# block 1

Fig. 1: block 1, metal 3
Bar = 20 um.
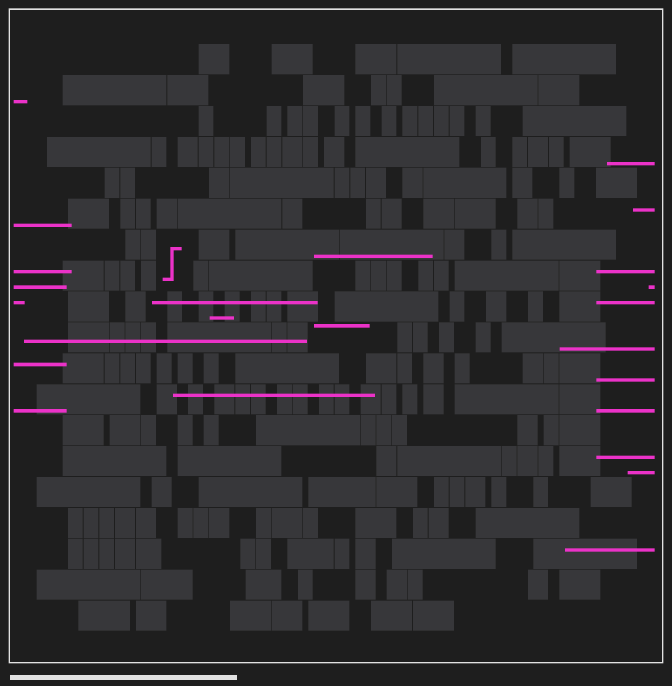

[config.mk]
export PLATFORM = sky130hd
export DESIGN_NAME = serial_subtractor
export DESIGN_NICKNAME = d
export VERILOG_FILES = /design/src/rtl/serial_sub_pkg.sv /design/src/rtl/half_subtractor.sv /design/src/rtl/serial_subtractor.sv
export SDC_FILE = /design/constraint.sdc
export NUM_CORES = 1
export LEC_CHECK = 0
export ABC_AREA = 1
export ABC_CLOCK_PERIOD_IN_PS = 1650
export CAP_MARGIN = 5
export CORE_MARGIN = 2
export CORE_UTILIZATION = 51
export CTS_BUF_LIST = sky130_fd_sc_hd__clkbuf_4
export DETAILED_ROUTE_END_ITERATION = 8
export PLACE_DENSITY_LB_ADDON = 0.15
export RECOVER_POWER = 100
export REMOVE_ABC_BUFFERS = 1
export SYNTH_ARGS = -nofsm -noshare
export SYNTH_HDL_FRONTEND = slang
export SYNTH_SLANG_ARGS = --single-unit
[constraint.sdc]
create_clock -name clk -period 1.65 [get_ports clk]
set_input_delay 0.165 -clock clk [delete_from_list [all_inputs] [get_ports clk]]
set_output_delay 0.165 -clock clk [all_outputs]
set_load 0.03 [all_outputs]
[src/rtl/serial_sub_pkg.sv]
// Shared types and defaults for the bit-serial subtractor.
// The state encoding is exported so checkers can decode the debug state port.
package serial_sub_pkg;

    typedef enum logic [1:0] {
        IDLE = 2'd0,
        RUN  = 2'd1,
        DONE = 2'd2
    } sub_state_t;

    localparam int DEFAULT_WIDTH = 8;

endpackage

[src/rtl/half_subtractor.sv]
// One-bit half subtractor: diff = a - b, borrow set when a < b.
// The serial datapath chains two of these to form a full subtract cell.
module half_subtractor (
    input  logic a,
    input  logic b,
    output logic diff,
    output logic borrow
);

    assign diff   = a ^ b;
    assign borrow = ~a & b;

endmodule

[src/rtl/serial_subtractor.sv]
// Bit-serial unsigned subtractor: Diff = A - B mod 2^WIDTH, one bit per clock, LSB first.
// Borrow is the final borrow out, i.e. 1 exactly when A < B.
module serial_subtractor
    import serial_sub_pkg::*;
#(
    parameter int WIDTH = DEFAULT_WIDTH
) (
    input  logic             clk,
    input  logic             rst_n,
    input  logic             in_valid,
    output logic             in_ready,
    input  logic [WIDTH-1:0] A,
    input  logic [WIDTH-1:0] B,
    output logic             out_valid,
    input  logic             out_ready,
    output logic [WIDTH-1:0] Diff,
    output logic             Borrow,
    output logic [1:0]       dbg_state
);

    localparam int CW = $clog2(WIDTH);

    // Handshake: a transfer happens on a rising edge where valid && ready are both
    // high. in_ready is high only in IDLE, out_valid only in DONE; both are decoded
    // from the state register, so neither depends combinationally on any input.

    sub_state_t       state;
    sub_state_t       state_next;
    logic [WIDTH-1:0] a_q;
    logic [WIDTH-1:0] b_q;
    logic [WIDTH-1:0] diff_q;
    logic             borrow_q;
    logic [CW-1:0]    cnt;

    logic d_half;
    logic b_half;
    logic d_bit;
    logic b_chain;
    logic borrow_next;
    logic last_bit;

    // Full subtract of the current LSB: first cell subtracts b, second subtracts the borrow-in.
    half_subtractor u_hs_ab (
        .a      (a_q[0]),
        .b      (b_q[0]),
        .diff   (d_half),
        .borrow (b_half)
    );

    half_subtractor u_hs_bin (
        .a      (d_half),
        .b      (borrow_q),
        .diff   (d_bit),
        .borrow (b_chain)
    );

    assign borrow_next = b_half | b_chain;
    assign last_bit    = (cnt == CW'(WIDTH - 1));

    always_comb begin
        state_next = state;
        case (state)
            IDLE:    if (in_valid)  state_next = RUN;
            RUN:     if (last_bit)  state_next = DONE;
            DONE:    if (out_ready) state_next = IDLE;
            default:                state_next = IDLE;
        endcase
    end

    always_ff @(posedge clk or negedge rst_n) begin
        if (!rst_n) begin
            state <= IDLE;
        end else begin
            state <= state_next;
        end
    end

    always_ff @(posedge clk or negedge rst_n) begin
        if (!rst_n) begin
            a_q      <= '0;
            b_q      <= '0;
            diff_q   <= '0;
            borrow_q <= 1'b0;
            cnt      <= '0;
        end else begin
            case (state)
                IDLE: begin
                    if (in_valid) begin
                        a_q      <= A;
                        b_q      <= B;
                        borrow_q <= 1'b0;
                        cnt      <= '0;
                    end
                end
                RUN: begin
                    a_q      <= a_q >> 1;
                    b_q      <= b_q >> 1;
                    diff_q   <= {d_bit, diff_q[WIDTH-1:1]};
                    borrow_q <= borrow_next;
                    // Holding at WIDTH-1 keeps the counter from wrapping for any WIDTH.
                    if (!last_bit) begin
                        cnt <= cnt + CW'(1);
                    end
                end
                default: ;
            endcase
        end
    end

    assign in_ready  = (state == IDLE);
    assign out_valid = (state == DONE);
    assign Diff      = diff_q;
    assign Borrow    = borrow_q;
    assign dbg_state = state;

endmodule
# block 2

<file path="src/rtl/if_pkg.sv">
// Shared fetch/decode definitions.
//   state_t       : assembler word-position state (first word / awaiting immediate)
//   PC_W, WORD_W  : default program-counter and instruction-word widths
//   LONG_BIT      : bit of a first word that marks a two-word instruction;
//                   the decoder keys off the same bit.
package if_pkg;
  localparam int PC_W     = 32;
  localparam int WORD_W   = 16;
  localparam int LONG_BIT = 15;

  typedef enum logic {S_FIRST, S_SECOND} state_t;
endpackage

</file>
<file path="src/rtl/if_id_assembler.sv">
// IF->ID instruction assembler.
// Accepts 16-bit fetch words, pairs a long opcode word with the immediate word
// that follows it, and presents whole instructions to decode in a one-deep
// valid/ready output slot. in_ready doubles as the fetch enable.
// Ports:
//   clk, rst                 clock; async active-high reset
//   flush                    discard pending first word and the output slot
//   in_valid/in_ready        fetch-side handshake; in_word, in_pc payload
//   out_valid/out_ready      decode-side handshake
//   out_instr/out_imm/out_pc opcode word, immediate word (0 if short), pc
//   out_long                 instruction was two words
//   seq_err                  one-cycle pulse: immediate pc was not opcode pc+1
module if_id_assembler #(
  parameter int PC_W     = if_pkg::PC_W,
  parameter int WORD_W   = if_pkg::WORD_W,
  parameter int LONG_BIT = if_pkg::LONG_BIT
) (
  input  logic              clk,
  input  logic              rst,
  input  logic              flush,
  input  logic              in_valid,
  output logic              in_ready,
  input  logic [WORD_W-1:0] in_word,
  input  logic [PC_W-1:0]   in_pc,
  output logic              out_valid,
  input  logic              out_ready,
  output logic [WORD_W-1:0] out_instr,
  output logic [WORD_W-1:0] out_imm,
  output logic [PC_W-1:0]   out_pc,
  output logic              out_long,
  output logic              seq_err
);

  if_pkg::state_t    state;
  logic [WORD_W-1:0] pend_instr;
  logic [PC_W-1:0]   pend_pc;

  logic accept, consume, pair_ok, pc_break, is_long;

  // Combinational out_ready -> in_ready path keeps one word per cycle
  // flowing while decode is draining the slot.
  assign in_ready = ~flush & (~out_valid | out_ready);
  assign accept   = in_valid & in_ready;
  assign consume  = out_valid & out_ready;
  assign is_long  = in_word[LONG_BIT];
  // pc+1 is computed at PC_W bits so the all-ones pc pairs with pc 0.
  assign pair_ok  = (state == if_pkg::S_SECOND) && (in_pc == pend_pc + PC_W'(1));
  assign pc_break = (state == if_pkg::S_SECOND) && !pair_ok;

  always_ff @(posedge clk or posedge rst) begin
    if (rst) begin
      state      <= if_pkg::S_FIRST;
      pend_instr <= '0;
      pend_pc    <= '0;
      out_valid  <= 1'b0;
      out_instr  <= '0;
      out_imm    <= '0;
      out_pc     <= '0;
      out_long   <= 1'b0;
      seq_err    <= 1'b0;
    end else if (flush) begin
      // in_ready is low here, so nothing was accepted; a consume is void.
      state      <= if_pkg::S_FIRST;
      pend_instr <= '0;
      pend_pc    <= '0;
      out_valid  <= 1'b0;
      seq_err    <= 1'b0;
    end else begin
      seq_err <= 1'b0;
      if (consume) out_valid <= 1'b0;
      if (accept) begin
        if (pair_ok) begin
          out_valid <= 1'b1;
          out_instr <= pend_instr;
          out_imm   <= in_word;
          out_pc    <= pend_pc;
          out_long  <= 1'b1;
          state     <= if_pkg::S_FIRST;
        end else begin
          // Broken pair: drop the pending word and treat this one as a fresh
          // first word.
          seq_err <= pc_break;
          if (is_long) begin
            pend_instr <= in_word;
            pend_pc    <= in_pc;
            state      <= if_pkg::S_SECOND;
          end else begin
            out_valid <= 1'b1;
            out_instr <= in_word;
            out_imm   <= '0;
            out_pc    <= in_pc;
            out_long  <= 1'b0;
            state     <= if_pkg::S_FIRST;
          end
        end
      end
    end
  end

endmodule
</file>
<file path="config.mk">
export PLATFORM = sky130hd
export DESIGN_NAME = if_id_assembler
export DESIGN_NICKNAME = d
export VERILOG_FILES = /design/src/rtl/if_pkg.sv /design/src/rtl/if_id_assembler.sv
export SDC_FILE = /design/constraint.sdc
export NUM_CORES = 1
export LEC_CHECK = 0
export CAP_MARGIN = 40
export CORE_MARGIN = 4
export CORE_UTILIZATION = 48
export CTS_CLUSTER_DIAMETER = 30
export DETAILED_ROUTE_END_ITERATION = 7
export GPL_TIMING_DRIVEN = 0
export PLACE_DENSITY = 0.74
export SLEW_MARGIN = 0
export SYNTH_ARGS = -nofsm -noshare
export SYNTH_HDL_FRONTEND = slang
export SYNTH_SLANG_ARGS = --single-unit
</file>
<file path="constraint.sdc">
create_clock -name clk -period 3.35 [get_ports clk]
set_input_delay 0.335 -clock clk [delete_from_list [all_inputs] [get_ports clk]]
set_output_delay 0.335 -clock clk [all_outputs]
set_load 0.01 [all_outputs]
</file>
# block 3

===== src/rtl/fft_pkg.sv =====
// Shared definitions for the 32-point FFT/IFFT datapath.
// Holds the default frame geometry, the complex sample type, the
// collector's writer state encoding and the bit-reversal helper that the
// transform core and the frame collector both use.
package fft_pkg;

  localparam int N     = 32;
  localparam int LOG2N = 5;
  localparam int WIDTH = 16;

  typedef struct packed {
    logic signed [WIDTH-1:0] re;
    logic signed [WIDTH-1:0] im;
  } cplx_t;

  typedef enum logic {
    WR_IDLE = 1'b0,
    WR_FILL = 1'b1
  } wr_state_e;

  // Reverse the low 'bits' bits of x; bits above that come back zero.
  function automatic logic [31:0] bitrev(input logic [31:0] x, input int bits);
    logic [31:0] r;
    r = '0;
    for (int b = 0; b < 32; b++) begin
      if (b < bits) r[5'(bits - 1 - b)] = x[5'(b)];
    end
    return r;
  endfunction

endpackage


===== src/rtl/fft_pingpong_bank.sv =====
// Two-bank sample store for the frame collector.
// Ports:
//   clk, reset     clock, async active-low reset (clears contents)
//   we, wr_bank,   single write port: bank select, word address, data
//   wr_addr, wr_data
//   rd_bank,       combinational read port: bank select, word address
//   rd_addr, rd_data
module fft_pingpong_bank #(
  parameter int N     = 32,
  parameter int LOG2N = 5,
  parameter int DW    = 32
) (
  input  logic             clk,
  input  logic             reset,
  input  logic             we,
  input  logic             wr_bank,
  input  logic [LOG2N-1:0] wr_addr,
  input  logic [DW-1:0]    wr_data,
  input  logic             rd_bank,
  input  logic [LOG2N-1:0] rd_addr,
  output logic [DW-1:0]    rd_data
);

  logic [1:0][N-1:0][DW-1:0] mem_q;

  always_ff @(posedge clk or negedge reset) begin
    if (!reset)  mem_q <= '0;
    else if (we) mem_q[wr_bank][wr_addr] <= wr_data;
  end

  assign rd_data = mem_q[rd_bank][rd_addr];

endmodule


===== src/rtl/fft_frame_collector.sv =====
// Output-side frame collector for the FFT core.
// Captures frames arriving in (optionally) bit-reversed order into a
// ping-pong store and replays them in natural bin order over valid/ready.
// The core cannot be stalled: a frame that finds its target bank still
// full is dropped and the sticky overflow flag is raised.
// Ports:
//   clk, reset                  clock, async active-low reset
//   data_real_in/data_imag_in   sample from the core
//   in_valid, in_start          sample qualifier, first-sample marker
//   out_real/out_imag/out_index natural-order sample and its bin index
//   out_last                    high on bin N-1
//   out_valid/out_ready         downstream handshake
//   overflow                    sticky: at least one frame dropped
module fft_frame_collector #(
  parameter int N      = fft_pkg::N,
  parameter int LOG2N  = fft_pkg::LOG2N,
  parameter int WIDTH  = fft_pkg::WIDTH,
  parameter int BITREV = 1
) (
  input  logic                    clk,
  input  logic                    reset,
  input  logic signed [WIDTH-1:0] data_real_in,
  input  logic signed [WIDTH-1:0] data_imag_in,
  input  logic                    in_valid,
  input  logic                    in_start,
  output logic signed [WIDTH-1:0] out_real,
  output logic signed [WIDTH-1:0] out_imag,
  output logic [LOG2N-1:0]        out_index,
  output logic                    out_last,
  output logic                    out_valid,
  input  logic                    out_ready,
  output logic                    overflow
);
  import fft_pkg::*;

  localparam logic [LOG2N-1:0] LAST = LOG2N'(N - 1);
  localparam logic [LOG2N-1:0] ONE  = LOG2N'(1);

  // writer
  wr_state_e        wr_state_q, wr_state_d;
  logic             wr_bank_q, wr_bank_d;
  logic [LOG2N-1:0] wr_cnt_q, wr_cnt_d;
  logic             drop_q, drop_d;
  logic             ovf_q, ovf_d;
  logic [1:0]       full_q, full_d;
  logic             we, full_set;
  logic [LOG2N-1:0] wr_pos, wr_addr;
  logic [31:0]      wr_pos_br;

  // reader
  logic               rd_bank_q, rd_bank_d;
  logic [LOG2N-1:0]   rd_cnt_q, rd_cnt_d;
  logic               vld_q, vld_d;
  logic [2*WIDTH-1:0] dout_q, dout_d;
  logic               hs, full_clr, load;
  logic               rd_sel_bank;
  logic [LOG2N-1:0]   rd_addr;
  logic [2*WIDTH-1:0] rd_data;

  // Writer next state. in_start wins over everything and restarts the frame,
  // silently abandoning any partial frame (its bank was never marked full).
  always_comb begin
    wr_state_d = wr_state_q;
    wr_bank_d  = wr_bank_q;
    wr_cnt_d   = wr_cnt_q;
    drop_d     = drop_q;
    ovf_d      = ovf_q;
    we         = 1'b0;
    full_set   = 1'b0;
    wr_pos     = wr_cnt_q;
    if (in_valid && in_start) begin
      wr_pos     = '0;
      wr_cnt_d   = ONE;
      wr_state_d = WR_FILL;
      if (full_q[wr_bank_q]) begin
        drop_d = 1'b1;
        ovf_d  = 1'b1;
      end else begin
        drop_d = 1'b0;
        we     = 1'b1;
      end
    end else if (in_valid && wr_state_q == WR_FILL) begin
      we       = !drop_q;
      wr_cnt_d = wr_cnt_q + ONE;
      if (wr_cnt_q == LAST) begin
        full_set   = !drop_q;
        wr_bank_d  = drop_q ? wr_bank_q : ~wr_bank_q;
        drop_d     = 1'b0;
        wr_cnt_d   = '0;
        wr_state_d = WR_IDLE;
      end
    end
  end

  assign wr_pos_br = bitrev(32'(wr_pos), LOG2N);
  assign wr_addr   = (BITREV != 0) ? wr_pos_br[LOG2N-1:0] : wr_pos;

  // Reader: the output register holds bin rd_cnt of bank rd_bank. On a
  // handshake the next word is fetched in the same edge, and after bin N-1
  // the other bank's bin 0 is fetched directly so full banks stream gaplessly.
  assign hs = vld_q && out_ready;

  always_comb begin
    rd_bank_d   = rd_bank_q;
    rd_cnt_d    = rd_cnt_q;
    vld_d       = vld_q;
    full_clr    = 1'b0;
    load        = 1'b0;
    rd_sel_bank = rd_bank_q;
    rd_addr     = rd_cnt_q;
    if (hs && rd_cnt_q == LAST) begin
      full_clr    = 1'b1;
      rd_bank_d   = ~rd_bank_q;
      rd_cnt_d    = '0;
      rd_sel_bank = ~rd_bank_q;
      rd_addr     = '0;
      vld_d       = full_q[~rd_bank_q];
      load        = full_q[~rd_bank_q];
    end else if (hs) begin
      rd_cnt_d = rd_cnt_q + ONE;
      rd_addr  = rd_cnt_q + ONE;
      load     = 1'b1;
    end else if (!vld_q) begin
      // idle reader always sits at bin 0
      vld_d = full_q[rd_bank_q];
      load  = full_q[rd_bank_q];
    end
  end

  always_comb begin
    dout_d = load ? rd_data : dout_q;
  end

  // Writer and reader never target the same bank, so set and clear compose.
  always_comb begin
    full_d = full_q;
    if (full_set) full_d[wr_bank_q] = 1'b1;
    if (full_clr) full_d[rd_bank_q] = 1'b0;
  end

  always_ff @(posedge clk or negedge reset) begin
    if (!reset) begin
      wr_state_q <= WR_IDLE;
      wr_bank_q  <= 1'b0;
      wr_cnt_q   <= '0;
      drop_q     <= 1'b0;
      ovf_q      <= 1'b0;
      full_q     <= 2'b00;
      rd_bank_q  <= 1'b0;
      rd_cnt_q   <= '0;
      vld_q      <= 1'b0;
      dout_q     <= '0;
    end else begin
      wr_state_q <= wr_state_d;
      wr_bank_q  <= wr_bank_d;
      wr_cnt_q   <= wr_cnt_d;
      drop_q     <= drop_d;
      ovf_q      <= ovf_d;
      full_q     <= full_d;
      rd_bank_q  <= rd_bank_d;
      rd_cnt_q   <= rd_cnt_d;
      vld_q      <= vld_d;
      dout_q     <= dout_d;
    end
  end

  fft_pingpong_bank #(
    .N    (N),
    .LOG2N(LOG2N),
    .DW   (2 * WIDTH)
  ) u_bank (
    .clk    (clk),
    .reset  (reset),
    .we     (we),
    .wr_bank(wr_bank_q),
    .wr_addr(wr_addr),
    .wr_data({data_real_in, data_imag_in}),
    .rd_bank(rd_sel_bank),
    .rd_addr(rd_addr),
    .rd_data(rd_data)
  );

  assign out_real  = dout_q[2*WIDTH-1:WIDTH];
  assign out_imag  = dout_q[WIDTH-1:0];
  assign out_index = rd_cnt_q;
  assign out_valid = vld_q;
  assign out_last  = vld_q && (rd_cnt_q == LAST);
  assign overflow  = ovf_q;

endmodule


===== config.mk =====
export PLATFORM = sky130hd
export DESIGN_NAME = fft_frame_collector
export DESIGN_NICKNAME = d
export VERILOG_FILES = /design/src/rtl/fft_pkg.sv /design/src/rtl/fft_pingpong_bank.sv /design/src/rtl/fft_frame_collector.sv
export SDC_FILE = /design/constraint.sdc
export NUM_CORES = 2
export LEC_CHECK = 0
export CAP_MARGIN = 20
export CELL_PAD_IN_SITES_DETAIL_PLACEMENT = 1
export CELL_PAD_IN_SITES_GLOBAL_PLACEMENT = 2
export CORE_MARGIN = 4
export CORE_UTILIZATION = 46
export DETAILED_ROUTE_END_ITERATION = 7
export MAX_ROUTING_LAYER = met4
export PLACE_DENSITY_LB_ADDON = 0.1
export SETUP_SLACK_MARGIN = 0.4
export SLEW_MARGIN = 20
export SYNTH_ARGS = -nofsm -noshare
export SYNTH_HDL_FRONTEND = slang
export SYNTH_SLANG_ARGS = --single-unit

===== constraint.sdc =====
create_clock -name clk -period 6.2 [get_ports clk]
set_clock_uncertainty 0.1 [all_clocks]
set_input_delay 1.86 -clock clk [delete_from_list [all_inputs] [get_ports clk]]
set_output_delay 1.86 -clock clk [all_outputs]
set_load 0.1 [all_outputs]

# block 4

`src/rtl/instruction_fetch_pkg.sv`:
```
// Shared types for the instruction fetch stage.
// Fetch FSM states, the reset PC and the instruction word type.
package instruction_fetch_pkg;

  typedef logic [31:0] int_t;

  typedef enum logic [1:0] {
    REQUEST = 2'd0,
    WAIT    = 2'd1,
    DISCARD = 2'd2
  } fetch_state_t;

  localparam int_t RESET_PC = 32'h0000_3000;

endpackage

```
`src/rtl/fetch_output_slot.sv`:
```
// Single-entry valid/ready holding register feeding decode.
// Ports: load/load_data/load_pc fill it, consume drains it, flush empties it.
module fetch_output_slot
  import instruction_fetch_pkg::*;
(
  input  logic clock,
  input  logic reset,
  input  logic load,
  input  int_t load_data,
  input  int_t load_pc,
  input  logic consume,
  input  logic flush,
  output logic valid,
  output int_t data,
  output int_t pc
);

  // flush beats load beats consume
  always_ff @(posedge clock or posedge reset) begin
    if (reset) begin
      valid <= 1'b0;
      data  <= '0;
      pc    <= '0;
    end else if (flush) begin
      valid <= 1'b0;
    end else if (load) begin
      valid <= 1'b1;
      data  <= load_data;
      pc    <= load_pc;
    end else if (valid && consume) begin
      valid <= 1'b0;
    end
  end

endmodule

```
`src/rtl/instruction_fetch.sv`:
```
// Fetch stage: owns the PC, one outstanding imem fetch, one output slot.
// Optional FETCH_PERF_COUNTERS_EN adds fetchCount/discardCount outputs.
module instruction_fetch
  import instruction_fetch_pkg::*;
(
  input  logic        clock,
  input  logic        reset,
  output logic        imemRequestValid,
  input  logic        imemRequestReady,
  output int_t        imemRequestAddress,
  input  logic        imemResponseValid,
  input  int_t        imemResponseData,
  input  logic        redirectValid,
  input  int_t        redirectTarget,
  output logic        outValid,
  input  logic        outReady,
  output int_t        outInstructionData,
`ifdef FETCH_PERF_COUNTERS_EN
  output int_t        outPc,
  output logic [31:0] fetchCount,
  output logic [31:0] discardCount
`else
  output int_t        outPc
`endif
);

  fetch_state_t state;
  fetch_state_t state_next;
  int_t         pc;
  int_t         in_flight_pc;
  logic         slot_free;
  logic         req_valid;
  logic         fire;
  logic         load;
  logic         drop;
  logic         unused_tgt;

  assign unused_tgt = ^redirectTarget[1:0];
  assign slot_free  = !outValid || outReady;

  always_comb begin
    state_next = state;
    req_valid  = 1'b0;
    load       = 1'b0;
    drop       = 1'b0;
    unique case (state)
      REQUEST: begin
        req_valid = slot_free && !redirectValid;
        if (req_valid && imemRequestReady)
          state_next = WAIT;
      end
      WAIT: begin
        if (imemResponseValid) begin
          load       = !redirectValid;
          drop       = redirectValid;
          state_next = REQUEST;
        end else if (redirectValid) begin
          state_next = DISCARD;
        end
      end
      DISCARD: begin
        if (imemResponseValid) begin
          drop       = 1'b1;
          state_next = REQUEST;
        end
      end
      default: state_next = REQUEST;
    endcase
  end

  // async reset puts us in REQUEST; hold the request low until release
  assign imemRequestValid   = req_valid && !reset;
  assign imemRequestAddress = pc;
  assign fire = req_valid && imemRequestReady;

  always_ff @(posedge clock or posedge reset) begin
    if (reset) begin
      state        <= REQUEST;
      pc           <= RESET_PC;
      in_flight_pc <= '0;
    end else begin
      state <= state_next;
      if (redirectValid) begin
        pc <= {redirectTarget[31:2], 2'b00};
      end else if (fire) begin
        pc <= pc + 32'd4;
      end
      if (fire)
        in_flight_pc <= pc;
    end
  end

  fetch_output_slot u_slot (
    .clock     (clock),
    .reset     (reset),
    .load      (load),
    .load_data (imemResponseData),
    .load_pc   (in_flight_pc),
    .consume   (outReady),
    .flush     (redirectValid),
    .valid     (outValid),
    .data      (outInstructionData),
    .pc        (outPc)
  );

`ifdef FETCH_PERF_COUNTERS_EN
  logic [31:0] discard_inc;

  assign discard_inc = 32'(drop) + 32'(outValid && redirectValid);

  always_ff @(posedge clock or posedge reset) begin
    if (reset) begin
      fetchCount   <= '0;
      discardCount <= '0;
    end else begin
      if (outValid && outReady)
        fetchCount <= fetchCount + 32'd1;
      discardCount <= discardCount + discard_inc;
    end
  end
`else
  logic unused_drop;
  assign unused_drop = drop;
`endif

endmodule

```
`config.mk`:
```
export PLATFORM = sky130hd
export DESIGN_NAME = instruction_fetch
export DESIGN_NICKNAME = d
export VERILOG_FILES = /design/src/rtl/instruction_fetch_pkg.sv /design/src/rtl/fetch_output_slot.sv /design/src/rtl/instruction_fetch.sv
export SDC_FILE = /design/constraint.sdc
export NUM_CORES = 1
export LEC_CHECK = 0
export ABC_AREA = 1
export CORE_UTILIZATION = 49
export DETAILED_ROUTE_END_ITERATION = 10
export GPL_TIMING_DRIVEN = 0
export PLACE_DENSITY = 0.9
export SYNTH_ARGS = -nofsm -noshare
export SYNTH_HDL_FRONTEND = slang
export SYNTH_HIERARCHICAL = 1
export SYNTH_SLANG_ARGS = --single-unit
```
`constraint.sdc`:
```
create_clock -name clock -period 2.6 [get_ports clock]
set_input_delay 0.26 -clock clock [delete_from_list [all_inputs] [get_ports clock]]
set_output_delay 0.26 -clock clock [all_outputs]
set_load 0.01 [all_outputs]
```
# block 5

[src/rtl/hazard_unit.sv]
// Pipeline hazard detector: tracks in-flight destinations, raises stall/flush and selects forwarding sources.
// Build option: define HAZARD_FORWARDING_EN to forward results and stall only on load-use.
module hazard_unit #(
    parameter int STAGES     = 3,
    parameter int REG_ADDR_W = 5,
    localparam int SEL_W     = $clog2(STAGES + 1)
) (
    input  logic                  clk,
    input  logic                  rst,
    input  logic                  id_valid,
    input  logic [REG_ADDR_W-1:0] id_rs1,
    input  logic [REG_ADDR_W-1:0] id_rs2,
    input  logic                  id_use_rs1,
    input  logic                  id_use_rs2,
    input  logic [REG_ADDR_W-1:0] id_rd,
    input  logic                  id_reg_write,
    input  logic                  id_mem_read,
    input  logic                  branch_taken,
    output logic                  stall,
    output logic                  flush,
    output logic [SEL_W-1:0]      fwd_sel1,
    output logic [SEL_W-1:0]      fwd_sel2,
    output logic [15:0]           stall_count
);

    logic [STAGES-1:0]                 valid_q, valid_d;
    logic [STAGES-1:0]                 rw_q, rw_d;
    logic [STAGES-1:0]                 mr_q, mr_d;
    logic [STAGES-1:0][REG_ADDR_W-1:0] rd_q, rd_d;
    logic [15:0]                       cnt_q, cnt_d;

    logic             hit1, hit2;
    logic [SEL_W-1:0] idx1, idx2;
    logic             hazard;
    logic [SEL_W-1:0] sel1, sel2;

    // Scan oldest to youngest so the lowest matching index is what remains.
    always_comb begin
        hit1 = 1'b0;
        hit2 = 1'b0;
        idx1 = '0;
        idx2 = '0;
        for (int k = STAGES - 1; k >= 0; k--) begin
            if (id_use_rs1 && (id_rs1 != '0) && valid_q[k] && rw_q[k] && (rd_q[k] == id_rs1)) begin
                hit1 = 1'b1;
                idx1 = SEL_W'(k);
            end
            if (id_use_rs2 && (id_rs2 != '0) && valid_q[k] && rw_q[k] && (rd_q[k] == id_rs2)) begin
                hit2 = 1'b1;
                idx2 = SEL_W'(k);
            end
        end
    end

`ifdef HAZARD_FORWARDING_EN
    always_comb begin
        hazard = (hit1 && (idx1 == '0) && mr_q[0]) || (hit2 && (idx2 == '0) && mr_q[0]);
        sel1   = hit1 ? idx1 + SEL_W'(1) : '0;
        sel2   = hit2 ? idx2 + SEL_W'(1) : '0;
    end
`else
    logic unused_nofwd;
    assign unused_nofwd = ^{mr_q, idx1, idx2};

    always_comb begin
        hazard = hit1 || hit2;
        sel1   = '0;
        sel2   = '0;
    end
`endif

    // Outputs are held low during reset; a taken branch overrides any hazard.
    always_comb begin
        stall    = rst && id_valid && !branch_taken && hazard;
        flush    = rst && branch_taken;
        fwd_sel1 = (rst && id_valid) ? sel1 : '0;
        fwd_sel2 = (rst && id_valid) ? sel2 : '0;
    end

    always_comb begin
        valid_d    = valid_q;
        rw_d       = rw_q;
        mr_d       = mr_q;
        rd_d       = rd_q;
        valid_d[0] = id_valid && !stall && !branch_taken;
        rw_d[0]    = id_reg_write;
        mr_d[0]    = id_mem_read;
        rd_d[0]    = id_rd;
        for (int k = 1; k < STAGES; k++) begin
            valid_d[k] = valid_q[k-1];
            rw_d[k]    = rw_q[k-1];
            mr_d[k]    = mr_q[k-1];
            rd_d[k]    = rd_q[k-1];
        end
        cnt_d = cnt_q;
        if (stall && (cnt_q != 16'hFFFF)) begin
            cnt_d = cnt_q + 16'd1;
        end
    end

    always_ff @(posedge clk) begin
        if (!rst) begin
            valid_q <= '0;
            cnt_q   <= '0;
        end else begin
            valid_q <= valid_d;
            cnt_q   <= cnt_d;
        end
    end

    // Payload fields are only meaningful alongside valid, so they need no reset.
    always_ff @(posedge clk) begin
        rw_q <= rw_d;
        mr_q <= mr_d;
        rd_q <= rd_d;
    end

    assign stall_count = cnt_q;

endmodule
[config.mk]
export PLATFORM = sky130hd
export DESIGN_NAME = hazard_unit
export DESIGN_NICKNAME = d
export VERILOG_FILES = /design/src/rtl/hazard_unit.sv
export SDC_FILE = /design/constraint.sdc
export NUM_CORES = 1
export LEC_CHECK = 0
export ABC_AREA = 1
export CORE_AREA = 2 2 70 72
export CTS_BUF_LIST = sky130_fd_sc_hd__clkbuf_16
export DETAILED_ROUTE_END_ITERATION = 16
export DIE_AREA = 0 0 72 74
export GPL_ROUTABILITY_DRIVEN = 0
export PLACE_DENSITY = 0.83
export REMOVE_ABC_BUFFERS = 1
export SETUP_SLACK_MARGIN = 0.15
export SYNTH_ARGS = -nofsm -noshare
export SYNTH_HDL_FRONTEND = slang
export SYNTH_SLANG_ARGS = --single-unit
[constraint.sdc]
create_clock -name clk -period 2 [get_ports clk]
set_input_delay 0.4 -clock clk [delete_from_list [all_inputs] [get_ports clk]]
set_output_delay 0.4 -clock clk [all_outputs]
set_load 0.05 [all_outputs]
Fig. 2: block 3, metal 3
Bar = 100 um.
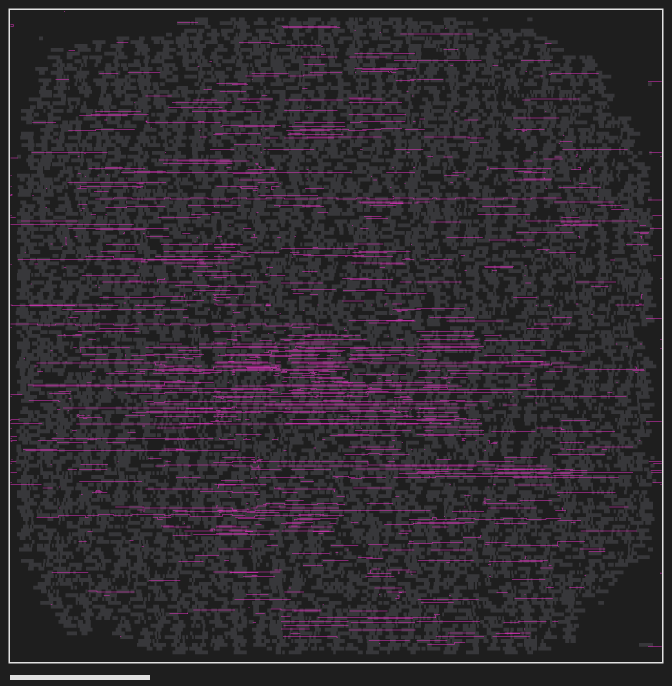
The layer carries 21.1 mm of wire. The layer holds 5.9% of the routed length. The wires run mostly horizontal. The longest straight run is 197 um.

==> flow_summary.yaml, block 3 <==
# synthesis and place-and-route metrics
global_routing:
  grt_first_pass_wirelength_um: 514000
final_timing:
  slew_viol_final: 0
  timing.setup.tns_ns: 0
pwr:
  powerDensity_mw_per_mm2: 387
  maxPowerGroup: "registers"
  powerClk_mw: 13.6
floorplanning:
  io_pins: 77
  fp.dieH_um: 465
synthesis:
  ys.flops: 2098
  enable_flop_cells: 0
  yosysChipArea_sq_mm: 0.0961
finish:
  finalNonFillerCells: 10200
  clock_cell_area_share: 0.0681
  ff_count: 2098
status:
  outcome: "finished, final reports clean"
clock_tree:
  cts_buffer_depth: 3
worst_setup_path:
  critical-path-top-delay-family: "buffers and inverters"
-- block 3: metal layers --
layer | vias up | track usage | routed length, um
li1 | 26300 | - | -
met1 | 35500 | 0.460 | 157000
met2 | 1948 | 0.527 | 168000
met3 | 611 | 0.0541 | 21100
met4 | 0 | 0.106 | 12500
met5 | - | - | 0
-- block 3: worst max path at each step --
stage | cells after the start | end | start
floorplan | 5 | out_last | out_index[3]
global placement | 12 | dout_q[27] | out_ready
detailed placement | 11 | dout_q[27] | out_ready
CTS | 6 | out_last | out_index[0]
global route | 6 | out_last | out_index[1]
finish | 6 | out_last | out_index[0]
-- block 3: logic make-up (layout without fill, tap and decap cells) --
logic type,Yosys count,after routing,share of synthesized area
multiplexers,2659,2659,0.323
flip-flops,2098,2098,0.547
AND/OR/NAND/NOR,1122,1122,0.0508
buffers and inverters,730,852,0.0336
AND-OR/OR-AND,655,655,0.0452
adder cells (fa/ha/maj),4,4,0.000521
XOR/XNOR,4,4,0.000443
other,0,10,0
-- block 3: metrics by stage --
stage / cell area, sq um / worst slack (ns)
final: 109000 / 0.634
after global routing: 109000 / 0.575
after CTS: 109000 / 0.645
after detailed placement: 102000 / 0.226
after global placement: 102000 / 0.231
after floorplan: 96100 / 1.82
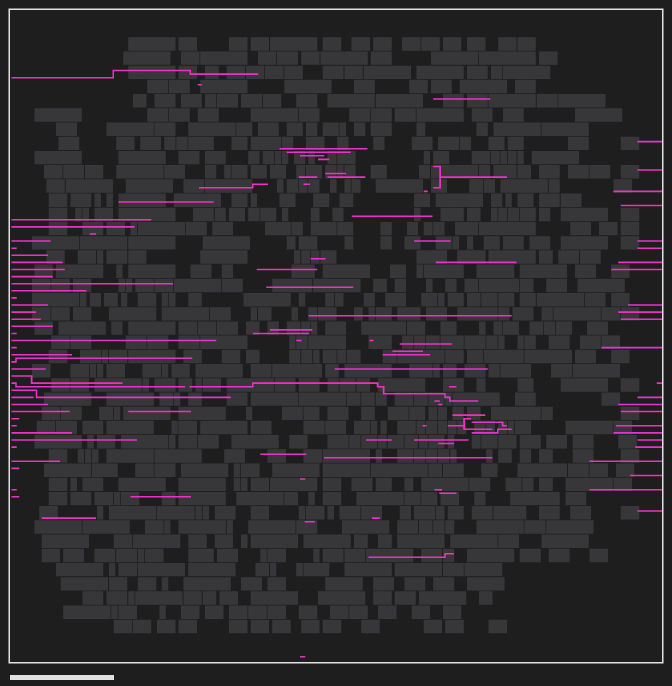
Fig. 3. Metal 3 (block 2).
Bar = 20 um.
The longest straight run is 38.9 um. The layer holds 6.4% of the routed length. 92 nets have wire on it.

==> flow_summary.yaml, block 2 <==
# synthesis and place-and-route metrics
finish:
  logic_area_sq_mm: 0.00356
  clock_cell_area_share: 0.0659
  dominant-cell-class: "multi-input combinational cells"
worst_setup_path:
  arrival_ns: 3.60
  cp-start-kind: "flip-flop"
synthesis:
  synthMuxAreaShare: 0.270
  synthCells: 586
  async_flop_share: 1.00
global_routing:
  grt_most_used_layer: "met2"
  use_met3: 0.0819
pwr:
  powerSeq_mw: 1.64
  p_leak_nw: 3.82
min_path:
  hp-class: "input pin to asynchronous set/reset pin"
final_timing:
  worst_hold_slack_ns: 0.262
  max_slew.worst_pin.slew_ns: 0.635
  hold_violations: 0
floorplanning:
  n_tap_cell: 176
clock_tree:
  cts_buffers: 17
  cts_buffer_depth: 2
  h-tree-depth: 4
status:
  outcome: "finished, final reports clean"
detailed_routing:
  routedLengthMet1_um: 7340
  met3_length_um: 1140
job:
  tool_warnings: 27
-- block 2: worst paths after layout --
| check | start | end | slack, ns | cells past startpoint |
|---|---|---|---|---|
| setup reg to reg | pend_pc[0] | out_instr[14] | 0.05 | 13 |
| hold / removal | rst | out_pc[3] | 0.26 | 2 |
| setup / recovery | pend_pc[0] | out_instr[14] | 0.05 | 13 |
| min in group clk | pend_instr[15] | pend_instr[15] | 0.48 | 1 |
| max in group asynchronous | rst | out_instr[10] | 2.57 | 3 |
| hold reg to reg | pend_instr[15] | pend_instr[15] | 0.48 | 1 |
-- block 2: worst max-delay path, cell delays in order, from the launching register on --
cell and delay [ns]:
dfrtp_2 0.46, ha_4 0.25, xor2_1 0.15, a211oi_2 0.18, nand4b_1 0.16, buf_4 0.16, nor3_2 0.17, nand4_1 0.17
nor4b_4 0.39, nand3_2 0.18, buf_12 0.17, buf_4 0.19, mux2_2 0.28, mux2_2 0.27
-- block 2: per-stage QoR --
| step | cell area, sq um | utilization |
|---|---|---|
| global route | 9130 | 0.687 |
| CTS | 8810 | 0.662 |
| global placement | 7980 | 0.600 |
| floorplan | 6550 | - |
| finish | 9130 | 0.687 |
| detailed placement | 8040 | 0.604 |
Fig. 4: block 1, clock distribution
Bar = 20 um.
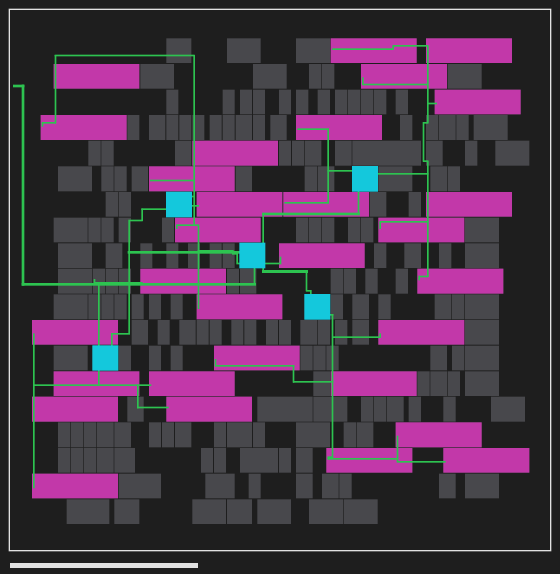
Green marks clock wires, length 368 um. Cyan marks clock drivers, count 5. Magenta marks flip-flops, count 30.
There are 6 routed clock nets. Position of the flops: spread over the die.

Notes on Fig. 1 above:
The layer carries 149 um of wire. 21 nets have wire on it. The layer holds 5.4% of the routed length.

==> flow_summary.yaml, block 1 <==
# synthesis and place-and-route metrics
status:
  outcome: "finished, final reports clean"
final_timing:
  period_needed_ns: 1.57
  finalClockSkew_ns: 0.00943
  fmax_mhz: 638
global_routing:
  grt_pass1_vias: 1148
  grt-ovfl-total: 0
  grt_max_degree: 31
detailed_routing:
  routed-via-count: 1213
  top_layer: "met4"
  via_per_inst: 4.89
synthesis:
  yosys_cells: 180
  synthMuxAreaShare: 0
min_path:
  hp-class: "input pin to flip-flop"
finish:
  final_nets: 239
  syn2layout_area_growth_pct: 24.4
  signal_buffers: 38
  comb.multi_input.count: 131
  antenna_cells: 0
clock_tree:
  cts_resized: 1
  post_cts_buffers: 0
worst_setup_path:
  crit_end: "Diff[6]"
  worstPathCellList: "dlygate4sd3_1"
floorplanning:
  n_tap_cell: 31
  fp.dieH_um: 57.4
pwr:
  p_int_mw: 1.90
-- block 1: stage by stage --
stage          TNS, ns  instances  setup slack (ns)  utilization  instance area, sq um
2_1_floorplan    -5.91        171            -0.274            -                  1380
5_1_grt              0        248            0.0306        0.661                  1810
4_1_cts              0        248            0.0403        0.670                  1830
3_5_place_dp         0        240             0.234        0.650                  1780
3_3_place_gp         0        240             0.251        0.650                  1780
6_report             0        248            0.0816        0.661                  1810
-- block 1: power by group through the flow --
stage,clock network [mW],registers [mW],logic [mW]
after floorplan,0,1.56,0.902
after global placement,0,1.27,1.79
after detailed placement,0,1.28,1.84
after CTS,0.431,1.27,1.84
after global routing,0.460,1.31,1.98
final,0.413,1.26,1.76
-- block 1: synthesized netlist by cell type --
cell,count
nand2_1,91
dfrtp_1,30
nand3_1,21
inv_1,8
o21ai_0,5
buf_4,4
nor2_1,4
a21oi_1,3
buf_6,3
buf_2,2
ha_1,2
inv_2,2
fa_1,1
nand3_2,1
nand4_1,1
nor2_4,1
o21ai_4,1
-- block 1: registers in the layout (all words and copies together), names as in the netlist --
| signal | flops |
|---|---|
| Diff | 8 |
| a_q | 8 |
| b_q | 8 |
| cnt | 3 |
| dbg_state | 2 |
| Borrow | 1 |
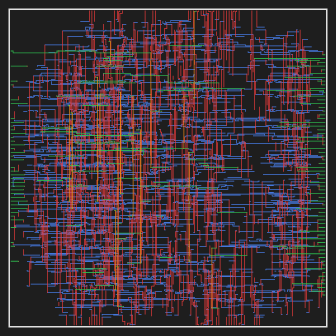
Fig. 5. Routed metal, one color a layer (block 4).
Red marks metal 2, wire length 8000 um. Green marks metal 3, wire length 1120 um. Blue marks metal 1, wire length 7280 um. Orange marks metal 4, wire length 517 um.

==> flow_summary.yaml, block 4 <==
# synthesis and place-and-route metrics
pwr:
  power.switching_mw: 2.14
  power_mw: 7.13
  p_seq_frac: 0.404
synthesis:
  ys_types: 29
final_timing:
  hold_violations: 0
floorplanning:
  fp_util: 0.510
  n_tap_cell: 168
  fp.dieH_um: 114
worst_setup_path:
  worstPathCellList: "clkdlybuf4s50_1 > buf_2 > a21oi_2 > nand2_1 > nor2_1 > clkdlybuf4s50_1"
  crit_end: "imemRequestValid"
  crit_type: "input pin to output pin"
  cp-start-kind: "input pin"
  crit_top_cell: "clkdlybuf4s50_1"
  critPathRequiredTime_ns: 2.34
finish:
  comb.multi_input.count: 559
  ff_count: 127
  inverters: 59
clock_tree:
  clk_latency_ns: 0.41
  cts_resized: 0
  cts_buffer_depth: 2
  ctsHoldBuffers: 0
placement:
  post_dp_cell_area_sq_mm: 0.00809
  dp_cells: 1117
job:
  maxCapViolCount: 0
status:
  outcome: "finished, final reports clean"
global_routing:
  grt_antenna_before_repair: 0
==> block 4: per-layer routing <==
metal / vias to the layer above / global-route usage
li1: 2854 / -
met1: 2684 / 0.353
met2: 257 / 0.451
met3: 35 / 0.0524
met4: 0 / 0.126
met5: - / 0
==> block 4: kinds of logic after synthesis <==
family	after synthesis	synth area share
simple gates	506	0.364
flops	127	0.513
buf+inv	98	0.0779
compound gates	48	0.0424
fa+ha+maj	1	0.00202
other cells	1	0.000605
==> block 4: layout by cell type (no fill, tap or decap), types with 5 or more instances in the layout <==
master / instances
inv_1: 54
o21ai_1: 8
o21ai_0: 32
buf_2: 8
buf_4: 16
clkbuf_16: 17
clkdlybuf4s50_1: 163
buf_6: 6
nor2_4: 7
clkbuf_1: 11
inv_2: 5
dfrtp_1: 125
nor2_1: 30
o211ai_1: 6
nand2_1: 316
nand3_1: 134
==> block 4: sequential cells by signal, indices dropped and copies added, names as in the netlist <==
name                cells
u_slot/pc              32
state                   2
in_flight_pc           30
u_slot/data            32
u_slot/valid            1
imemRequestAddress     30
Fig. 6: block 5, M2 wires
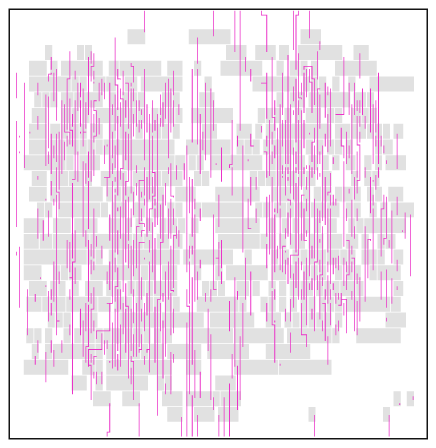
The layer carries 2910 um of wire. The wires run mostly vertical. The layer holds 50% of the routed length. 358 nets have wire on it. The longest straight run is 24.1 um.

==> flow_summary.yaml, block 5 <==
# synthesis and place-and-route metrics
pwr:
  p_seq_frac: 0.414
  powerClk_uw: 885
  p_int_mw: 1.43
finish:
  syn2layout_area_growth_pct: 32.8
  seq_area_sq_um: 762
global_routing:
  grt_first_pass_wirelength_um: 9210
detailed_routing:
  ant_nets: 0
  first_pass_iters: 4
status:
  outcome: "finished, final reports clean"
clock_tree:
  post_cts_buffers: 3
  cts_buffer_depth: 2
  clockRootBuffer: "clkbuf_16"
  h-tree-depth: 2
worst_setup_path:
  cp-end-kind: "output pin"
  critPathRequiredTime_ns: 1.60
synthesis:
  simple_gate_share: 0.482
  synthDominantCellAreaShare: 0.327
  syn_avg_cell_area_sq_um: 6.08
  synthCells: 373
  logic_family: "simple AND/OR/NAND/NOR gates"
final_timing:
  fmax_mhz: 531
[block 5: placed cells by master, fill, tap and decap left out, drive strengths merged]
master	n
nor2	54
nand2	131
nand3	29
and3	1
clkbuf	12
dfxtp	37
buf	34
xor2	1
o21ai	8
conb	4
clkdlybuf4s15	1
nor3	3
xnor2	1
a31oi	1
inv	73
nor4	1
nand4	20
clkdlybuf4s50	11
bufinv	1
ha	1
dlygate4sd2	10
clkinv	2
[block 5: critical path: cells and delay by family (launching register included)]
kind                   cells  cell delay, ns
buffers and inverters      3            0.26
DFF                        1            0.33
and+or+nand+nor            7            0.51
AOI/OAI and AO/OA          1            0.09
[block 5: path summary, 6_finish.rpt]
check                                     from         endpoint
worst max-delay path                   rw_q[0]            stall
worst min-delay path                   rw_q[0]          rw_q[1]
worst max register to register  stall_count[6]  stall_count[13]
worst min register to register         rw_q[0]          rw_q[1]
[block 5: layout make-up]
cell class	count	area share
clock buffers	5	0.0415
clock inverters	3	0.0125
flip-flops and latches	37	0.253
repair buffers	63	0.177
inverters	73	0.0910
multi-input cells	255	0.402
well taps	54	0.0224

# block 6

File: src/rtl/fb_access_pkg.sv
// Shared types and elaboration-time helpers for the framebuffer port arbiter
// and the scaled display address generator.
package fb_access_pkg;

  typedef enum logic [0:0] {
    IDLE  = 1'b0,
    CLEAR = 1'b1
  } fb_arb_state_t;

  // Integer upscale factor from buffer to display: 4, 2, or 1 if neither fits.
  function automatic int fb_scale_factor(input int buf_w, input int buf_h,
                                         input int h_res, input int v_res);
    if ((buf_w * 4 == h_res) && (buf_h * 4 == v_res)) return 4;
    if ((buf_w * 2 == h_res) && (buf_h * 2 == v_res)) return 2;
    return 1;
  endfunction

  function automatic int fb_scale_log2(input int scale);
    return (scale == 4) ? 2 : ((scale == 2) ? 1 : 0);
  endfunction

  function automatic int fb_addr_width(input int buf_w, input int buf_h);
    return $clog2(buf_w * buf_h);
  endfunction

endpackage

File: src/rtl/fb_scaled_addr_gen.sv
// Combinational display-coordinate to framebuffer-address mapping, plus the
// flag marking the cycles in which the display owns the RAM port.
module fb_scaled_addr_gen
  import fb_access_pkg::*;
#(
  parameter int BUF_WIDTH = 160,
  parameter int SCALE     = 4,
  parameter int ADDR_W    = 15
) (
  input  logic              i_display_active,
  input  logic [9:0]        i_display_x,
  input  logic [9:0]        i_display_y,
  output logic [ADDR_W-1:0] o_addr,
  output logic              o_display_slot
);

  localparam int         SHIFT     = fb_scale_log2(SCALE);
  localparam int         SUM_W     = ADDR_W + 1;
  localparam logic [9:0] SLOT_MASK = 10'(SCALE - 1);

  logic [9:0]       w_col;
  logic [9:0]       w_row;
  logic [SUM_W-1:0] w_sum;

  assign w_col = i_display_x >> SHIFT;
  assign w_row = i_display_y >> SHIFT;

  // One bit of headroom, then truncated; active coordinates never leave the buffer.
  assign w_sum  = SUM_W'(w_row) * SUM_W'(BUF_WIDTH) + SUM_W'(w_col);
  assign o_addr = w_sum[ADDR_W-1:0];

  assign o_display_slot = i_display_active && ((i_display_x & SLOT_MASK) == 10'd0);

endmodule

File: src/rtl/fb_access_arbiter.sv
// Single-port framebuffer arbiter: display reads have absolute priority, and the
// remaining slots go to the draw-side writer or to the whole-buffer clear engine.
module fb_access_arbiter
  import fb_access_pkg::*;
#(
  parameter int BUF_WIDTH  = 160,
  parameter int BUF_HEIGHT = 120,
  parameter int H_RES      = 640,
  parameter int V_RES      = 480,
  parameter int DATA_W     = 12,
  parameter int ADDR_W     = fb_addr_width(BUF_WIDTH, BUF_HEIGHT)
) (
  input  logic              clk,
  input  logic              rst_n,
  input  logic              display_active,
  input  logic [9:0]        display_x,
  input  logic [9:0]        display_y,
  output logic [DATA_W-1:0] pixel_out,
  output logic              pixel_valid,
  input  logic              wr_valid,
  output logic              wr_ready,
  input  logic [ADDR_W-1:0] wr_addr,
  input  logic [DATA_W-1:0] wr_data,
  input  logic              clear_start,
  input  logic [DATA_W-1:0] clear_color,
  output logic              clear_busy,
  output logic              clear_done,
  output logic              mem_en,
  output logic              mem_we,
  output logic [ADDR_W-1:0] mem_addr,
  output logic [DATA_W-1:0] mem_wdata,
  input  logic [DATA_W-1:0] mem_rdata
);

  localparam int                SCALE     = fb_scale_factor(BUF_WIDTH, BUF_HEIGHT, H_RES, V_RES);
  localparam logic [ADDR_W-1:0] LAST_ADDR = ADDR_W'(BUF_WIDTH * BUF_HEIGHT - 1);

  fb_arb_state_t     r_state;
  fb_arb_state_t     w_state_next;
  logic [ADDR_W-1:0] r_clear_cnt;
  logic [DATA_W-1:0] r_clear_color;
  logic              r_clear_done;
  logic              r_act_d1;
  logic              r_slot_d1;
  logic              r_pixel_valid;
  logic [DATA_W-1:0] r_pixel;

  logic [ADDR_W-1:0] w_rd_addr;
  logic              w_slot;
  logic              w_clear_write;
  logic              w_clear_last;

  fb_scaled_addr_gen #(
    .BUF_WIDTH (BUF_WIDTH),
    .SCALE     (SCALE),
    .ADDR_W    (ADDR_W)
  ) u_addr_gen (
    .i_display_active (display_active),
    .i_display_x      (display_x),
    .i_display_y      (display_y),
    .o_addr           (w_rd_addr),
    .o_display_slot   (w_slot)
  );

  assign w_clear_write = (r_state == CLEAR) && !w_slot;
  assign w_clear_last  = w_clear_write && (r_clear_cnt == LAST_ADDR);

  always_comb begin
    w_state_next = r_state;
    case (r_state)
      IDLE:    if (clear_start)  w_state_next = CLEAR;
      CLEAR:   if (w_clear_last) w_state_next = IDLE;
      default: w_state_next = IDLE;
    endcase
  end

  // Port mux; everything is forced quiet while reset is held.
  always_comb begin
    mem_en    = 1'b0;
    mem_we    = 1'b0;
    mem_addr  = '0;
    mem_wdata = '0;
    wr_ready  = 1'b0;
    if (rst_n) begin
      if (w_slot) begin
        mem_en   = 1'b1;
        mem_addr = w_rd_addr;
      end else if (r_state == IDLE) begin
        wr_ready = 1'b1;
        if (wr_valid) begin
          mem_en    = 1'b1;
          mem_we    = 1'b1;
          mem_addr  = wr_addr;
          mem_wdata = wr_data;
        end
      end else begin
        mem_en    = 1'b1;
        mem_we    = 1'b1;
        mem_addr  = r_clear_cnt;
        mem_wdata = r_clear_color;
      end
    end
  end

  always_ff @(posedge clk or negedge rst_n) begin
    if (!rst_n) begin
      r_state       <= IDLE;
      r_clear_cnt   <= '0;
      r_clear_color <= '0;
      r_clear_done  <= 1'b0;
    end else begin
      r_state      <= w_state_next;
      r_clear_done <= w_clear_last;
      if ((r_state == IDLE) && clear_start) begin
        r_clear_cnt   <= '0;
        r_clear_color <= clear_color;
      end else if (w_clear_write) begin
        r_clear_cnt <= r_clear_cnt + ADDR_W'(1);
      end
    end
  end

  // RAM data arrives one clock after the read; it is captured on the following edge.
  always_ff @(posedge clk or negedge rst_n) begin
    if (!rst_n) begin
      r_act_d1      <= 1'b0;
      r_slot_d1     <= 1'b0;
      r_pixel_valid <= 1'b0;
      r_pixel       <= '0;
    end else begin
      r_act_d1      <= display_active;
      r_slot_d1     <= w_slot;
      r_pixel_valid <= r_act_d1;
      if (!r_act_d1)      r_pixel <= '0;
      else if (r_slot_d1) r_pixel <= mem_rdata;
    end
  end

  assign pixel_out   = r_pixel;
  assign pixel_valid = r_pixel_valid;
  assign clear_busy  = (r_state == CLEAR);
  assign clear_done  = r_clear_done;

endmodule
File: config.mk
export PLATFORM = sky130hd
export DESIGN_NAME = fb_access_arbiter
export DESIGN_NICKNAME = d
export VERILOG_FILES = /design/src/rtl/fb_access_pkg.sv /design/src/rtl/fb_scaled_addr_gen.sv /design/src/rtl/fb_access_arbiter.sv
export SDC_FILE = /design/constraint.sdc
export NUM_CORES = 1
export LEC_CHECK = 0
export ABC_AREA = 1
export CORE_UTILIZATION = 45
export DETAILED_ROUTE_END_ITERATION = 8
export GPL_ROUTABILITY_DRIVEN = 0
export PLACE_DENSITY = 0.82
export SLEW_MARGIN = 20
export SYNTH_ARGS = -nofsm -noshare
export SYNTH_HDL_FRONTEND = slang
export SYNTH_HIERARCHICAL = 1
export SYNTH_SLANG_ARGS = --single-unit
export TNS_END_PERCENT = 30
File: constraint.sdc
create_clock -name clk -period 3.35 [get_ports clk]
set_clock_uncertainty 0.05 [all_clocks]
set_input_delay 0.5025 -clock clk [delete_from_list [all_inputs] [get_ports clk]]
set_output_delay 0.5025 -clock clk [all_outputs]
set_load 0.01 [all_outputs]
# block 7

==> src/rtl/k580vt57_dma.sv <==
// Four-channel DMA controller (K580VT57 / i8257 subset): CPU register file, hold handshake,
// channel arbitration, S1-S3 transfer sequencing, terminal count and ch3->ch2 autoload.
module k580vt57_dma (
    input  logic        clk,
    input  logic        reset_n,
    input  logic [3:0]  iaddr,
    input  logic [7:0]  idata,
    output logic [7:0]  odata,
    input  logic        iwe_n,
    input  logic        ird_n,
    input  logic [3:0]  drq,
    input  logic        hlda,
    output logic        hrq,
    output logic [3:0]  dack,
    output logic [15:0] oaddr,
    output logic        memr,
    output logic        memw,
    output logic        iord,
    output logic        iowr,
    output logic        tc
);

    typedef enum logic [2:0] {ST_IDLE, ST_WAIT, ST_S1, ST_S2, ST_S3} state_t;

    state_t      state_reg;
    logic [15:0] addr_reg [4];
    logic [15:0] cnt_reg  [4];
    logic [7:0]  mode_reg;
    logic [3:0]  tcf_reg;
    logic        upd_reg;
    logic        ff_reg;
    logic [1:0]  ch_reg;
    logic [1:0]  last_reg;
    logic        iwe_q_reg;
    logic        ird_q_reg;

    logic        wr_pulse;
    logic        rd_pulse;
    logic [3:0]  req;
    logic [3:0]  req_s3;
    logic [3:0]  en_after;
    logic        last_byte;
    logic        autoload_hit;
    logic [1:0]  win_wait;
    logic [1:0]  win_s3;
    logic [15:0] s3_addr_next;
    logic [15:0] s3_oaddr_next;
    logic [15:0] rd_sel;

    // First requesting channel at or after 'start', wrapping 3 -> 0.
    function automatic logic [1:0] pick(input logic [3:0] r, input logic [1:0] start);
        logic [1:0] res;
        logic [1:0] idx;
        logic       found;
        res   = start;
        found = 1'b0;
        for (int k = 0; k < 4; k++) begin
            idx = start + 2'(k);
            if (!found && r[idx]) begin
                res   = idx;
                found = 1'b1;
            end
        end
        return res;
    endfunction

    assign wr_pulse = iwe_n & ~iwe_q_reg;
    assign rd_pulse = ird_n & ~ird_q_reg;
    assign req      = drq & mode_reg[3:0];

    always_comb begin
        last_byte    = (cnt_reg[ch_reg][13:0] == 14'd0);
        autoload_hit = last_byte && (ch_reg == 2'd2) && mode_reg[7];
        en_after     = mode_reg[3:0];
        // Autoload keeps channel 2 running even when TC-stop is also selected.
        if (last_byte && mode_reg[6] && !autoload_hit)
            en_after[ch_reg] = 1'b0;
        req_s3        = drq & en_after;
        win_wait      = pick(req, mode_reg[4] ? last_reg + 2'd1 : 2'd0);
        win_s3        = pick(req_s3, mode_reg[4] ? ch_reg + 2'd1 : 2'd0);
        s3_addr_next  = autoload_hit ? addr_reg[3] : addr_reg[ch_reg] + 16'd1;
        s3_oaddr_next = (win_s3 == ch_reg) ? s3_addr_next : addr_reg[win_s3];
    end

    always_comb begin
        odata  = 8'h00;
        rd_sel = iaddr[0] ? cnt_reg[iaddr[2:1]] : addr_reg[iaddr[2:1]];
        if (!iaddr[3])
            odata = ff_reg ? rd_sel[15:8] : rd_sel[7:0];
        else if (iaddr == 4'd8)
            odata = {3'b000, upd_reg, tcf_reg};
    end

    always_ff @(posedge clk or negedge reset_n) begin
        if (!reset_n) begin
            state_reg <= ST_IDLE;
            for (int i = 0; i < 4; i++) begin
                addr_reg[i] <= 16'h0000;
                cnt_reg[i]  <= 16'h0000;
            end
            mode_reg  <= 8'h00;
            tcf_reg   <= 4'h0;
            upd_reg   <= 1'b0;
            ff_reg    <= 1'b0;
            ch_reg    <= 2'd0;
            last_reg  <= 2'd3;
            iwe_q_reg <= 1'b1;
            ird_q_reg <= 1'b1;
            hrq       <= 1'b0;
            dack      <= 4'h0;
            oaddr     <= 16'h0000;
            memr      <= 1'b0;
            memw      <= 1'b0;
            iord      <= 1'b0;
            iowr      <= 1'b0;
            tc        <= 1'b0;
        end else begin
            iwe_q_reg <= iwe_n;
            ird_q_reg <= ird_n;

            // Status read clears flags first, so a flag raised in the same clk survives.
            if (rd_pulse) begin
                if (!iaddr[3]) begin
                    ff_reg <= ~ff_reg;
                end else if (iaddr == 4'd8) begin
                    ff_reg  <= 1'b0;
                    tcf_reg <= 4'h0;
                    upd_reg <= 1'b0;
                end
            end

            case (state_reg)
                ST_IDLE: begin
                    if (|req) begin
                        hrq       <= 1'b1;
                        state_reg <= ST_WAIT;
                    end
                end
                ST_WAIT: begin
                    if (!(|req)) begin
                        hrq       <= 1'b0;
                        state_reg <= ST_IDLE;
                    end else if (hlda) begin
                        ch_reg    <= win_wait;
                        oaddr     <= addr_reg[win_wait];
                        dack      <= 4'b0001 << win_wait;
                        state_reg <= ST_S1;
                    end
                end
                ST_S1: begin
                    tc <= last_byte;
                    case (cnt_reg[ch_reg][15:14])
                        2'b10: begin
                            memr <= 1'b1;
                            iowr <= 1'b1;
                        end
                        2'b01: begin
                            memw <= 1'b1;
                            iord <= 1'b1;
                        end
                        default: ;
                    endcase
                    state_reg <= ST_S2;
                end
                ST_S2: begin
                    memr      <= 1'b0;
                    memw      <= 1'b0;
                    iord      <= 1'b0;
                    iowr      <= 1'b0;
                    tc        <= 1'b0;
                    dack      <= 4'h0;
                    state_reg <= ST_S3;
                end
                ST_S3: begin
                    addr_reg[ch_reg]       <= addr_reg[ch_reg] + 16'd1;
                    cnt_reg[ch_reg][13:0]  <= cnt_reg[ch_reg][13:0] - 14'd1;
                    last_reg               <= ch_reg;
                    if (last_byte) begin
                        tcf_reg[ch_reg] <= 1'b1;
                        mode_reg[3:0]   <= en_after;
                        if (autoload_hit) begin
                            addr_reg[2] <= addr_reg[3];
                            cnt_reg[2]  <= cnt_reg[3];
                            upd_reg     <= 1'b1;
                        end
                    end
                    if ((|req_s3) && hlda) begin
                        ch_reg    <= win_s3;
                        oaddr     <= s3_oaddr_next;
                        dack      <= 4'b0001 << win_s3;
                        state_reg <= ST_S1;
                    end else begin
                        hrq       <= 1'b0;
                        state_reg <= ST_IDLE;
                    end
                end
                default: state_reg <= ST_IDLE;
            endcase

            // CPU writes come last so they override a same-clk S3 update of that register.
            if (wr_pulse) begin
                if (!iaddr[3]) begin
                    ff_reg <= ~ff_reg;
                    if (iaddr[0]) begin
                        if (ff_reg) cnt_reg[iaddr[2:1]][15:8] <= idata;
                        else        cnt_reg[iaddr[2:1]][7:0]  <= idata;
                    end else begin
                        if (ff_reg) addr_reg[iaddr[2:1]][15:8] <= idata;
                        else        addr_reg[iaddr[2:1]][7:0]  <= idata;
                    end
                end else if (iaddr == 4'd8) begin
                    mode_reg <= idata;
                    ff_reg   <= 1'b0;
                end
            end
        end
    end

endmodule
==> config.mk <==
export PLATFORM = sky130hd
export DESIGN_NAME = k580vt57_dma
export DESIGN_NICKNAME = d
export VERILOG_FILES = /design/src/rtl/k580vt57_dma.sv
export SDC_FILE = /design/constraint.sdc
export NUM_CORES = 1
export LEC_CHECK = 0
export CAP_MARGIN = 20
export CORE_MARGIN = 5
export CORE_UTILIZATION = 42
export CTS_CLUSTER_SIZE = 25
export DETAILED_ROUTE_END_ITERATION = 8
export PLACE_DENSITY = 0.7
export SLEW_MARGIN = 20
export SYNTH_ARGS = -nofsm -noshare
export SYNTH_HDL_FRONTEND = slang
export SYNTH_SLANG_ARGS = --single-unit
==> constraint.sdc <==
create_clock -name clk -period 4.8 [get_ports clk]
set_input_delay 0.48 -clock clk [delete_from_list [all_inputs] [get_ports clk]]
set_output_delay 0.48 -clock clk [all_outputs]
set_load 0.05 [all_outputs]
# block 8

<file path="config.mk">
export PLATFORM = sky130hd
export DESIGN_NAME = sdf_butterfly_stage
export DESIGN_NICKNAME = d
export VERILOG_FILES = /design/src/rtl/sdf_butterfly_stage.sv
export SDC_FILE = /design/constraint.sdc
export NUM_CORES = 2
export LEC_CHECK = 0
export CAP_MARGIN = 40
export CORE_MARGIN = 2
export CORE_UTILIZATION = 32
export CTS_BUF_LIST = sky130_fd_sc_hd__clkbuf_8
export DETAILED_ROUTE_END_ITERATION = 12
export PLACE_DENSITY = 0.45
export SLEW_MARGIN = 20
export SYNTH_ARGS = -nofsm -noshare
export SYNTH_HDL_FRONTEND = slang
export SYNTH_SLANG_ARGS = --single-unit
</file>
<file path="constraint.sdc">
create_clock -name clk -period 10.3 [get_ports clk]
set_clock_uncertainty 0.15 [all_clocks]
set_input_delay 2.575 -clock clk [delete_from_list [all_inputs] [get_ports clk]]
set_output_delay 2.575 -clock clk [all_outputs]
set_load 0.005 [all_outputs]
</file>
<file path="src/rtl/sdf_butterfly_stage.sv">
// Radix-2 DIF single-path-delay-feedback FFT stage: butterfly against a DEPTH-deep
// feedback delay line, followed by a rounded, saturating complex twiddle multiply.
module sdf_butterfly_stage #(
   parameter int unsigned WIDTH = 12,
   parameter int unsigned DEPTH = 4,
   parameter int unsigned FRAC  = 10
) (
   input  logic                    clk,
   input  logic                    reset,
   input  logic                    in_valid,
   input  logic signed [WIDTH-1:0] in_re,
   input  logic signed [WIDTH-1:0] in_im,
   input  logic signed [WIDTH-1:0] tw_re,
   input  logic signed [WIDTH-1:0] tw_im,
   output logic                    tw_en,
   output logic                    out_valid,
   output logic signed [WIDTH-1:0] out_re,
   output logic signed [WIDTH-1:0] out_im
);

   localparam int unsigned CW = (DEPTH > 1) ? $clog2(2 * DEPTH) : 1;
   localparam int unsigned PW = 2 * WIDTH + 1;
   localparam logic signed [PW-1:0] MAX_V = PW'((64'sd1 <<< (WIDTH - 1)) - 64'sd1);
   localparam logic signed [PW-1:0] MIN_V = -MAX_V - PW'(1);
   localparam logic signed [PW-1:0] RND   = PW'(64'sd1 <<< (FRAC - 1));

   logic [CW-1:0]           cnt_q;
   logic                    primed_q;
   logic signed [WIDTH-1:0] dl_re_q [DEPTH];
   logic signed [WIDTH-1:0] dl_im_q [DEPTH];
   logic                    out_valid_q;
   logic signed [WIDTH-1:0] out_re_q, out_im_q;

   logic                    bfly;
   logic                    cand_valid;
   logic signed [WIDTH-1:0] head_re, head_im;
   logic signed [WIDTH:0]   sum_re, sum_im, dif_re, dif_im;
   logic signed [WIDTH-1:0] c_re, c_im, push_re, push_im;
   logic signed [PW-1:0]    cr, ci, tr, ti, p_re, p_im, r_re, r_im;

   function automatic logic signed [WIDTH-1:0] sat(input logic signed [PW-1:0] v);
      if (v > MAX_V)      return MAX_V[WIDTH-1:0];
      else if (v < MIN_V) return MIN_V[WIDTH-1:0];
      else                return v[WIDTH-1:0];
   endfunction

   // 2*DEPTH is a power of two, so the MSB of cnt marks the butterfly half.
   assign bfly    = cnt_q[CW-1] | (DEPTH == 1 && cnt_q[0]);
   assign head_re = dl_re_q[DEPTH-1];
   assign head_im = dl_im_q[DEPTH-1];

   always_comb begin
      sum_re = {head_re[WIDTH-1], head_re} + {in_re[WIDTH-1], in_re};
      sum_im = {head_im[WIDTH-1], head_im} + {in_im[WIDTH-1], in_im};
      dif_re = {head_re[WIDTH-1], head_re} - {in_re[WIDTH-1], in_re};
      dif_im = {head_im[WIDTH-1], head_im} - {in_im[WIDTH-1], in_im};
      c_re    = head_re;
      c_im    = head_im;
      push_re = in_re;
      push_im = in_im;
      if (bfly) begin
         // Dropping bit 0 of the WIDTH+1 result is the floor halving.
         c_re    = sum_re[WIDTH:1];
         c_im    = sum_im[WIDTH:1];
         push_re = dif_re[WIDTH:1];
         push_im = dif_im[WIDTH:1];
      end
      cand_valid = in_valid & (bfly | primed_q);
      cr   = PW'(c_re);
      ci   = PW'(c_im);
      tr   = PW'(tw_re);
      ti   = PW'(tw_im);
      p_re = cr * tr - ci * ti;
      p_im = cr * ti + ci * tr;
      r_re = (p_re + RND) >>> FRAC;
      r_im = (p_im + RND) >>> FRAC;
   end

   assign tw_en = cand_valid;

   always_ff @(posedge clk or negedge reset) begin
      if (!reset) begin
         cnt_q       <= '0;
         primed_q    <= 1'b0;
         out_valid_q <= 1'b0;
         out_re_q    <= '0;
         out_im_q    <= '0;
         for (int i = 0; i < DEPTH; i++) begin
            dl_re_q[i] <= '0;
            dl_im_q[i] <= '0;
         end
      end else begin
         out_valid_q <= cand_valid;
         if (cand_valid) begin
            out_re_q <= sat(r_re);
            out_im_q <= sat(r_im);
         end
         if (in_valid) begin
            cnt_q <= (DEPTH == 1) ? (cnt_q ^ CW'(1)) : (cnt_q + CW'(1));
            if (bfly) primed_q <= 1'b1;
            dl_re_q[0] <= push_re;
            dl_im_q[0] <= push_im;
            for (int i = 1; i < DEPTH; i++) begin
               dl_re_q[i] <= dl_re_q[i-1];
               dl_im_q[i] <= dl_im_q[i-1];
            end
         end
      end
   end

   assign out_valid = out_valid_q;
   assign out_re    = out_re_q;
   assign out_im    = out_im_q;

endmodule

</file>

==> notes/layouts.md <==
Pictures saved along the way, in no particular order.

M2 wires.
image #1
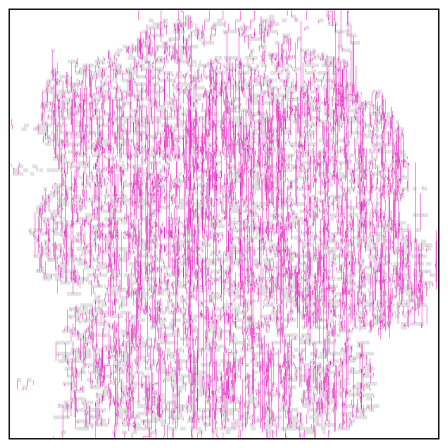
image #2
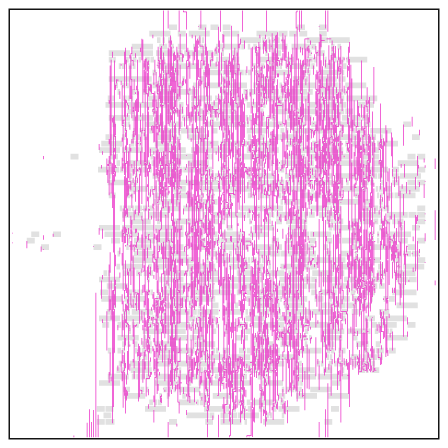
image #3
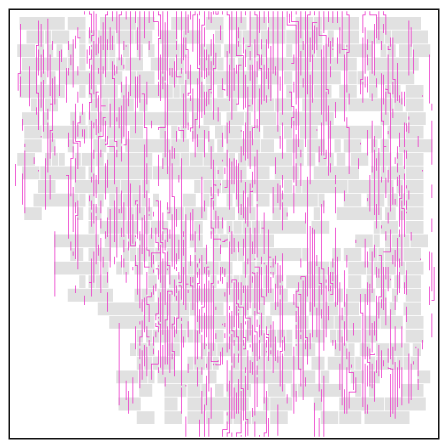
image #1: block 8
image #3: block 6
image #2: block 7

Fig. 7: block 6, clock distribution
Bar = 20 um.
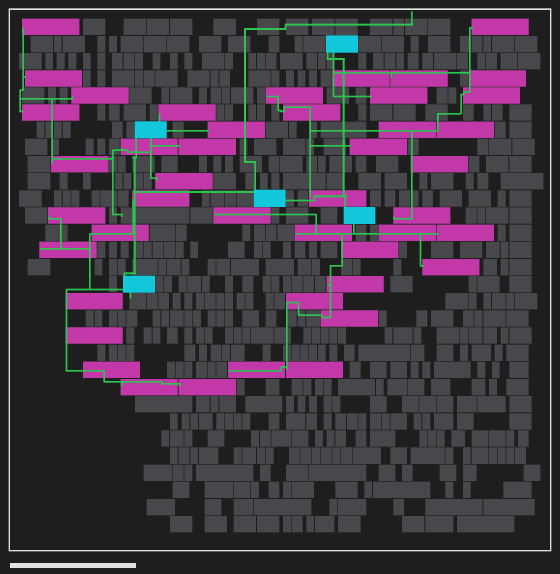
Cyan marks clock drivers, count 5. Green marks clock wires, length 546 um. Magenta marks flip-flops, count 44.
There are 6 routed clock nets.

Fig. 8: block 6, routed metal, one color a layer
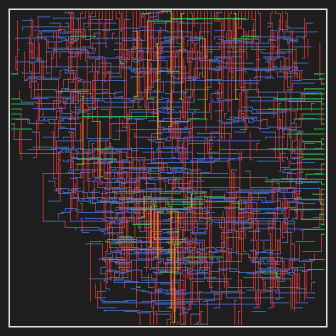
Green marks metal 3, wire length 583 um. Orange marks metal 4, wire length 303 um. Blue marks metal 1, wire length 4130 um. Red marks metal 2, wire length 4620 um.

==> flow_summary.yaml, block 6 <==
# synthesis and place-and-route metrics
status:
  outcome: "finished with violations"
  violations: "negative setup slack"
clock_tree:
  ctsHoldBuffers: 0
finish:
  ff_count: 44
  utilization: 0.700
  signal_buffers: 151
global_routing:
  grt_most_used_layer: "met2"
  use_met3: 0.0452
synthesis:
  netlist_area_sq_mm: 0.00315
  simple_gate_share: 0.357
  logic_family: "simple AND/OR/NAND/NOR gates"
worst_setup_path:
  slowest_delay_ns: 0.42
final_timing:
  slew_headroom: 0.380
  worst_slack_ns: -0.0457
  final-setup-viol-count: 1
  fmax_mhz: 294
detailed_routing:
  routedLengthMet1_um: 4130
floorplanning:
  io_pins: 121
  fp-row-count: 30
==> block 6: sequential cells by signal (all words and copies together) (netlist names) <==
signal / flops
r_clear_cnt: 15
pixel_out: 12
r_clear_color: 12
clear_busy: 1
clear_done: 1
pixel_valid: 1
r_act_d1: 1
r_slot_d1: 1
==> block 6: path summary, 6_finish.rpt <==
check	slack (ns)	cells past startpoint	end	startpoint
max in group asynchronous	2.63	2	r_clear_cnt[13]	rst_n
min in group clk	0.43	2	r_clear_color[6]	r_clear_color[6]
setup / recovery	-0.05	13	mem_addr[12]	display_y[8]
hold / removal	0.23	2	pixel_out[5]	rst_n
hold reg to reg	0.43	2	r_clear_color[6]	r_clear_color[6]
setup reg to reg	1.63	7	r_clear_cnt[4]	clear_busy
Fig. 9: block 8, track usage over the die
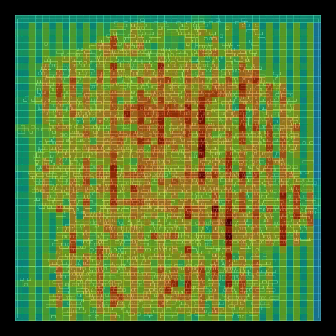
routing usage on met1: 0.249
Final Util: 0.399
met3 Use GR: 0.0179

==> flow_summary.yaml, block 8 <==
# synthesis and place-and-route metrics
final_timing:
  final-setup-viol-count: 23
  worst_slack_ns: -0.312
  slew_viol_final: 0
  timing.setup.tns_ns: -6.18
finish:
  final_nets: 4527
clock_tree:
  cts_tree: "yes"
  clock_sinks: 125
synthesis:
  synth_seq_share: 0.104
detailed_routing:
  first_iter_violations: 963
  top_layer: "met4"
worst_setup_path:
  cp-end-kind: "flip-flop"
status:
  violations: "negative setup slack"
  outcome: "finished with violations"
placement:
  post_dp_cell_area_sq_mm: 0.0357
global_routing:
  grt_pass1_vias: 23100
## block 8: cell type report
| class | instances | area (sq um) |
|---|---|---|
| inverters | 797 | 3000 |
| diodes | 1 | 2.50 |
| flip-flops and latches | 125 | 3130 |
| repair buffers | 506 | 4680 |
| well taps | 1254 | 1570 |
| fillers | 9579 | 56100 |
| clock inverters | 15 | 168 |
| clock buffers | 17 | 234 |
| multi-input cells | 2147 | 24400 |
## block 8: path summary, 6_finish.rpt
check,startpoint,slack [ns],to,depth (start not counted)
min in group asynchronous,reset,1.85,cnt_q[1],1
max in group asynchronous,reset,7.02,out_re[2],3
max,in_im[1],-0.31,out_re[9],36
min,dl_im_q[29],0.32,dl_im_q[17],1
max reg2reg,head_im[1],1.32,out_re[9],33
min reg2reg,dl_im_q[29],0.32,dl_im_q[17],1
## block 8: critical path, delay by kind of cell
kind,cells,cell delay [ns]
compound gates,14,2.35
simple gates,5,1.34
fa+ha+maj,9,3.95
buf+inv,8,0.63
Fig. 10: block 7, clock distribution
Bar = 50 um.
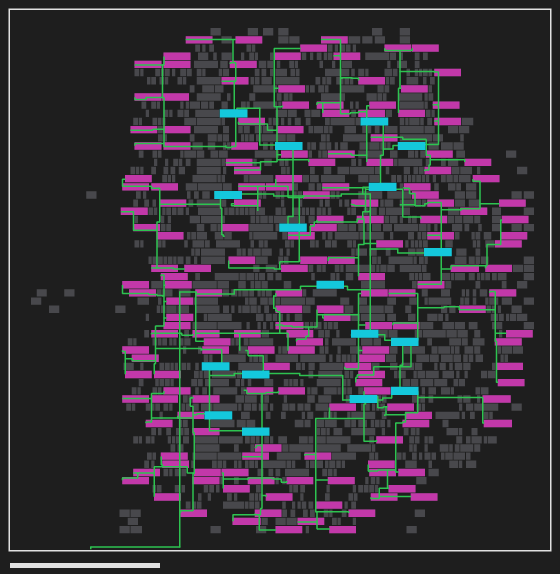
Cyan marks clock drivers, count 17. Green marks clock wires, length 2450 um. Magenta marks flip-flops, count 174.
There are 18 routed clock nets.

==> flow_summary.yaml, block 7 <==
# synthesis and place-and-route metrics
status:
  outcome: "finished, final reports clean"
global_routing:
  grt_max_degree: 113
  grt_pass1_vias: 10500
worst_setup_path:
  worstSetupStartpoint: "ch_reg[0]"
finish:
  ff_count: 174
  logic_area_sq_mm: 0.00732
synthesis:
  largest_area_cell: "dfrtp_1"
  ys.flop_type: "dfrtp_1"
final_timing:
  fmax_mhz: 215
  post-route-period-util: 0.971
  worst_hold_slack_ns: 0.00846
clock_tree:
  path_clk_slew_ns: 0.07
placement:
  gp_congestion: 0.911
detailed_routing:
  ant_nets: 0
  via_per_inst: 6.24
block 7: how the worst min path moves through the flow:
stage	start	end	slack, ns
after CTS	reset_n	cnt_reg[45]	0.04
after global routing	reset_n	cnt_reg[45]	0.07
final	reset_n	cnt_reg[45]	0.008
after floorplan	reset_n	addr_reg[0]	0.18
after detailed placement	upd_reg	upd_reg	0.47
after global placement	upd_reg	upd_reg	0.46
block 7: routing by layer:
layer	wire, um	vias to the layer above	GRT usage	share of wire
met5	8	-	0	0.00021
met1	15000	5239	0.299	0.39
met3	3930	114	0.0594	0.10
li1	-	4868	-	-
met4	1590	2	0.103	0.041
met2	18100	607	0.381	0.47
block 7: kinds of logic (layout without fill, tap and decap cells):
family          after synthesis  count (layout)  synth area share
xor+xnor                     26              26            0.0188
fa+ha+maj                     7               7           0.00722
compound gates              407             407             0.193
flops                       174             174             0.359
mux                         155             155             0.220
buf+inv                     128             134            0.0437
simple gates                449             449             0.158

# block 9

==> src/rtl/wb_arbiter.sv <==
// ---------------------------------------------------------------------------
// wb_arbiter
//
// Writeback arbiter in front of the register file's single write port.
// Two producers, the ALU (a_*) and the load/store unit (m_*), hand completed
// results over through valid/ready handshakes. Each source has its own small
// FIFO. Each cycle at most one FIFO head is granted onto the registered
// wen/waddr/wdata port. The LSU normally wins a contested cycle. After
// STARVE_MAX consecutive ALU losses, the ALU is forced through instead.
// pend_mask tells the decode/hazard logic which registers still have a
// queued write in flight.
//
// Parameters
//   XLEN        data width
//   AW          register address width
//   DEPTH       entries per source FIFO (power of two, >= 2)
//   STARVE_MAX  consecutive ALU losses before the ALU is forced a grant
//
// Ports
//   clk        in   rising-edge clock
//   rst        in   asynchronous reset, active low (asserted when 0)
//   a_valid    in   ALU result valid
//   a_ready    out  ALU FIFO can accept (0 while in reset)
//   a_rd       in   ALU destination register
//   a_data     in   ALU result
//   m_valid    in   LSU result valid
//   m_ready    out  LSU FIFO can accept (0 while in reset)
//   m_rd       in   LSU destination register
//   m_data     in   LSU result
//   wen        out  register file write enable (registered)
//   waddr      out  register file write address (registered)
//   wdata      out  register file write data (registered)
//   pend_mask  out  bit r set while any queued entry targets register r
// ---------------------------------------------------------------------------
module wb_arbiter #(
   parameter int XLEN       = 32,
   parameter int AW         = 5,
   parameter int DEPTH      = 2,
   parameter int STARVE_MAX = 4
) (
   input  logic                 clk,
   input  logic                 rst,
   input  logic                 a_valid,
   output logic                 a_ready,
   input  logic [AW-1:0]        a_rd,
   input  logic [XLEN-1:0]      a_data,
   input  logic                 m_valid,
   output logic                 m_ready,
   input  logic [AW-1:0]        m_rd,
   input  logic [XLEN-1:0]      m_data,
   output logic                 wen,
   output logic [AW-1:0]        waddr,
   output logic [XLEN-1:0]      wdata,
   output logic [(1<<AW)-1:0]   pend_mask
);

   // Source indices into the per-source arrays below.
   localparam int SRC_A = 0;
   localparam int SRC_M = 1;

   localparam int PW = $clog2(DEPTH);
   localparam int CW = $clog2(DEPTH + 1);
   localparam int SW = (STARVE_MAX > 0) ? $clog2(STARVE_MAX + 1) : 1;

   localparam logic [CW-1:0] FULL_CNT   = CW'(DEPTH);
   localparam logic [SW-1:0] STARVE_LIM = SW'(STARVE_MAX);

   logic [1:0]       in_valid;
   logic [AW-1:0]    in_rd      [2];
   logic [XLEN-1:0]  in_data    [2];

   logic [1:0]       in_ready;
   logic [1:0]       do_push;
   logic [1:0]       head_valid;
   logic [1:0]       grant;

   logic [AW-1:0]    rd_mem     [2][DEPTH];
   logic [XLEN-1:0]  data_mem   [2][DEPTH];
   logic [PW-1:0]    wr_ptr     [2];
   logic [PW-1:0]    rd_ptr     [2];
   logic [CW-1:0]    count      [2];

   logic [AW-1:0]    head_rd    [2];
   logic [XLEN-1:0]  head_data  [2];

   logic [SW-1:0]    starve_cnt;
   logic [SW-1:0]    starve_next;

   logic             any_grant;
   logic [AW-1:0]    sel_rd;
   logic [XLEN-1:0]  sel_data;

   assign in_valid       = {m_valid, a_valid};
   assign in_rd[SRC_A]   = a_rd;
   assign in_rd[SRC_M]   = m_rd;
   assign in_data[SRC_A] = a_data;
   assign in_data[SRC_M] = m_data;

   assign a_ready = in_ready[SRC_A];
   assign m_ready = in_ready[SRC_M];

   // FIFO status and head view. Ready depends only on the current count, so
   // a pop in the same cycle never makes room for a push into a full FIFO.
   // Gating with rst keeps both producers stalled while reset is asserted.
   always_comb begin
      for (int s = 0; s < 2; s++) begin
         in_ready[s]   = rst && (count[s] != FULL_CNT);
         do_push[s]    = in_valid[s] && in_ready[s];
         head_valid[s] = (count[s] != '0);
         head_rd[s]    = rd_mem[s][rd_ptr[s]];
         head_data[s]  = data_mem[s][rd_ptr[s]];
      end
   end

   // Arbitration over the two heads: a lone head always wins. When both are
   // present the LSU wins, unless the ALU has already lost STARVE_MAX times
   // in a row.
   always_comb begin
      grant        = 2'b00;
      grant[SRC_A] = head_valid[SRC_A] &&
                     (!head_valid[SRC_M] || (starve_cnt == STARVE_LIM));
      grant[SRC_M] = head_valid[SRC_M] && !grant[SRC_A];
      any_grant    = grant[SRC_A] || grant[SRC_M];
      sel_rd       = grant[SRC_A] ? head_rd[SRC_A]   : head_rd[SRC_M];
      sel_data     = grant[SRC_A] ? head_data[SRC_A] : head_data[SRC_M];
   end

   // Starvation counter: it tracks only a waiting ALU head that keeps losing.
   // An empty ALU FIFO or an ALU grant restarts it. It saturates so that the
   // forced-grant compare above stays true until the ALU gets through.
   always_comb begin
      starve_next = starve_cnt;
      if (!head_valid[SRC_A] || grant[SRC_A]) begin
         starve_next = '0;
      end else if (grant[SRC_M] && (starve_cnt != STARVE_LIM)) begin
         starve_next = starve_cnt + 1'b1;
      end
   end

   always_ff @(posedge clk or negedge rst) begin
      if (!rst) begin
         starve_cnt <= '0;
      end else begin
         starve_cnt <= starve_next;
      end
   end

   // FIFO pointers and occupancy for both sources. Pointers are exactly
   // log2(DEPTH) bits wide, so they wrap modulo DEPTH by themselves. The
   // count needs the extra bit to represent a full FIFO.
   always_ff @(posedge clk or negedge rst) begin
      if (!rst) begin
         for (int s = 0; s < 2; s++) begin
            wr_ptr[s] <= '0;
            rd_ptr[s] <= '0;
            count[s]  <= '0;
         end
      end else begin
         for (int s = 0; s < 2; s++) begin
            if (do_push[s]) begin
               wr_ptr[s] <= wr_ptr[s] + 1'b1;
            end
            if (grant[s]) begin
               rd_ptr[s] <= rd_ptr[s] + 1'b1;
            end
            case ({do_push[s], grant[s]})
               2'b10:   count[s] <= count[s] + 1'b1;
               2'b01:   count[s] <= count[s] - 1'b1;
               default: count[s] <= count[s];
            endcase
         end
      end
   end

   // Entry storage. No reset is needed: an entry is only observed while the
   // count says it is live, and reset clears the count.
   always_ff @(posedge clk) begin
      for (int s = 0; s < 2; s++) begin
         if (do_push[s]) begin
            rd_mem[s][wr_ptr[s]]   <= in_rd[s];
            data_mem[s][wr_ptr[s]] <= in_data[s];
         end
      end
   end

   // Registered write port. A granted entry targeting x0 is consumed, and its
   // address and data still load, but it never raises the write enable.
   // Without a grant the enable drops and the address and data hold.
   always_ff @(posedge clk or negedge rst) begin
      if (!rst) begin
         wen   <= 1'b0;
         waddr <= '0;
         wdata <= '0;
      end else if (any_grant) begin
         wen   <= (sel_rd != '0);
         waddr <= sel_rd;
         wdata <= sel_data;
      end else begin
         wen   <= 1'b0;
      end
   end

   // Pending-write mask: a slot is live when its distance from the read
   // pointer (mod DEPTH) is below the count. A popped entry therefore drops
   // out of the mask in the same cycle its wen is visible. Register 0 is
   // never reported because writes to it are discarded.
   always_comb begin
      pend_mask = '0;
      for (int s = 0; s < 2; s++) begin
         for (int i = 0; i < DEPTH; i++) begin
            if (CW'(PW'(PW'(i) - rd_ptr[s])) < count[s]) begin
               pend_mask[rd_mem[s][i]] = 1'b1;
            end
         end
      end
      pend_mask[0] = 1'b0;
   end

endmodule

==> config.mk <==
export PLATFORM = sky130hd
export DESIGN_NAME = wb_arbiter
export DESIGN_NICKNAME = d
export VERILOG_FILES = /design/src/rtl/wb_arbiter.sv
export SDC_FILE = /design/constraint.sdc
export NUM_CORES = 1
export LEC_CHECK = 0
export CAP_MARGIN = 20
export CELL_PAD_IN_SITES_DETAIL_PLACEMENT = 1
export CELL_PAD_IN_SITES_GLOBAL_PLACEMENT = 2
export CORE_MARGIN = 4
export CORE_UTILIZATION = 40
export CTS_CLUSTER_SIZE = 28
export DETAILED_ROUTE_END_ITERATION = 10
export MAX_ROUTING_LAYER = met4
export PLACE_DENSITY = 0.95
export RECOVER_POWER = 50
export REMOVE_ABC_BUFFERS = 1
export SLEW_MARGIN = 0
export SYNTH_ARGS = -nofsm -noshare
export SYNTH_HDL_FRONTEND = slang
export SYNTH_SLANG_ARGS = --single-unit
==> constraint.sdc <==
create_clock -name clk -period 7.3 [get_ports clk]
set_clock_uncertainty 0.1 [all_clocks]
set_input_delay 0.73 -clock clk [delete_from_list [all_inputs] [get_ports clk]]
set_output_delay 0.73 -clock clk [all_outputs]
set_load 0.02 [all_outputs]
# block 10

`config.mk`:
```
export PLATFORM = sky130hd
export DESIGN_NAME = image_window_feeder
export DESIGN_NICKNAME = d
export VERILOG_FILES = /design/src/rtl/image_window_feeder.sv
export SDC_FILE = /design/constraint.sdc
export NUM_CORES = 1
export LEC_CHECK = 0
export CAP_MARGIN = 20
export CORE_MARGIN = 2
export CORE_UTILIZATION = 30
export DETAILED_ROUTE_END_ITERATION = 10
export GPL_ROUTABILITY_DRIVEN = 0
export PLACE_DENSITY_LB_ADDON = 0.1
export SYNTH_ARGS = -nofsm -noshare
export SYNTH_HDL_FRONTEND = slang
export SYNTH_SLANG_ARGS = --single-unit
```
`constraint.sdc`:
```
create_clock -name clk -period 1.8 [get_ports clk]
set_clock_uncertainty 0.15 [all_clocks]
set_input_delay 0.27 -clock clk [delete_from_list [all_inputs] [get_ports clk]]
set_output_delay 0.27 -clock clk [all_outputs]
set_load 0.01 [all_outputs]
```
`src/rtl/image_window_feeder.sv`:
```
// Raster frame reader feeding a 3x3 window buffer; pixel at read+2, win_valid at read+2+WIN_LAT.
// No backpressure (stream never stalls). IMAGE_WINDOW_FEEDER_ZERO_PAD_EN adds a zero border.
module image_window_feeder #(
   parameter int DATA_WIDTH = 8,
   parameter int IMG_W      = 8,
   parameter int IMG_H      = 8,
   parameter int ADDR_WIDTH = 6,
   parameter int WIN_LAT    = 1
) (
   input  logic                        clk,
   input  logic                        rst_n,
   input  logic                        start,
   input  logic [ADDR_WIDTH-1:0]       base_addr,
   output logic                        mem_rd_en,
   output logic [ADDR_WIDTH-1:0]       mem_addr,
   input  logic [DATA_WIDTH-1:0]       mem_rdata,
   output logic [DATA_WIDTH-1:0]       pix_out,
   output logic                        pix_valid,
   output logic                        win_valid,
   output logic [$clog2(IMG_H+2)-1:0]  win_row,
   output logic [$clog2(IMG_W+2)-1:0]  win_col,
   output logic                        busy,
   output logic                        done
);
   localparam int RW        = $clog2(IMG_H+2);
   localparam int CW        = $clog2(IMG_W+2);
   localparam int DRW       = 3;
   localparam int DRAIN_LEN = 2 + WIN_LAT;
`ifdef IMAGE_WINDOW_FEEDER_ZERO_PAD_EN
   localparam bit PAD_EN = 1'b1;
`else
   localparam bit PAD_EN = 1'b0;
`endif

   typedef enum logic [1:0] {IDLE, READ, DRAIN, DONE} state_t;

   state_t                state_q;
   logic [RW-1:0]         row_q, row_d;
   logic [CW-1:0]         col_q, col_d;
   logic [ADDR_WIDTH-1:0] addr_q;
   logic                  rd_en_q, busy_q, done_q;
   logic [DRW-1:0]        drain_q;
   logic                  last_pos;

   // With padding, the stream is IMG_H x IMG_W including a one-pixel zero ring.
   function automatic logic is_pad(input logic [RW-1:0] r, input logic [CW-1:0] c);
      return PAD_EN && ((r == '0) || (r == RW'(IMG_H-1)) || (c == '0) || (c == CW'(IMG_W-1)));
   endfunction

   always_comb begin
      col_d = col_q + CW'(1);
      row_d = row_q;
      if (col_q == CW'(IMG_W-1)) begin
         col_d = '0;
         row_d = row_q + RW'(1);
      end
   end

   assign last_pos = (row_q == RW'(IMG_H-1)) && (col_q == CW'(IMG_W-1));

   always_ff @(posedge clk or negedge rst_n) begin
      if (!rst_n) begin
         state_q <= IDLE;
         row_q   <= '0;
         col_q   <= '0;
         addr_q  <= '0;
         rd_en_q <= 1'b0;
         busy_q  <= 1'b0;
         done_q  <= 1'b0;
         drain_q <= '0;
      end else begin
         done_q <= 1'b0;
         case (state_q)
            IDLE: begin
               if (start) begin
                  state_q <= READ;
                  busy_q  <= 1'b1;
                  row_q   <= '0;
                  col_q   <= '0;
                  addr_q  <= base_addr;
                  rd_en_q <= !is_pad('0, '0);
               end
            end
            READ: begin
               // Stored pixels are contiguous, so the address only advances on real reads.
               if (rd_en_q)
                  addr_q <= addr_q + ADDR_WIDTH'(1);
               if (last_pos) begin
                  state_q <= DRAIN;
                  rd_en_q <= 1'b0;
                  drain_q <= '0;
               end else begin
                  row_q   <= row_d;
                  col_q   <= col_d;
                  rd_en_q <= !is_pad(row_d, col_d);
               end
            end
            DRAIN: begin
               drain_q <= drain_q + DRW'(1);
               if (drain_q == DRW'(DRAIN_LEN-1)) begin
                  state_q <= DONE;
                  done_q  <= 1'b1;
                  busy_q  <= 1'b0;
               end
            end
            DONE:    state_q <= IDLE;
            default: state_q <= IDLE;
         endcase
      end
   end

   logic                  s1_vld_q, s1_pad_q, s1_win_q;
   logic [RW-1:0]         s1_wrow_q;
   logic [CW-1:0]         s1_wcol_q;
   logic [DATA_WIDTH-1:0] pix_q;
   logic                  pix_vld_q;
   logic [WIN_LAT:0]      wv_q;
   logic [RW-1:0]         wr_q [WIN_LAT+1];
   logic [CW-1:0]         wc_q [WIN_LAT+1];

   always_ff @(posedge clk or negedge rst_n) begin
      if (!rst_n) begin
         s1_vld_q  <= 1'b0;
         s1_pad_q  <= 1'b0;
         s1_win_q  <= 1'b0;
         s1_wrow_q <= '0;
         s1_wcol_q <= '0;
         pix_q     <= '0;
         pix_vld_q <= 1'b0;
         wv_q      <= '0;
         for (int k = 0; k <= WIN_LAT; k++) begin
            wr_q[k] <= '0;
            wc_q[k] <= '0;
         end
      end else begin
         s1_vld_q  <= (state_q == READ);
         s1_pad_q  <= is_pad(row_q, col_q);
         s1_win_q  <= (state_q == READ) && (row_q >= RW'(2)) && (col_q >= CW'(2));
         s1_wrow_q <= row_q - RW'(2);
         s1_wcol_q <= col_q - CW'(2);
         pix_vld_q <= s1_vld_q;
         if (s1_vld_q)
            pix_q <= s1_pad_q ? '0 : mem_rdata;
         // Final stage only loads on a valid window so coordinates hold between windows.
         wv_q[0] <= s1_win_q;
         if (WIN_LAT > 0 || s1_win_q) begin
            wr_q[0] <= s1_wrow_q;
            wc_q[0] <= s1_wcol_q;
         end
         for (int k = 1; k <= WIN_LAT; k++) begin
            wv_q[k] <= wv_q[k-1];
            if (k < WIN_LAT || wv_q[k-1]) begin
               wr_q[k] <= wr_q[k-1];
               wc_q[k] <= wc_q[k-1];
            end
         end
      end
   end

   assign mem_rd_en = rd_en_q;
   assign mem_addr  = addr_q;
   assign pix_out   = pix_q;
   assign pix_valid = pix_vld_q;
   assign win_valid = wv_q[WIN_LAT];
   assign win_row   = wr_q[WIN_LAT];
   assign win_col   = wc_q[WIN_LAT];
   assign busy      = busy_q;
   assign done      = done_q;
endmodule
```
# block 11

===== src/rtl/bsg_serializer.sv =====
// bsg_serializer: register-driven 8/16-bit MSB-first serializer with bit-period divider
module bsg_serializer #(
  parameter int DATA_WIDTH = 8
) (
  input  logic                  SYS_CLK,
  input  logic                  rst,
  input  logic [DATA_WIDTH-1:0] ctrl_in,
  input  logic [DATA_WIDTH-1:0] data0_in,
  input  logic [DATA_WIDTH-1:0] data1_in,
  output logic                  ser_out,
  output logic                  ser_valid,
  output logic [DATA_WIDTH-1:0] status_out
);
  typedef enum logic [1:0] {IDLE, LOAD, SHIFT, DONE} state_t;
  state_t      state;
  logic        start_q;
  logic [15:0] sreg;
  logic [3:0]  bit_cnt;
  logic [3:0]  div_cnt;
  logic [3:0]  div_q;
  logic        start_ev;
  logic        unused_ok;
  assign start_ev   = ctrl_in[0] & ~start_q;
  assign unused_ok  = ^{ctrl_in, data0_in, data1_in};
  assign ser_valid  = state == SHIFT;
  assign ser_out    = state == SHIFT && sreg[15];
  assign status_out = {{(DATA_WIDTH-4){1'b0}}, state == DONE, state == LOAD || state == SHIFT, 2'b00};
  always_ff @(posedge SYS_CLK) begin
    if (rst) begin
      state   <= IDLE;
      start_q <= 1'b0;
      sreg    <= '0;
      bit_cnt <= '0;
      div_cnt <= '0;
      div_q   <= '0;
    end else begin
      start_q <= ctrl_in[0];
      case (state)
        IDLE, DONE: state <= start_ev ? LOAD : state;
        LOAD: begin
          state   <= SHIFT;
          sreg    <= {data0_in[7:0], ctrl_in[1] ? data1_in[7:0] : 8'h00};
          bit_cnt <= ctrl_in[1] ? 4'd15 : 4'd7;
          div_cnt <= ctrl_in[7:4];
          div_q   <= ctrl_in[7:4];
        end
        default: begin
          if (div_cnt != 4'd0) begin
            div_cnt <= div_cnt - 4'd1;
          end else if (bit_cnt != 4'd0) begin
            sreg    <= {sreg[14:0], 1'b0};
            bit_cnt <= bit_cnt - 4'd1;
            div_cnt <= div_q;
          end else begin
            state <= DONE;
          end
        end
      endcase
    end
  end
endmodule


===== config.mk =====
export PLATFORM = sky130hd
export DESIGN_NAME = bsg_serializer
export DESIGN_NICKNAME = d
export VERILOG_FILES = /design/src/rtl/bsg_serializer.sv
export SDC_FILE = /design/constraint.sdc
export NUM_CORES = 1
export LEC_CHECK = 0
export ABC_AREA = 1
export CORE_MARGIN = 4
export CORE_UTILIZATION = 40
export CTS_BUF_LIST = sky130_fd_sc_hd__clkbuf_8
export DETAILED_ROUTE_END_ITERATION = 10
export DONT_BUFFER_PORTS = 1
export GPL_TIMING_DRIVEN = 0
export SLEW_MARGIN = 5
export SYNTH_ARGS = -nofsm -noshare
export SYNTH_HDL_FRONTEND = slang
export SYNTH_SLANG_ARGS = --single-unit
export TNS_END_PERCENT = 10

===== constraint.sdc =====
create_clock -name SYS_CLK -period 2.7 [get_ports SYS_CLK]
set_input_delay 0.54 -clock SYS_CLK [delete_from_list [all_inputs] [get_ports SYS_CLK]]
set_output_delay 0.54 -clock SYS_CLK [all_outputs]
set_load 0.01 [all_outputs]

# block 12

**config.mk**
```make
export PLATFORM = sky130hd
export DESIGN_NAME = bc_result_display
export DESIGN_NICKNAME = d
export VERILOG_FILES = /design/src/rtl/bc_result_display.sv
export SDC_FILE = /design/constraint.sdc
export NUM_CORES = 1
export LEC_CHECK = 0
export CAP_MARGIN = 20
export CELL_PAD_IN_SITES_DETAIL_PLACEMENT = 1
export CELL_PAD_IN_SITES_GLOBAL_PLACEMENT = 1
export CORE_ASPECT_RATIO = 1.2
export CORE_UTILIZATION = 47
export CTS_CLUSTER_SIZE = 16
export DETAILED_ROUTE_END_ITERATION = 10
export HOLD_SLACK_MARGIN = 0.15
export PLACE_DENSITY_LB_ADDON = 0.1
export SYNTH_ARGS = -nofsm -noshare
export SYNTH_HDL_FRONTEND = slang
export SYNTH_SLANG_ARGS = --single-unit
export TNS_END_PERCENT = 5
```
**constraint.sdc**
```tcl
create_clock -name clk -period 6.1 [get_ports clk]
set_clock_uncertainty 0.2 [all_clocks]
set_input_delay 1.525 -clock clk [delete_from_list [all_inputs] [get_ports clk]]
set_output_delay 1.525 -clock clk [all_outputs]
set_load 0.01 [all_outputs]
```
**src/rtl/bc_result_display.sv**
```systemverilog
// bc_result_display: latches bulls/cows results and sequences them onto one 7-segment digit
module bc_result_display #(
  parameter int DWELL = 10_000_000,
  parameter int GAP   = 2_500_000
) (
  input  logic       clk,
  input  logic       rst_n,
  input  logic       res_valid,
  input  logic [2:0] bulls,
  input  logic [2:0] cows,
  input  logic       new_game,
  output logic [7:0] segment_out,
  output logic       busy
);
  localparam int MX = (DWELL > GAP) ? DWELL : GAP;
  localparam int CW = $clog2(MX + 1);
  localparam int DL = DWELL - 1;
  localparam int GL = (GAP > 0) ? GAP - 1 : 0;
  typedef enum logic [3:0] {
    IDLE, B_LBL, B_VAL, GAP_B, C_LBL, C_VAL, GAP_C, WIN_ON, WIN_OFF, ERR
  } state_t;
  state_t        state_q, state_d, succ, entry;
  logic [CW-1:0] cnt_q, cnt_d;
  logic [2:0]    bulls_q, bulls_d, cows_q, cows_d;
  logic [7:0]    seg_d;
  logic          lim_hit, bad;
  function automatic logic [7:0] digit(input logic [2:0] v);
    return v == 3'd0 ? 8'h3F : v == 3'd1 ? 8'h06 : v == 3'd2 ? 8'h5B :
           v == 3'd3 ? 8'h4F : v == 3'd4 ? 8'h66 : 8'h00;
  endfunction
  // State, dwell counter, latched score and registered segment output
  always_ff @(posedge clk) begin
    if (!rst_n) begin
      state_q     <= IDLE;
      cnt_q       <= '0;
      bulls_q     <= '0;
      cows_q      <= '0;
      segment_out <= 8'h40;
    end else begin
      state_q     <= state_d;
      cnt_q       <= cnt_d;
      bulls_q     <= bulls_d;
      cows_q      <= cows_d;
      segment_out <= seg_d;
    end
  end
  // Next state: new_game beats a result, a result beats the dwell timer
  always_comb begin
    bad     = bulls > 3'd4 || cows > 3'd4 || ({1'b0, bulls} + {1'b0, cows}) > 4'd4;
    entry   = bad ? ERR : bulls == 3'd4 ? WIN_ON : B_LBL;
    lim_hit = (state_q == GAP_B || state_q == GAP_C) ? cnt_q == CW'(GL) : cnt_q == CW'(DL);
    case (state_q)
      B_LBL:   succ = B_VAL;
      B_VAL:   succ = (GAP == 0) ? C_LBL : GAP_B;
      GAP_B:   succ = C_LBL;
      C_LBL:   succ = C_VAL;
      C_VAL:   succ = (GAP == 0) ? B_LBL : GAP_C;
      GAP_C:   succ = B_LBL;
      WIN_ON:  succ = WIN_OFF;
      WIN_OFF: succ = WIN_ON;
      default: succ = state_q;
    endcase
    state_d = new_game ? IDLE : res_valid ? entry : lim_hit ? succ : state_q;
    bulls_d = new_game ? 3'd0 : res_valid ? bulls : bulls_q;
    cows_d  = new_game ? 3'd0 : res_valid ? cows : cows_q;
    cnt_d   = (new_game || res_valid || state_d != state_q || state_q == IDLE || state_q == ERR)
              ? '0 : cnt_q + 1'b1;
  end
  // Segment pattern for the state being entered, so output moves with the state
  always_comb begin
    case (state_d)
      B_LBL:   seg_d = 8'h7C;
      B_VAL:   seg_d = digit(bulls_d);
      C_LBL:   seg_d = 8'h39;
      C_VAL:   seg_d = digit(cows_d);
      WIN_ON:  seg_d = 8'hFF;
      ERR:     seg_d = 8'h79;
      IDLE:    seg_d = 8'h40;
      default: seg_d = 8'h00;
    endcase
  end
  assign busy = state_q != IDLE;
endmodule

```

## Gallery

Track usage over the die.
Plate I
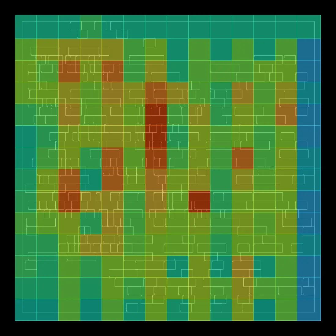
Plate II
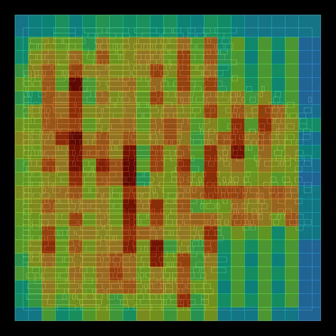
Plate III
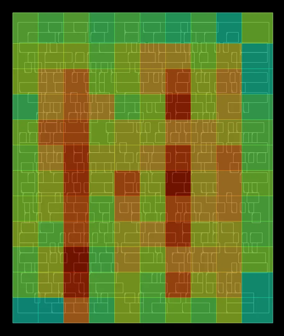
Plate IV
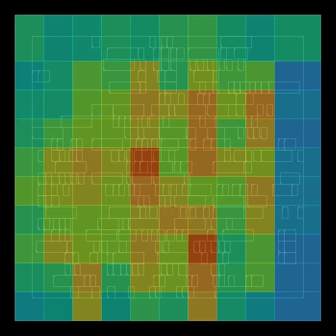
Plate II: block 9
Plate III: block 12
Plate IV: block 11
Plate I: block 10
- most wire per cell: Plate II
- lowest track usage: Plate I

Fig. 11: block 11, M2 wires
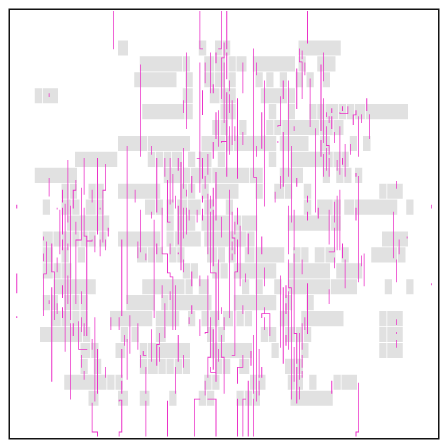
The longest straight run is 38.2 um. The wires run mostly vertical. The layer holds 46% of the routed length. The layer carries 1600 um of wire. 205 nets have wire on it.
via count: 1475
drt total wl: 3490 um
met2 GRT Util: 0.230

==> flow_summary.yaml, block 11 <==
# synthesis and place-and-route metrics
placement:
  io_buffer_count: 0
  post_dp_cell_area_sq_mm: 0.00178
  gp_congestion: 0.807
synthesis:
  syn_avg_cell_area_sq_um: 6.65
  yosysWarnings: 0
  yosys_cells: 255
  synthCells: 255
  synthMuxAreaShare: 0
  netlist_area_sq_mm: 0.00170
finish:
  top_register: "sreg"
  dominant-cell-class: "multi-input combinational cells"
  layout_top_cell: "nand2_1"
  inverters: 22
  logic_area_sq_um: 901
worst_setup_path:
  cp-start-kind: "flip-flop"
detailed_routing:
  first_pass_iters: 4
  wire_per_inst_um: 11.1
clock_tree:
  ctsHoldBuffers: 0
  cts_buffer_depth: 2
status:
  outcome: "finished, final reports clean"
final_timing:
  rsz0062_at_grt: "no"
global_routing:
  grt_util_all_layers: 0.147
floorplanning:
  die_w_um: 73.1
  n_tap_cell: 50
block 11: layer usage:
layer  vias up  track usage  share of wire
met5         -            0              0
met4         0       0.0492          0.011
met3         4       0.0565          0.050
met2        25        0.230           0.46
met1       633        0.185           0.48
li1        813            -              -
block 11: worst max-delay path: stages, from the launching register on:
cell     delay (ns)
dfxtp_1        0.40
inv_1          0.06
ha_1           0.35
inv_2          0.20
block 11: synthesized netlist by cell type, drive strengths merged:
cell type  instances  area [sq um]
nand2             74           285
nor2              47           176
dfxtp             31           621
inv               22          85.1
o21ai             18          90.1
nand3             17           115
buf               13          93.8
a21oi             11          55.1
ha                 6          75.1
clkbuf             4          15.0
nand4              3          18.8
a22oi              2          15.0
conb               1          3.75
nor3               1          5.00
o21bai             1          11.3
o31ai              1          7.51
or2                1          6.26
xnor2              1          8.76
xor2               1          8.76
block 11: worst paths after layout:
kind / start / end / cells after the start
worst max-delay path: state[0] / status_out[2] / 3
worst min register to register: bit_cnt[1] / bit_cnt[1] / 2
worst min-delay path: ctrl_in[0] / start_q / 2
worst max register to register: state[1] / sreg[10] / 8
block 11: power breakdown:
group          internal [mW]  switching [mW]
clock                  0.168           0.155
combinational          0.470           0.819
sequential             0.607          0.0758
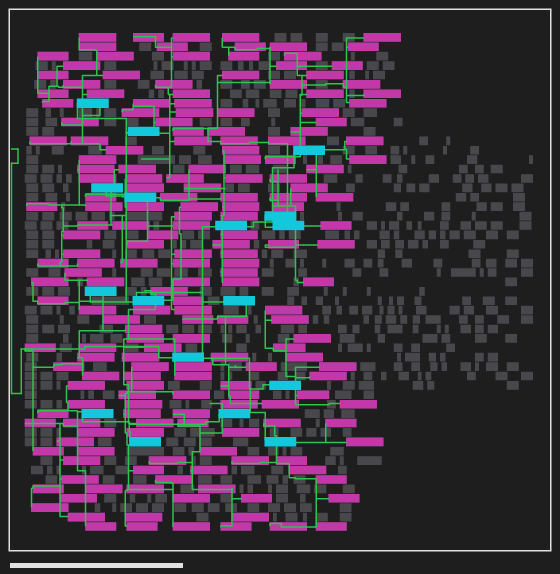
Fig. 12. Clock distribution (block 9).
Bar = 50 um.
Green marks clock wires, length 2150 um. Cyan marks clock drivers, count 17. Magenta marks flip-flops, count 197.
There are 18 routed clock nets.
Insertion Delay late pin: 0.43 ns
Clock Power Share: 0.233

==> flow_summary.yaml, block 9 <==
# synthesis and place-and-route metrics
clock_tree:
  h-tree-depth: 4
finish:
  syn2layout_area_growth_pct: 26.1
  buf_share: 0.141
  area.share.combinational: 0.256
detailed_routing:
  drt-total-wl_um: 26300
  remaining_drc_errors: 0
  ant_nets: 0
  routed-via-count: 5905
placement:
  post_dp_cell_area_sq_mm: 0.0104
synthesis:
  yosysMostFrequentCell: "edfxtp_1"
  yosysWarnings: 0
  syn_avg_cell_area_sq_um: 14.1
  ys_types: 55
  synthDominantCellAreaShare: 0.506
  enable_flop_cells: 148
worst_setup_path:
  cp.depth: 4
  critPathMaxFanout: 51
  cp-start-kind: "input pin"
  cp-end-kind: "output pin"
  worstSetupStartpoint: "rst"
final_timing:
  slew_headroom: -1.14
  slew_viol_final: 74
status:
  violations: "max-capacitance violations, max-slew violations"
  outcome: "finished with violations"
pwr:
  peakVddDrop_uv: 233
job:
  maxCapViolCount: 2
global_routing:
  grt_antenna_before_repair: 0
  grt_util_all_layers: 0.221
floorplanning:
  fp-row-count: 53
## block 9: flip-flops by register name, summed over array words and instances, names as in the netlist
register    flops
rd_mem         20
waddr           5
count           4
rd_ptr          2
wr_ptr          2
starve_cnt      3
wdata          32
wen             1
data_mem      128
## block 9: metal layers
metal  share of wire  vias up  GRT usage  wire, um
li1                -     2645          -         -
met1            0.41     2982      0.280     10800
met2            0.52      242      0.377     13600
met3           0.057       36     0.0424      1490
met4           0.015        0     0.0380       395
met5               0        -          -         0
## block 9: kinds of logic (layout without fill, tap and decap cells)
| group | Yosys count | count (layout) | synth area share |
|---|---|---|---|
| DFF | 197 | 197 | 0.646 |
| and+or+nand+nor | 127 | 127 | 0.0760 |
| AOI/OAI and AO/OA | 119 | 119 | 0.0989 |
| muxes | 110 | 110 | 0.131 |
| buffers and inverters | 52 | 198 | 0.0314 |
| xor gates and xnor gates | 11 | 11 | 0.0110 |
| adders and majority gates | 4 | 4 | 0.00570 |
| other | 1 | 1 | 0.000427 |
## block 9: stage by stage
stage          hold slack [ns]   util
2_1_floorplan            0.332      -
6_report                 0.377  0.520
3_3_place_gp             0.344  0.490
5_1_grt                  0.393  0.520
3_5_place_dp             0.353  0.490
4_1_cts                  0.362  0.520
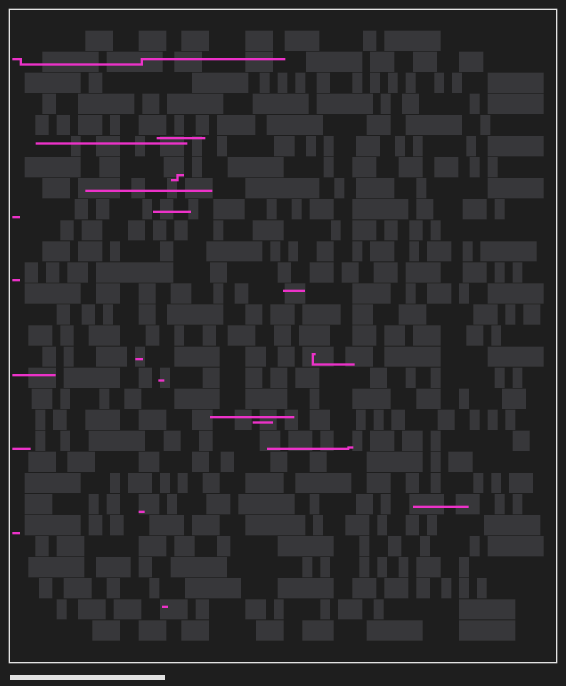
Fig. 13. Metal 3 (block 12).
Bar = 20 um.
The wires run mostly horizontal. 17 nets have wire on it. The layer holds 2.0% of the routed length. The layer carries 135 um of wire. The longest straight run is 19.3 um.
met3 Use GR: 0.0360
drt total wl: 6660 um
via count: 2438

==> flow_summary.yaml, block 12 <==
# synthesis and place-and-route metrics
floorplanning:
  die_w_um: 70.5
  fp.dieH_um: 84.2
detailed_routing:
  via_per_inst: 6.02
  first_pass_iters: 4
synthesis:
  yosys_cells: 334
  ys_sh_aoi: 0.181
  ys.flop_type: "dfxtp_1"
  ys_types: 59
  ys.flops: 42
  simple_gate_share: 0.309
pwr:
  powerClk_uw: 194
clock_tree:
  cts_tree: "yes"
  path_clk_slew_ns: 0.09
  ctsHoldBuffers: 0
  post_cts_buffers: 0
worst_setup_path:
  rr_worst_depth: 8
  crit_path_top_delay_cell: "a2bb2oi_4"
status:
  outcome: "finished, final reports clean"
finish:
  layout_top_cells: "nor2_1, nand2_1, dfxtp_1"
  antenna_cells: 0
  layout_top_cell: "nor2_1"
  ff_count: 42
global_routing:
  grt_util_all_layers: 0.245
  grt_most_used_layer: "met2"
job:
  tool_warnings: 26
final_timing:
  period_needed_ns: 4.85
## block 12: metal layers
layer  vias up  share of wire
li1       1203              -
met1      1196           0.42
met2        33           0.54
met3         6          0.020
met4         0          0.012
met5         -              0
## block 12: synthesized netlist by cell type, drive strengths merged, types with 2 or more instances
library cell,instances
nor2,58
nand2,44
dfxtp,42
xnor2,15
a21oi,14
o21ai,13
nand3,11
xor2,11
clkbuf,10
nor3,10
buf,9
mux2i,7
inv,6
nor4,6
a21o,5
nand4,5
nor3b,5
a32oi,4
and4,4
ha,4
or3,4
a211oi,3
a311oi,3
a31oi,3
and3,3
mux2,3
nand2b,3
o22ai,3
or2,3
a2111oi,2
nor2b,2
or4,2
## block 12: state kept, by name, indices dropped and copies added (netlist names)
register and count:
cnt_q 24, bulls_q 3, state_q 4, cows_q 3, segment_out 8
## block 12: stage by stage
step / setup slack, ns / hold slack (ns)
floorplan: 1.87 / 0.228
global placement: 1.04 / 0.249
detailed placement: 0.919 / 0.259
CTS: 1.23 / 0.272
global route: 0.975 / 0.302
finish: 1.25 / 0.271
Fig. 14: block 10, routed metal, one color a layer
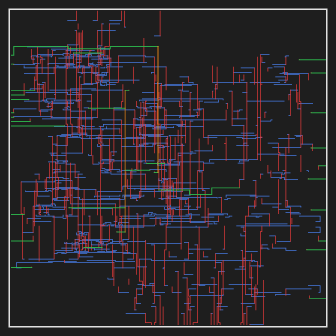
Green marks metal 3, wire length 241 um. Red marks metal 2, wire length 2360 um. Orange marks metal 4, wire length 82.3 um. Blue marks metal 1, wire length 2340 um.
drt total wl: 5020 um
GRT Overall Usage: 0.121
Routed WL per cell: 12.5 um
via count: 1778

==> flow_summary.yaml, block 10 <==
# synthesis and place-and-route metrics
pwr:
  p_seq_frac: 0.351
  p_comb_frac: 0.422
  power_mw: 5.77
floorplanning:
  io_pins: 44
  die_area_sq_mm: 0.00945
  core_sq_mm: 0.00859
  fp-row-count: 34
finish:
  signal_buffers: 77
  largest_reg_flops: 8
  syn2layout_area_growth_pct: 38.8
detailed_routing:
  ant_nets: 0
  first_iter_violations: 83
final_timing:
  slew_headroom: 0.768
  fmax_mhz: 584
worst_setup_path:
  arrival_ns: 1.29
  critPathBufInv: 1
  crit_type: "flip-flop to output pin"
  critPathRequiredTime_ns: 1.38
global_routing:
  grt_most_used_layer: "met2"
  grt_max_degree: 60
  grt_first_pass_wirelength_um: 9060
  grt_use_met2: 0.183
placement:
  hpwl_um: 3410
status:
  outcome: "finished, final reports clean"
clock_tree:
  path_clk_slew_ns: 0.06
  cts_buffer_depth: 2
job:
  maxCapViolCount: 0
synthesis:
  yosys_cells: 216
  ys.flops: 59
  syn_avg_cell_area_sq_um: 12.1
==> block 10: power by group through the flow <==
stage | combinational (mW) | clock, mW | sequential, mW
final | 2.44 | 1.31 | 2.02
after global routing | 2.72 | 1.44 | 2.09
after CTS | 2.37 | 1.38 | 2.02
after detailed placement | 2.36 | 0 | 2.04
after global placement | 2.35 | 0 | 2.04
after floorplan | 1.30 | 0 | 2.07
==> block 10: through the flow <==
step / util / setup slack (ns) / hold WS (ns)
floorplan: - / 0.00306 / -0.176
global placement: 0.388 / -0.0593 / 0.159
detailed placement: 0.388 / -0.0576 / 0.155
CTS: 0.414 / 0.00261 / 0.197
global route: 0.421 / -0.00780 / 0.203
finish: 0.421 / 0.0868 / 0.197
==> block 10: final timing paths <==
path                                     to  cells past startpoint  slack (ns)          from
worst max-delay path              mem_rd_en                      1        0.09     mem_rd_en
worst min-delay path                wc_q[4]                      0        0.20  s1_wcol_q[0]
worst max register to register   drain_q[1]                      7        0.09    state_q[0]
worst min register to register      wc_q[4]                      0        0.20  s1_wcol_q[0]
max in group asynchronous       mem_addr[3]                      3        0.90         rst_n
min in group asynchronous        pix_out[3]                      3        0.32         rst_n

# block 13

Fig. 15: block 13, track usage over the die
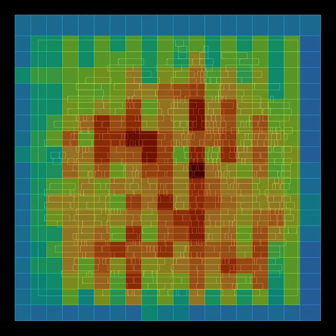
Fig. 16: block 13, M2 wires
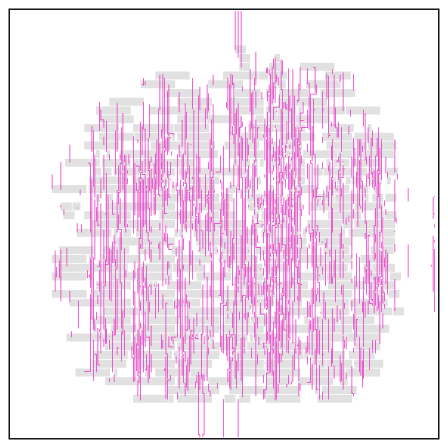
Fig. 17: block 13, metal 3
Bar = 50 um.
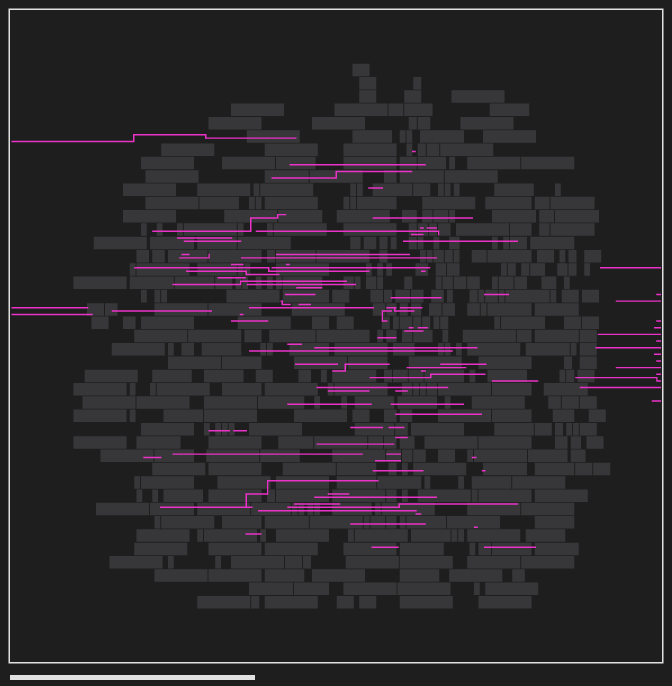
$ cat config.mk
export PLATFORM = sky130hd
export DESIGN_NAME = branch_chooser
export DESIGN_NICKNAME = d
export VERILOG_FILES = /design/src/rtl/branch_chooser_pkg.sv /design/src/rtl/branch_chooser_sat_counter2.sv /design/src/rtl/branch_chooser.sv
export SDC_FILE = /design/constraint.sdc
export NUM_CORES = 1
export LEC_CHECK = 0
export ABC_CLOCK_PERIOD_IN_PS = 4100
export CORE_MARGIN = 10
export CORE_UTILIZATION = 51
export CTS_BUF_LIST = sky130_fd_sc_hd__clkbuf_16
export CTS_CLUSTER_DIAMETER = 120
export CTS_CLUSTER_SIZE = 14
export DETAILED_ROUTE_END_ITERATION = 16
export HOLD_SLACK_MARGIN = 0.06
export PLACE_DENSITY = 0.77
export SETUP_SLACK_MARGIN = 0.05
export SYNTH_ARGS = -nofsm -noshare
export SYNTH_HDL_FRONTEND = slang
export SYNTH_SLANG_ARGS = --single-unit
$ cat constraint.sdc
create_clock -name clk -period 4.1 [get_ports clk]
set_input_delay 0.41 -clock clk [delete_from_list [all_inputs] [get_ports clk]]
set_output_delay 0.41 -clock clk [all_outputs]
set_load 0.1 [all_outputs]
$ cat src/rtl/branch_chooser_pkg.sv
// branch_chooser_pkg: shared state encoding, counter constants and PC index helper
package branch_chooser_pkg;

  typedef enum logic {
    ST_INIT = 1'b0,
    ST_RUN  = 1'b1
  } state_t;

  localparam logic [1:0] CNT_MAX  = 2'd3;
  localparam logic [1:0] CNT_MIN  = 2'd0;
  localparam logic [1:0] CNT_INIT = 2'b01;

  // Word-aligned PC bits; callers truncate to their own index width.
  function automatic logic [29:0] pc_index(input logic [31:0] pc);
    return pc[31:2];
  endfunction

endpackage

$ cat src/rtl/branch_chooser_sat_counter2.sv
// sat_counter2: next value of a 2-bit saturating counter (inc, dec or hold)
module sat_counter2
  import branch_chooser_pkg::*;
(
  input  logic [1:0] cnt,
  input  logic       inc,
  input  logic       dec,
  output logic [1:0] nxt
);

  // Conflicting or absent requests hold; the ends never wrap.
  always_comb
    nxt = (inc && !dec) ? ((cnt == CNT_MAX) ? cnt : cnt + 2'd1) :
          (dec && !inc) ? ((cnt == CNT_MIN) ? cnt : cnt - 2'd1) : cnt;

endmodule

$ cat src/rtl/branch_chooser.sv
// branch_chooser: tournament chooser selecting predictor 1 or 2 from a PC-indexed counter table
module branch_chooser
  import branch_chooser_pkg::*;
#(
  parameter int         IDX_W    = 6,
  parameter logic [1:0] INIT_VAL = CNT_INIT
) (
  input  logic        clk,
  input  logic        rst,
  input  logic        flush,
  input  logic        fetch_valid,
  input  logic [31:0] fetch_pc,
  input  logic        predict1,
  input  logic        predict2,
  output logic        pprediction,
  output logic        pred_sel,
  output logic        pred_valid,
  input  logic        upd_valid,
  input  logic [31:0] upd_pc,
  input  logic        upd_taken1,
  input  logic        upd_taken2,
  output logic        ready
);

  localparam int DEPTH = 1 << IDX_W;

  state_t           state;
  logic [IDX_W-1:0] init_idx;
  logic [IDX_W-1:0] f_idx;
  logic [IDX_W-1:0] u_idx;
  logic [1:0]       tbl [0:DEPTH-1];
  logic [1:0]       u_cnt;
  logic [1:0]       u_nxt;
  logic             f_sel;

  assign f_idx = IDX_W'(pc_index(fetch_pc));
  assign u_idx = IDX_W'(pc_index(upd_pc));
  assign u_cnt = tbl[u_idx];

  // While initialising the table is not trusted, so lookups fall back to predictor 1.
  assign f_sel = (state == ST_RUN) && tbl[f_idx][1];

  sat_counter2 u_sat (
    .cnt(u_cnt),
    .inc(upd_taken1),
    .dec(upd_taken2),
    .nxt(u_nxt)
  );

  // Sequencer and registered lookup outputs; flush restarts the clear sweep from entry 0.
  always_ff @(posedge clk or posedge rst)
    if (rst) begin
      state       <= ST_INIT;
      init_idx    <= '0;
      pprediction <= 1'b0;
      pred_sel    <= 1'b0;
      pred_valid  <= 1'b0;
      ready       <= 1'b0;
    end else begin
      pred_valid <= fetch_valid;
      if (fetch_valid) begin
        pred_sel    <= f_sel;
        pprediction <= f_sel ? predict2 : predict1;
      end
      if (flush) begin
        state    <= ST_INIT;
        init_idx <= '0;
        ready    <= 1'b0;
      end else if (state == ST_INIT) begin
        init_idx <= init_idx + 1'b1;
        if (&init_idx) begin
          state <= ST_RUN;
          ready <= 1'b1;
        end
      end
    end

  // Single write port: the clear sweep owns it in INIT, training owns it in RUN unless a flush drops it.
  always_ff @(posedge clk)
    if (state == ST_INIT) tbl[init_idx] <= INIT_VAL;
    else if (upd_valid && !flush) tbl[u_idx] <= u_nxt;

endmodule

==> flow_summary.yaml <==
# synthesis and place-and-route metrics
finish:
  inverters: 6
  finalNonFillerCells: 643
  ff_count: 139
  seq_share: 0.540
  layout_top_cell: "edfxtp_1"
final_timing:
  worst_slack_ns: 0.797
  timing.setup.tns_ns: 0
worst_setup_path:
  cp-start-kind: "input pin"
  worstSetupStartpoint: "upd_pc[3]"
  cp-end-kind: "flip-flop"
  critPathMaxFanout: 64
status:
  outcome: "finished, final reports clean"
clock_tree:
  cts_tree: "yes"
  cts_resized: 0
floorplanning:
  fp.dieH_um: 133
Notes on Fig. 15 above:
Routed WL per cell: 23.2 um
GRT Overall Usage: 0.175
routing usage on met1: 0.215
busiest metal layer after global routing: met2
Final Util: 0.605

Notes on Fig. 16 above:
The wires run mostly vertical. 445 nets have wire on it. The layer holds 49% of the routed length. The longest straight run is 49.3 um.
met2 GRT Util: 0.277
via count: 3982
drt total wl: 14900 um

Notes on Fig. 17 above:
The longest straight run is 41.4 um. The layer holds 8.6% of the routed length. The wires run mostly horizontal. The layer carries 1280 um of wire.
met3 Use GR: 0.0590

## cells in the mapped netlist, drive strengths merged, types with 4 or more instances
cell    count
a21oi       7
buf        11
clkbuf     11
dfrtp      11
edfxtp    128
inv         6
mux2i      13
mux4       51
nand2      27
nand2b      4
nand3      10
nand3b      5
nor2       78
nor2b       6
o21ai      10
or3         5
## routing by layer
| metal | part of all wire | up-vias | global-route usage | wire, um |
|---|---|---|---|---|
| met1 | 0.40 | 2024 | 0.215 | 5930 |
| met2 | 0.49 | 181 | 0.277 | 7360 |
| li1 | - | 1745 | - | - |
| met5 | 0 | - | 0 | 0 |
| met3 | 0.086 | 32 | 0.0590 | 1280 |
| met4 | 0.021 | 0 | 0.0744 | 311 |
## logic make-up after synthesis
logic type	Yosys count	share of synthesized area
xor gates and xnor gates	5	0.00669
DFF	139	0.629
and+or+nand+nor	142	0.0963
buffers and inverters	28	0.0216
muxes	64	0.198
AOI/OAI and AO/OA	44	0.0466
adders and majority gates	1	0.00191
## power breakdown
part / internal (mW) / leakage [nW] / switching (mW)
registers: 1.54 / 1.51 / 0.00743
logic: 0.0886 / 0.919 / 0.127
clock network: 0.954 / 0.283 / 0.604
total: 2.58 / 2.71 / 0.738


==> layout pictures side by side <==
M2 wires.
picture 1
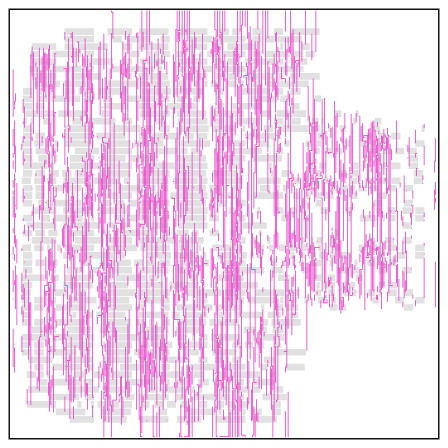
picture 2
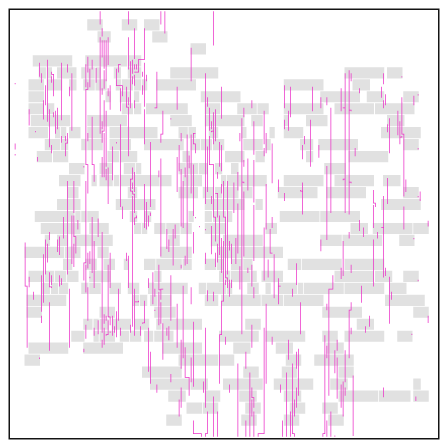
picture 3
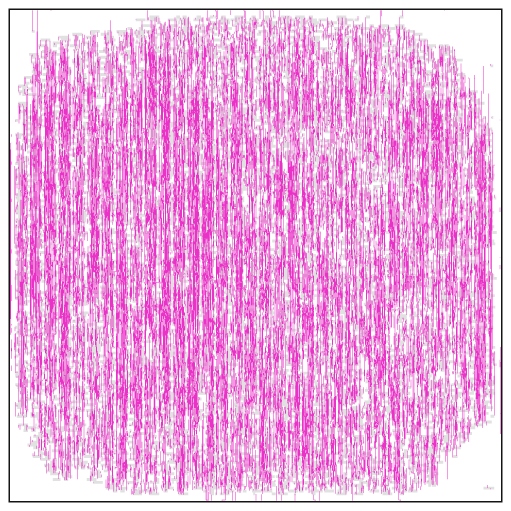
picture 4
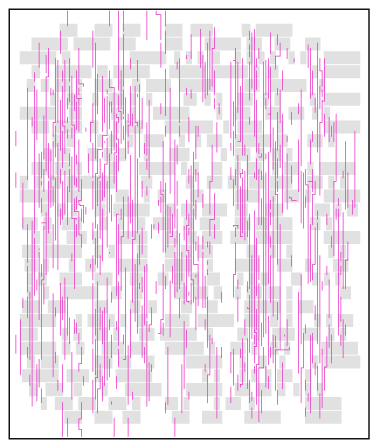
picture 5
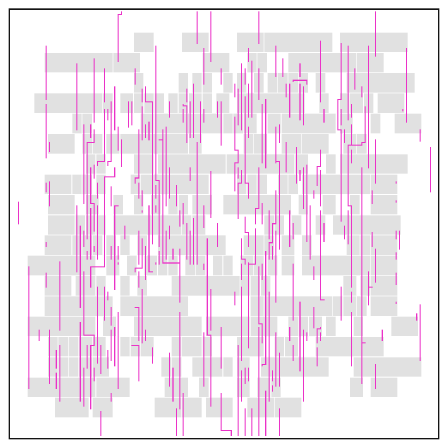
picture 6
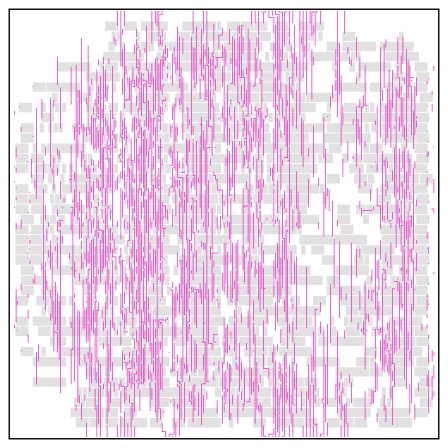
picture 2 -> block 10
picture 6 -> block 4
picture 1 -> block 9
picture 3 -> block 3
picture 4 -> block 12
picture 5 -> block 1

Key to picture 6:
The longest straight run is 62.6 um. 826 nets have wire on it.


==> gallery <==
Clock distribution.
shot_01.png
Bar = 20 um.
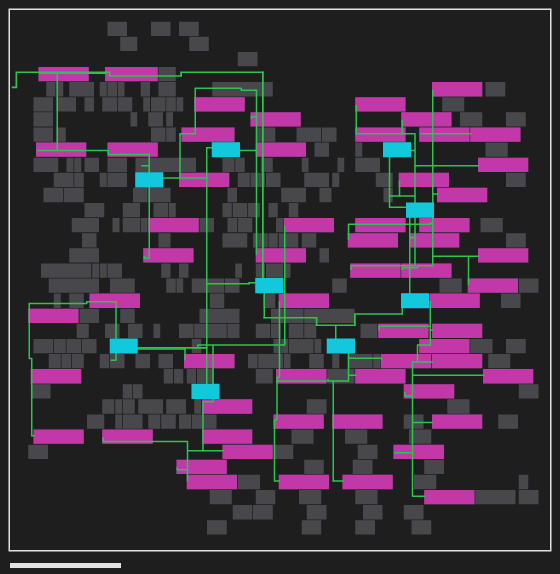
shot_02.png
Bar = 20 um.
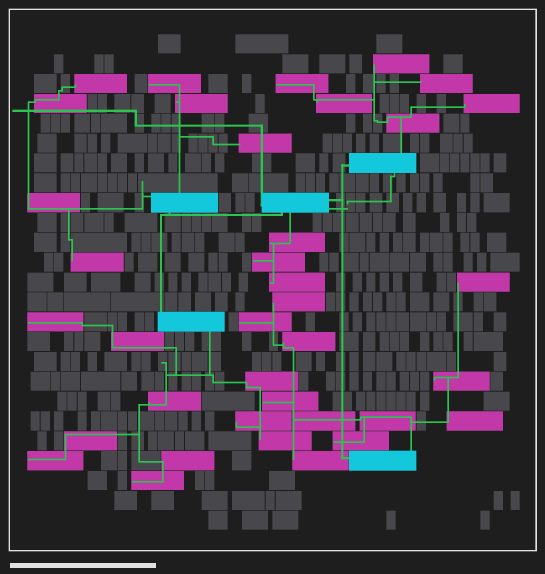
shot_03.png
Bar = 20 um.
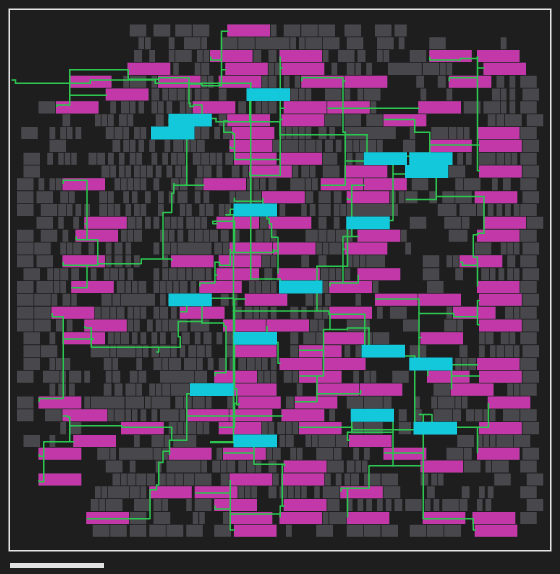
shot_04.png
Bar = 20 um.
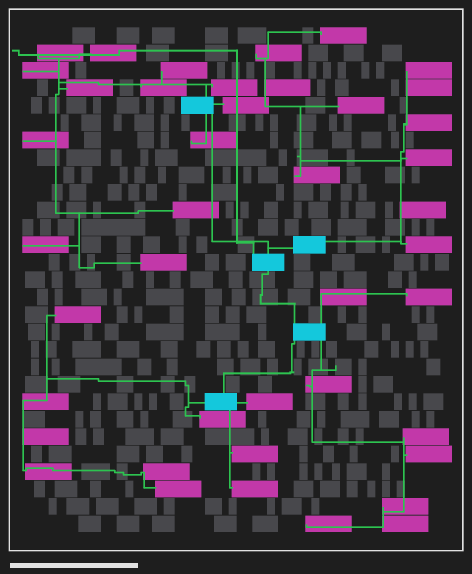
shot_05.png
Bar = 20 um.
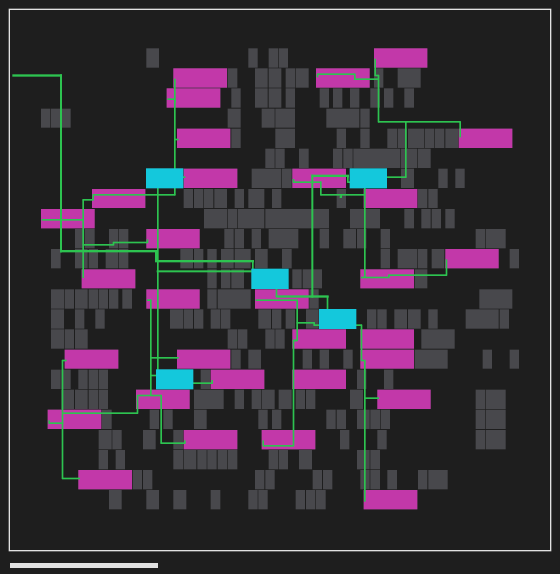
shot_06.png
Bar = 100 um.
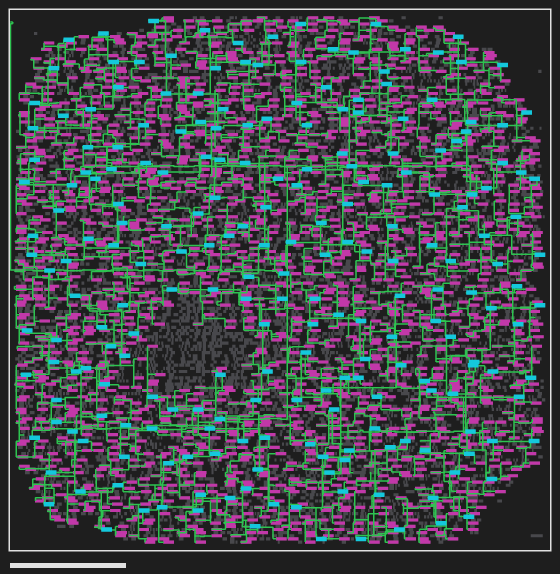
The one with the most sequential cells is shot_06.png.
| picture | from |
|---|---|
| shot_03.png | block 4 |
| shot_04.png | block 12 |
| shot_06.png | block 3 |
| shot_01.png | block 10 |
| shot_05.png | block 11 |
| shot_02.png | block 5 |

Power is estimated from default activity; no workload was simulated.
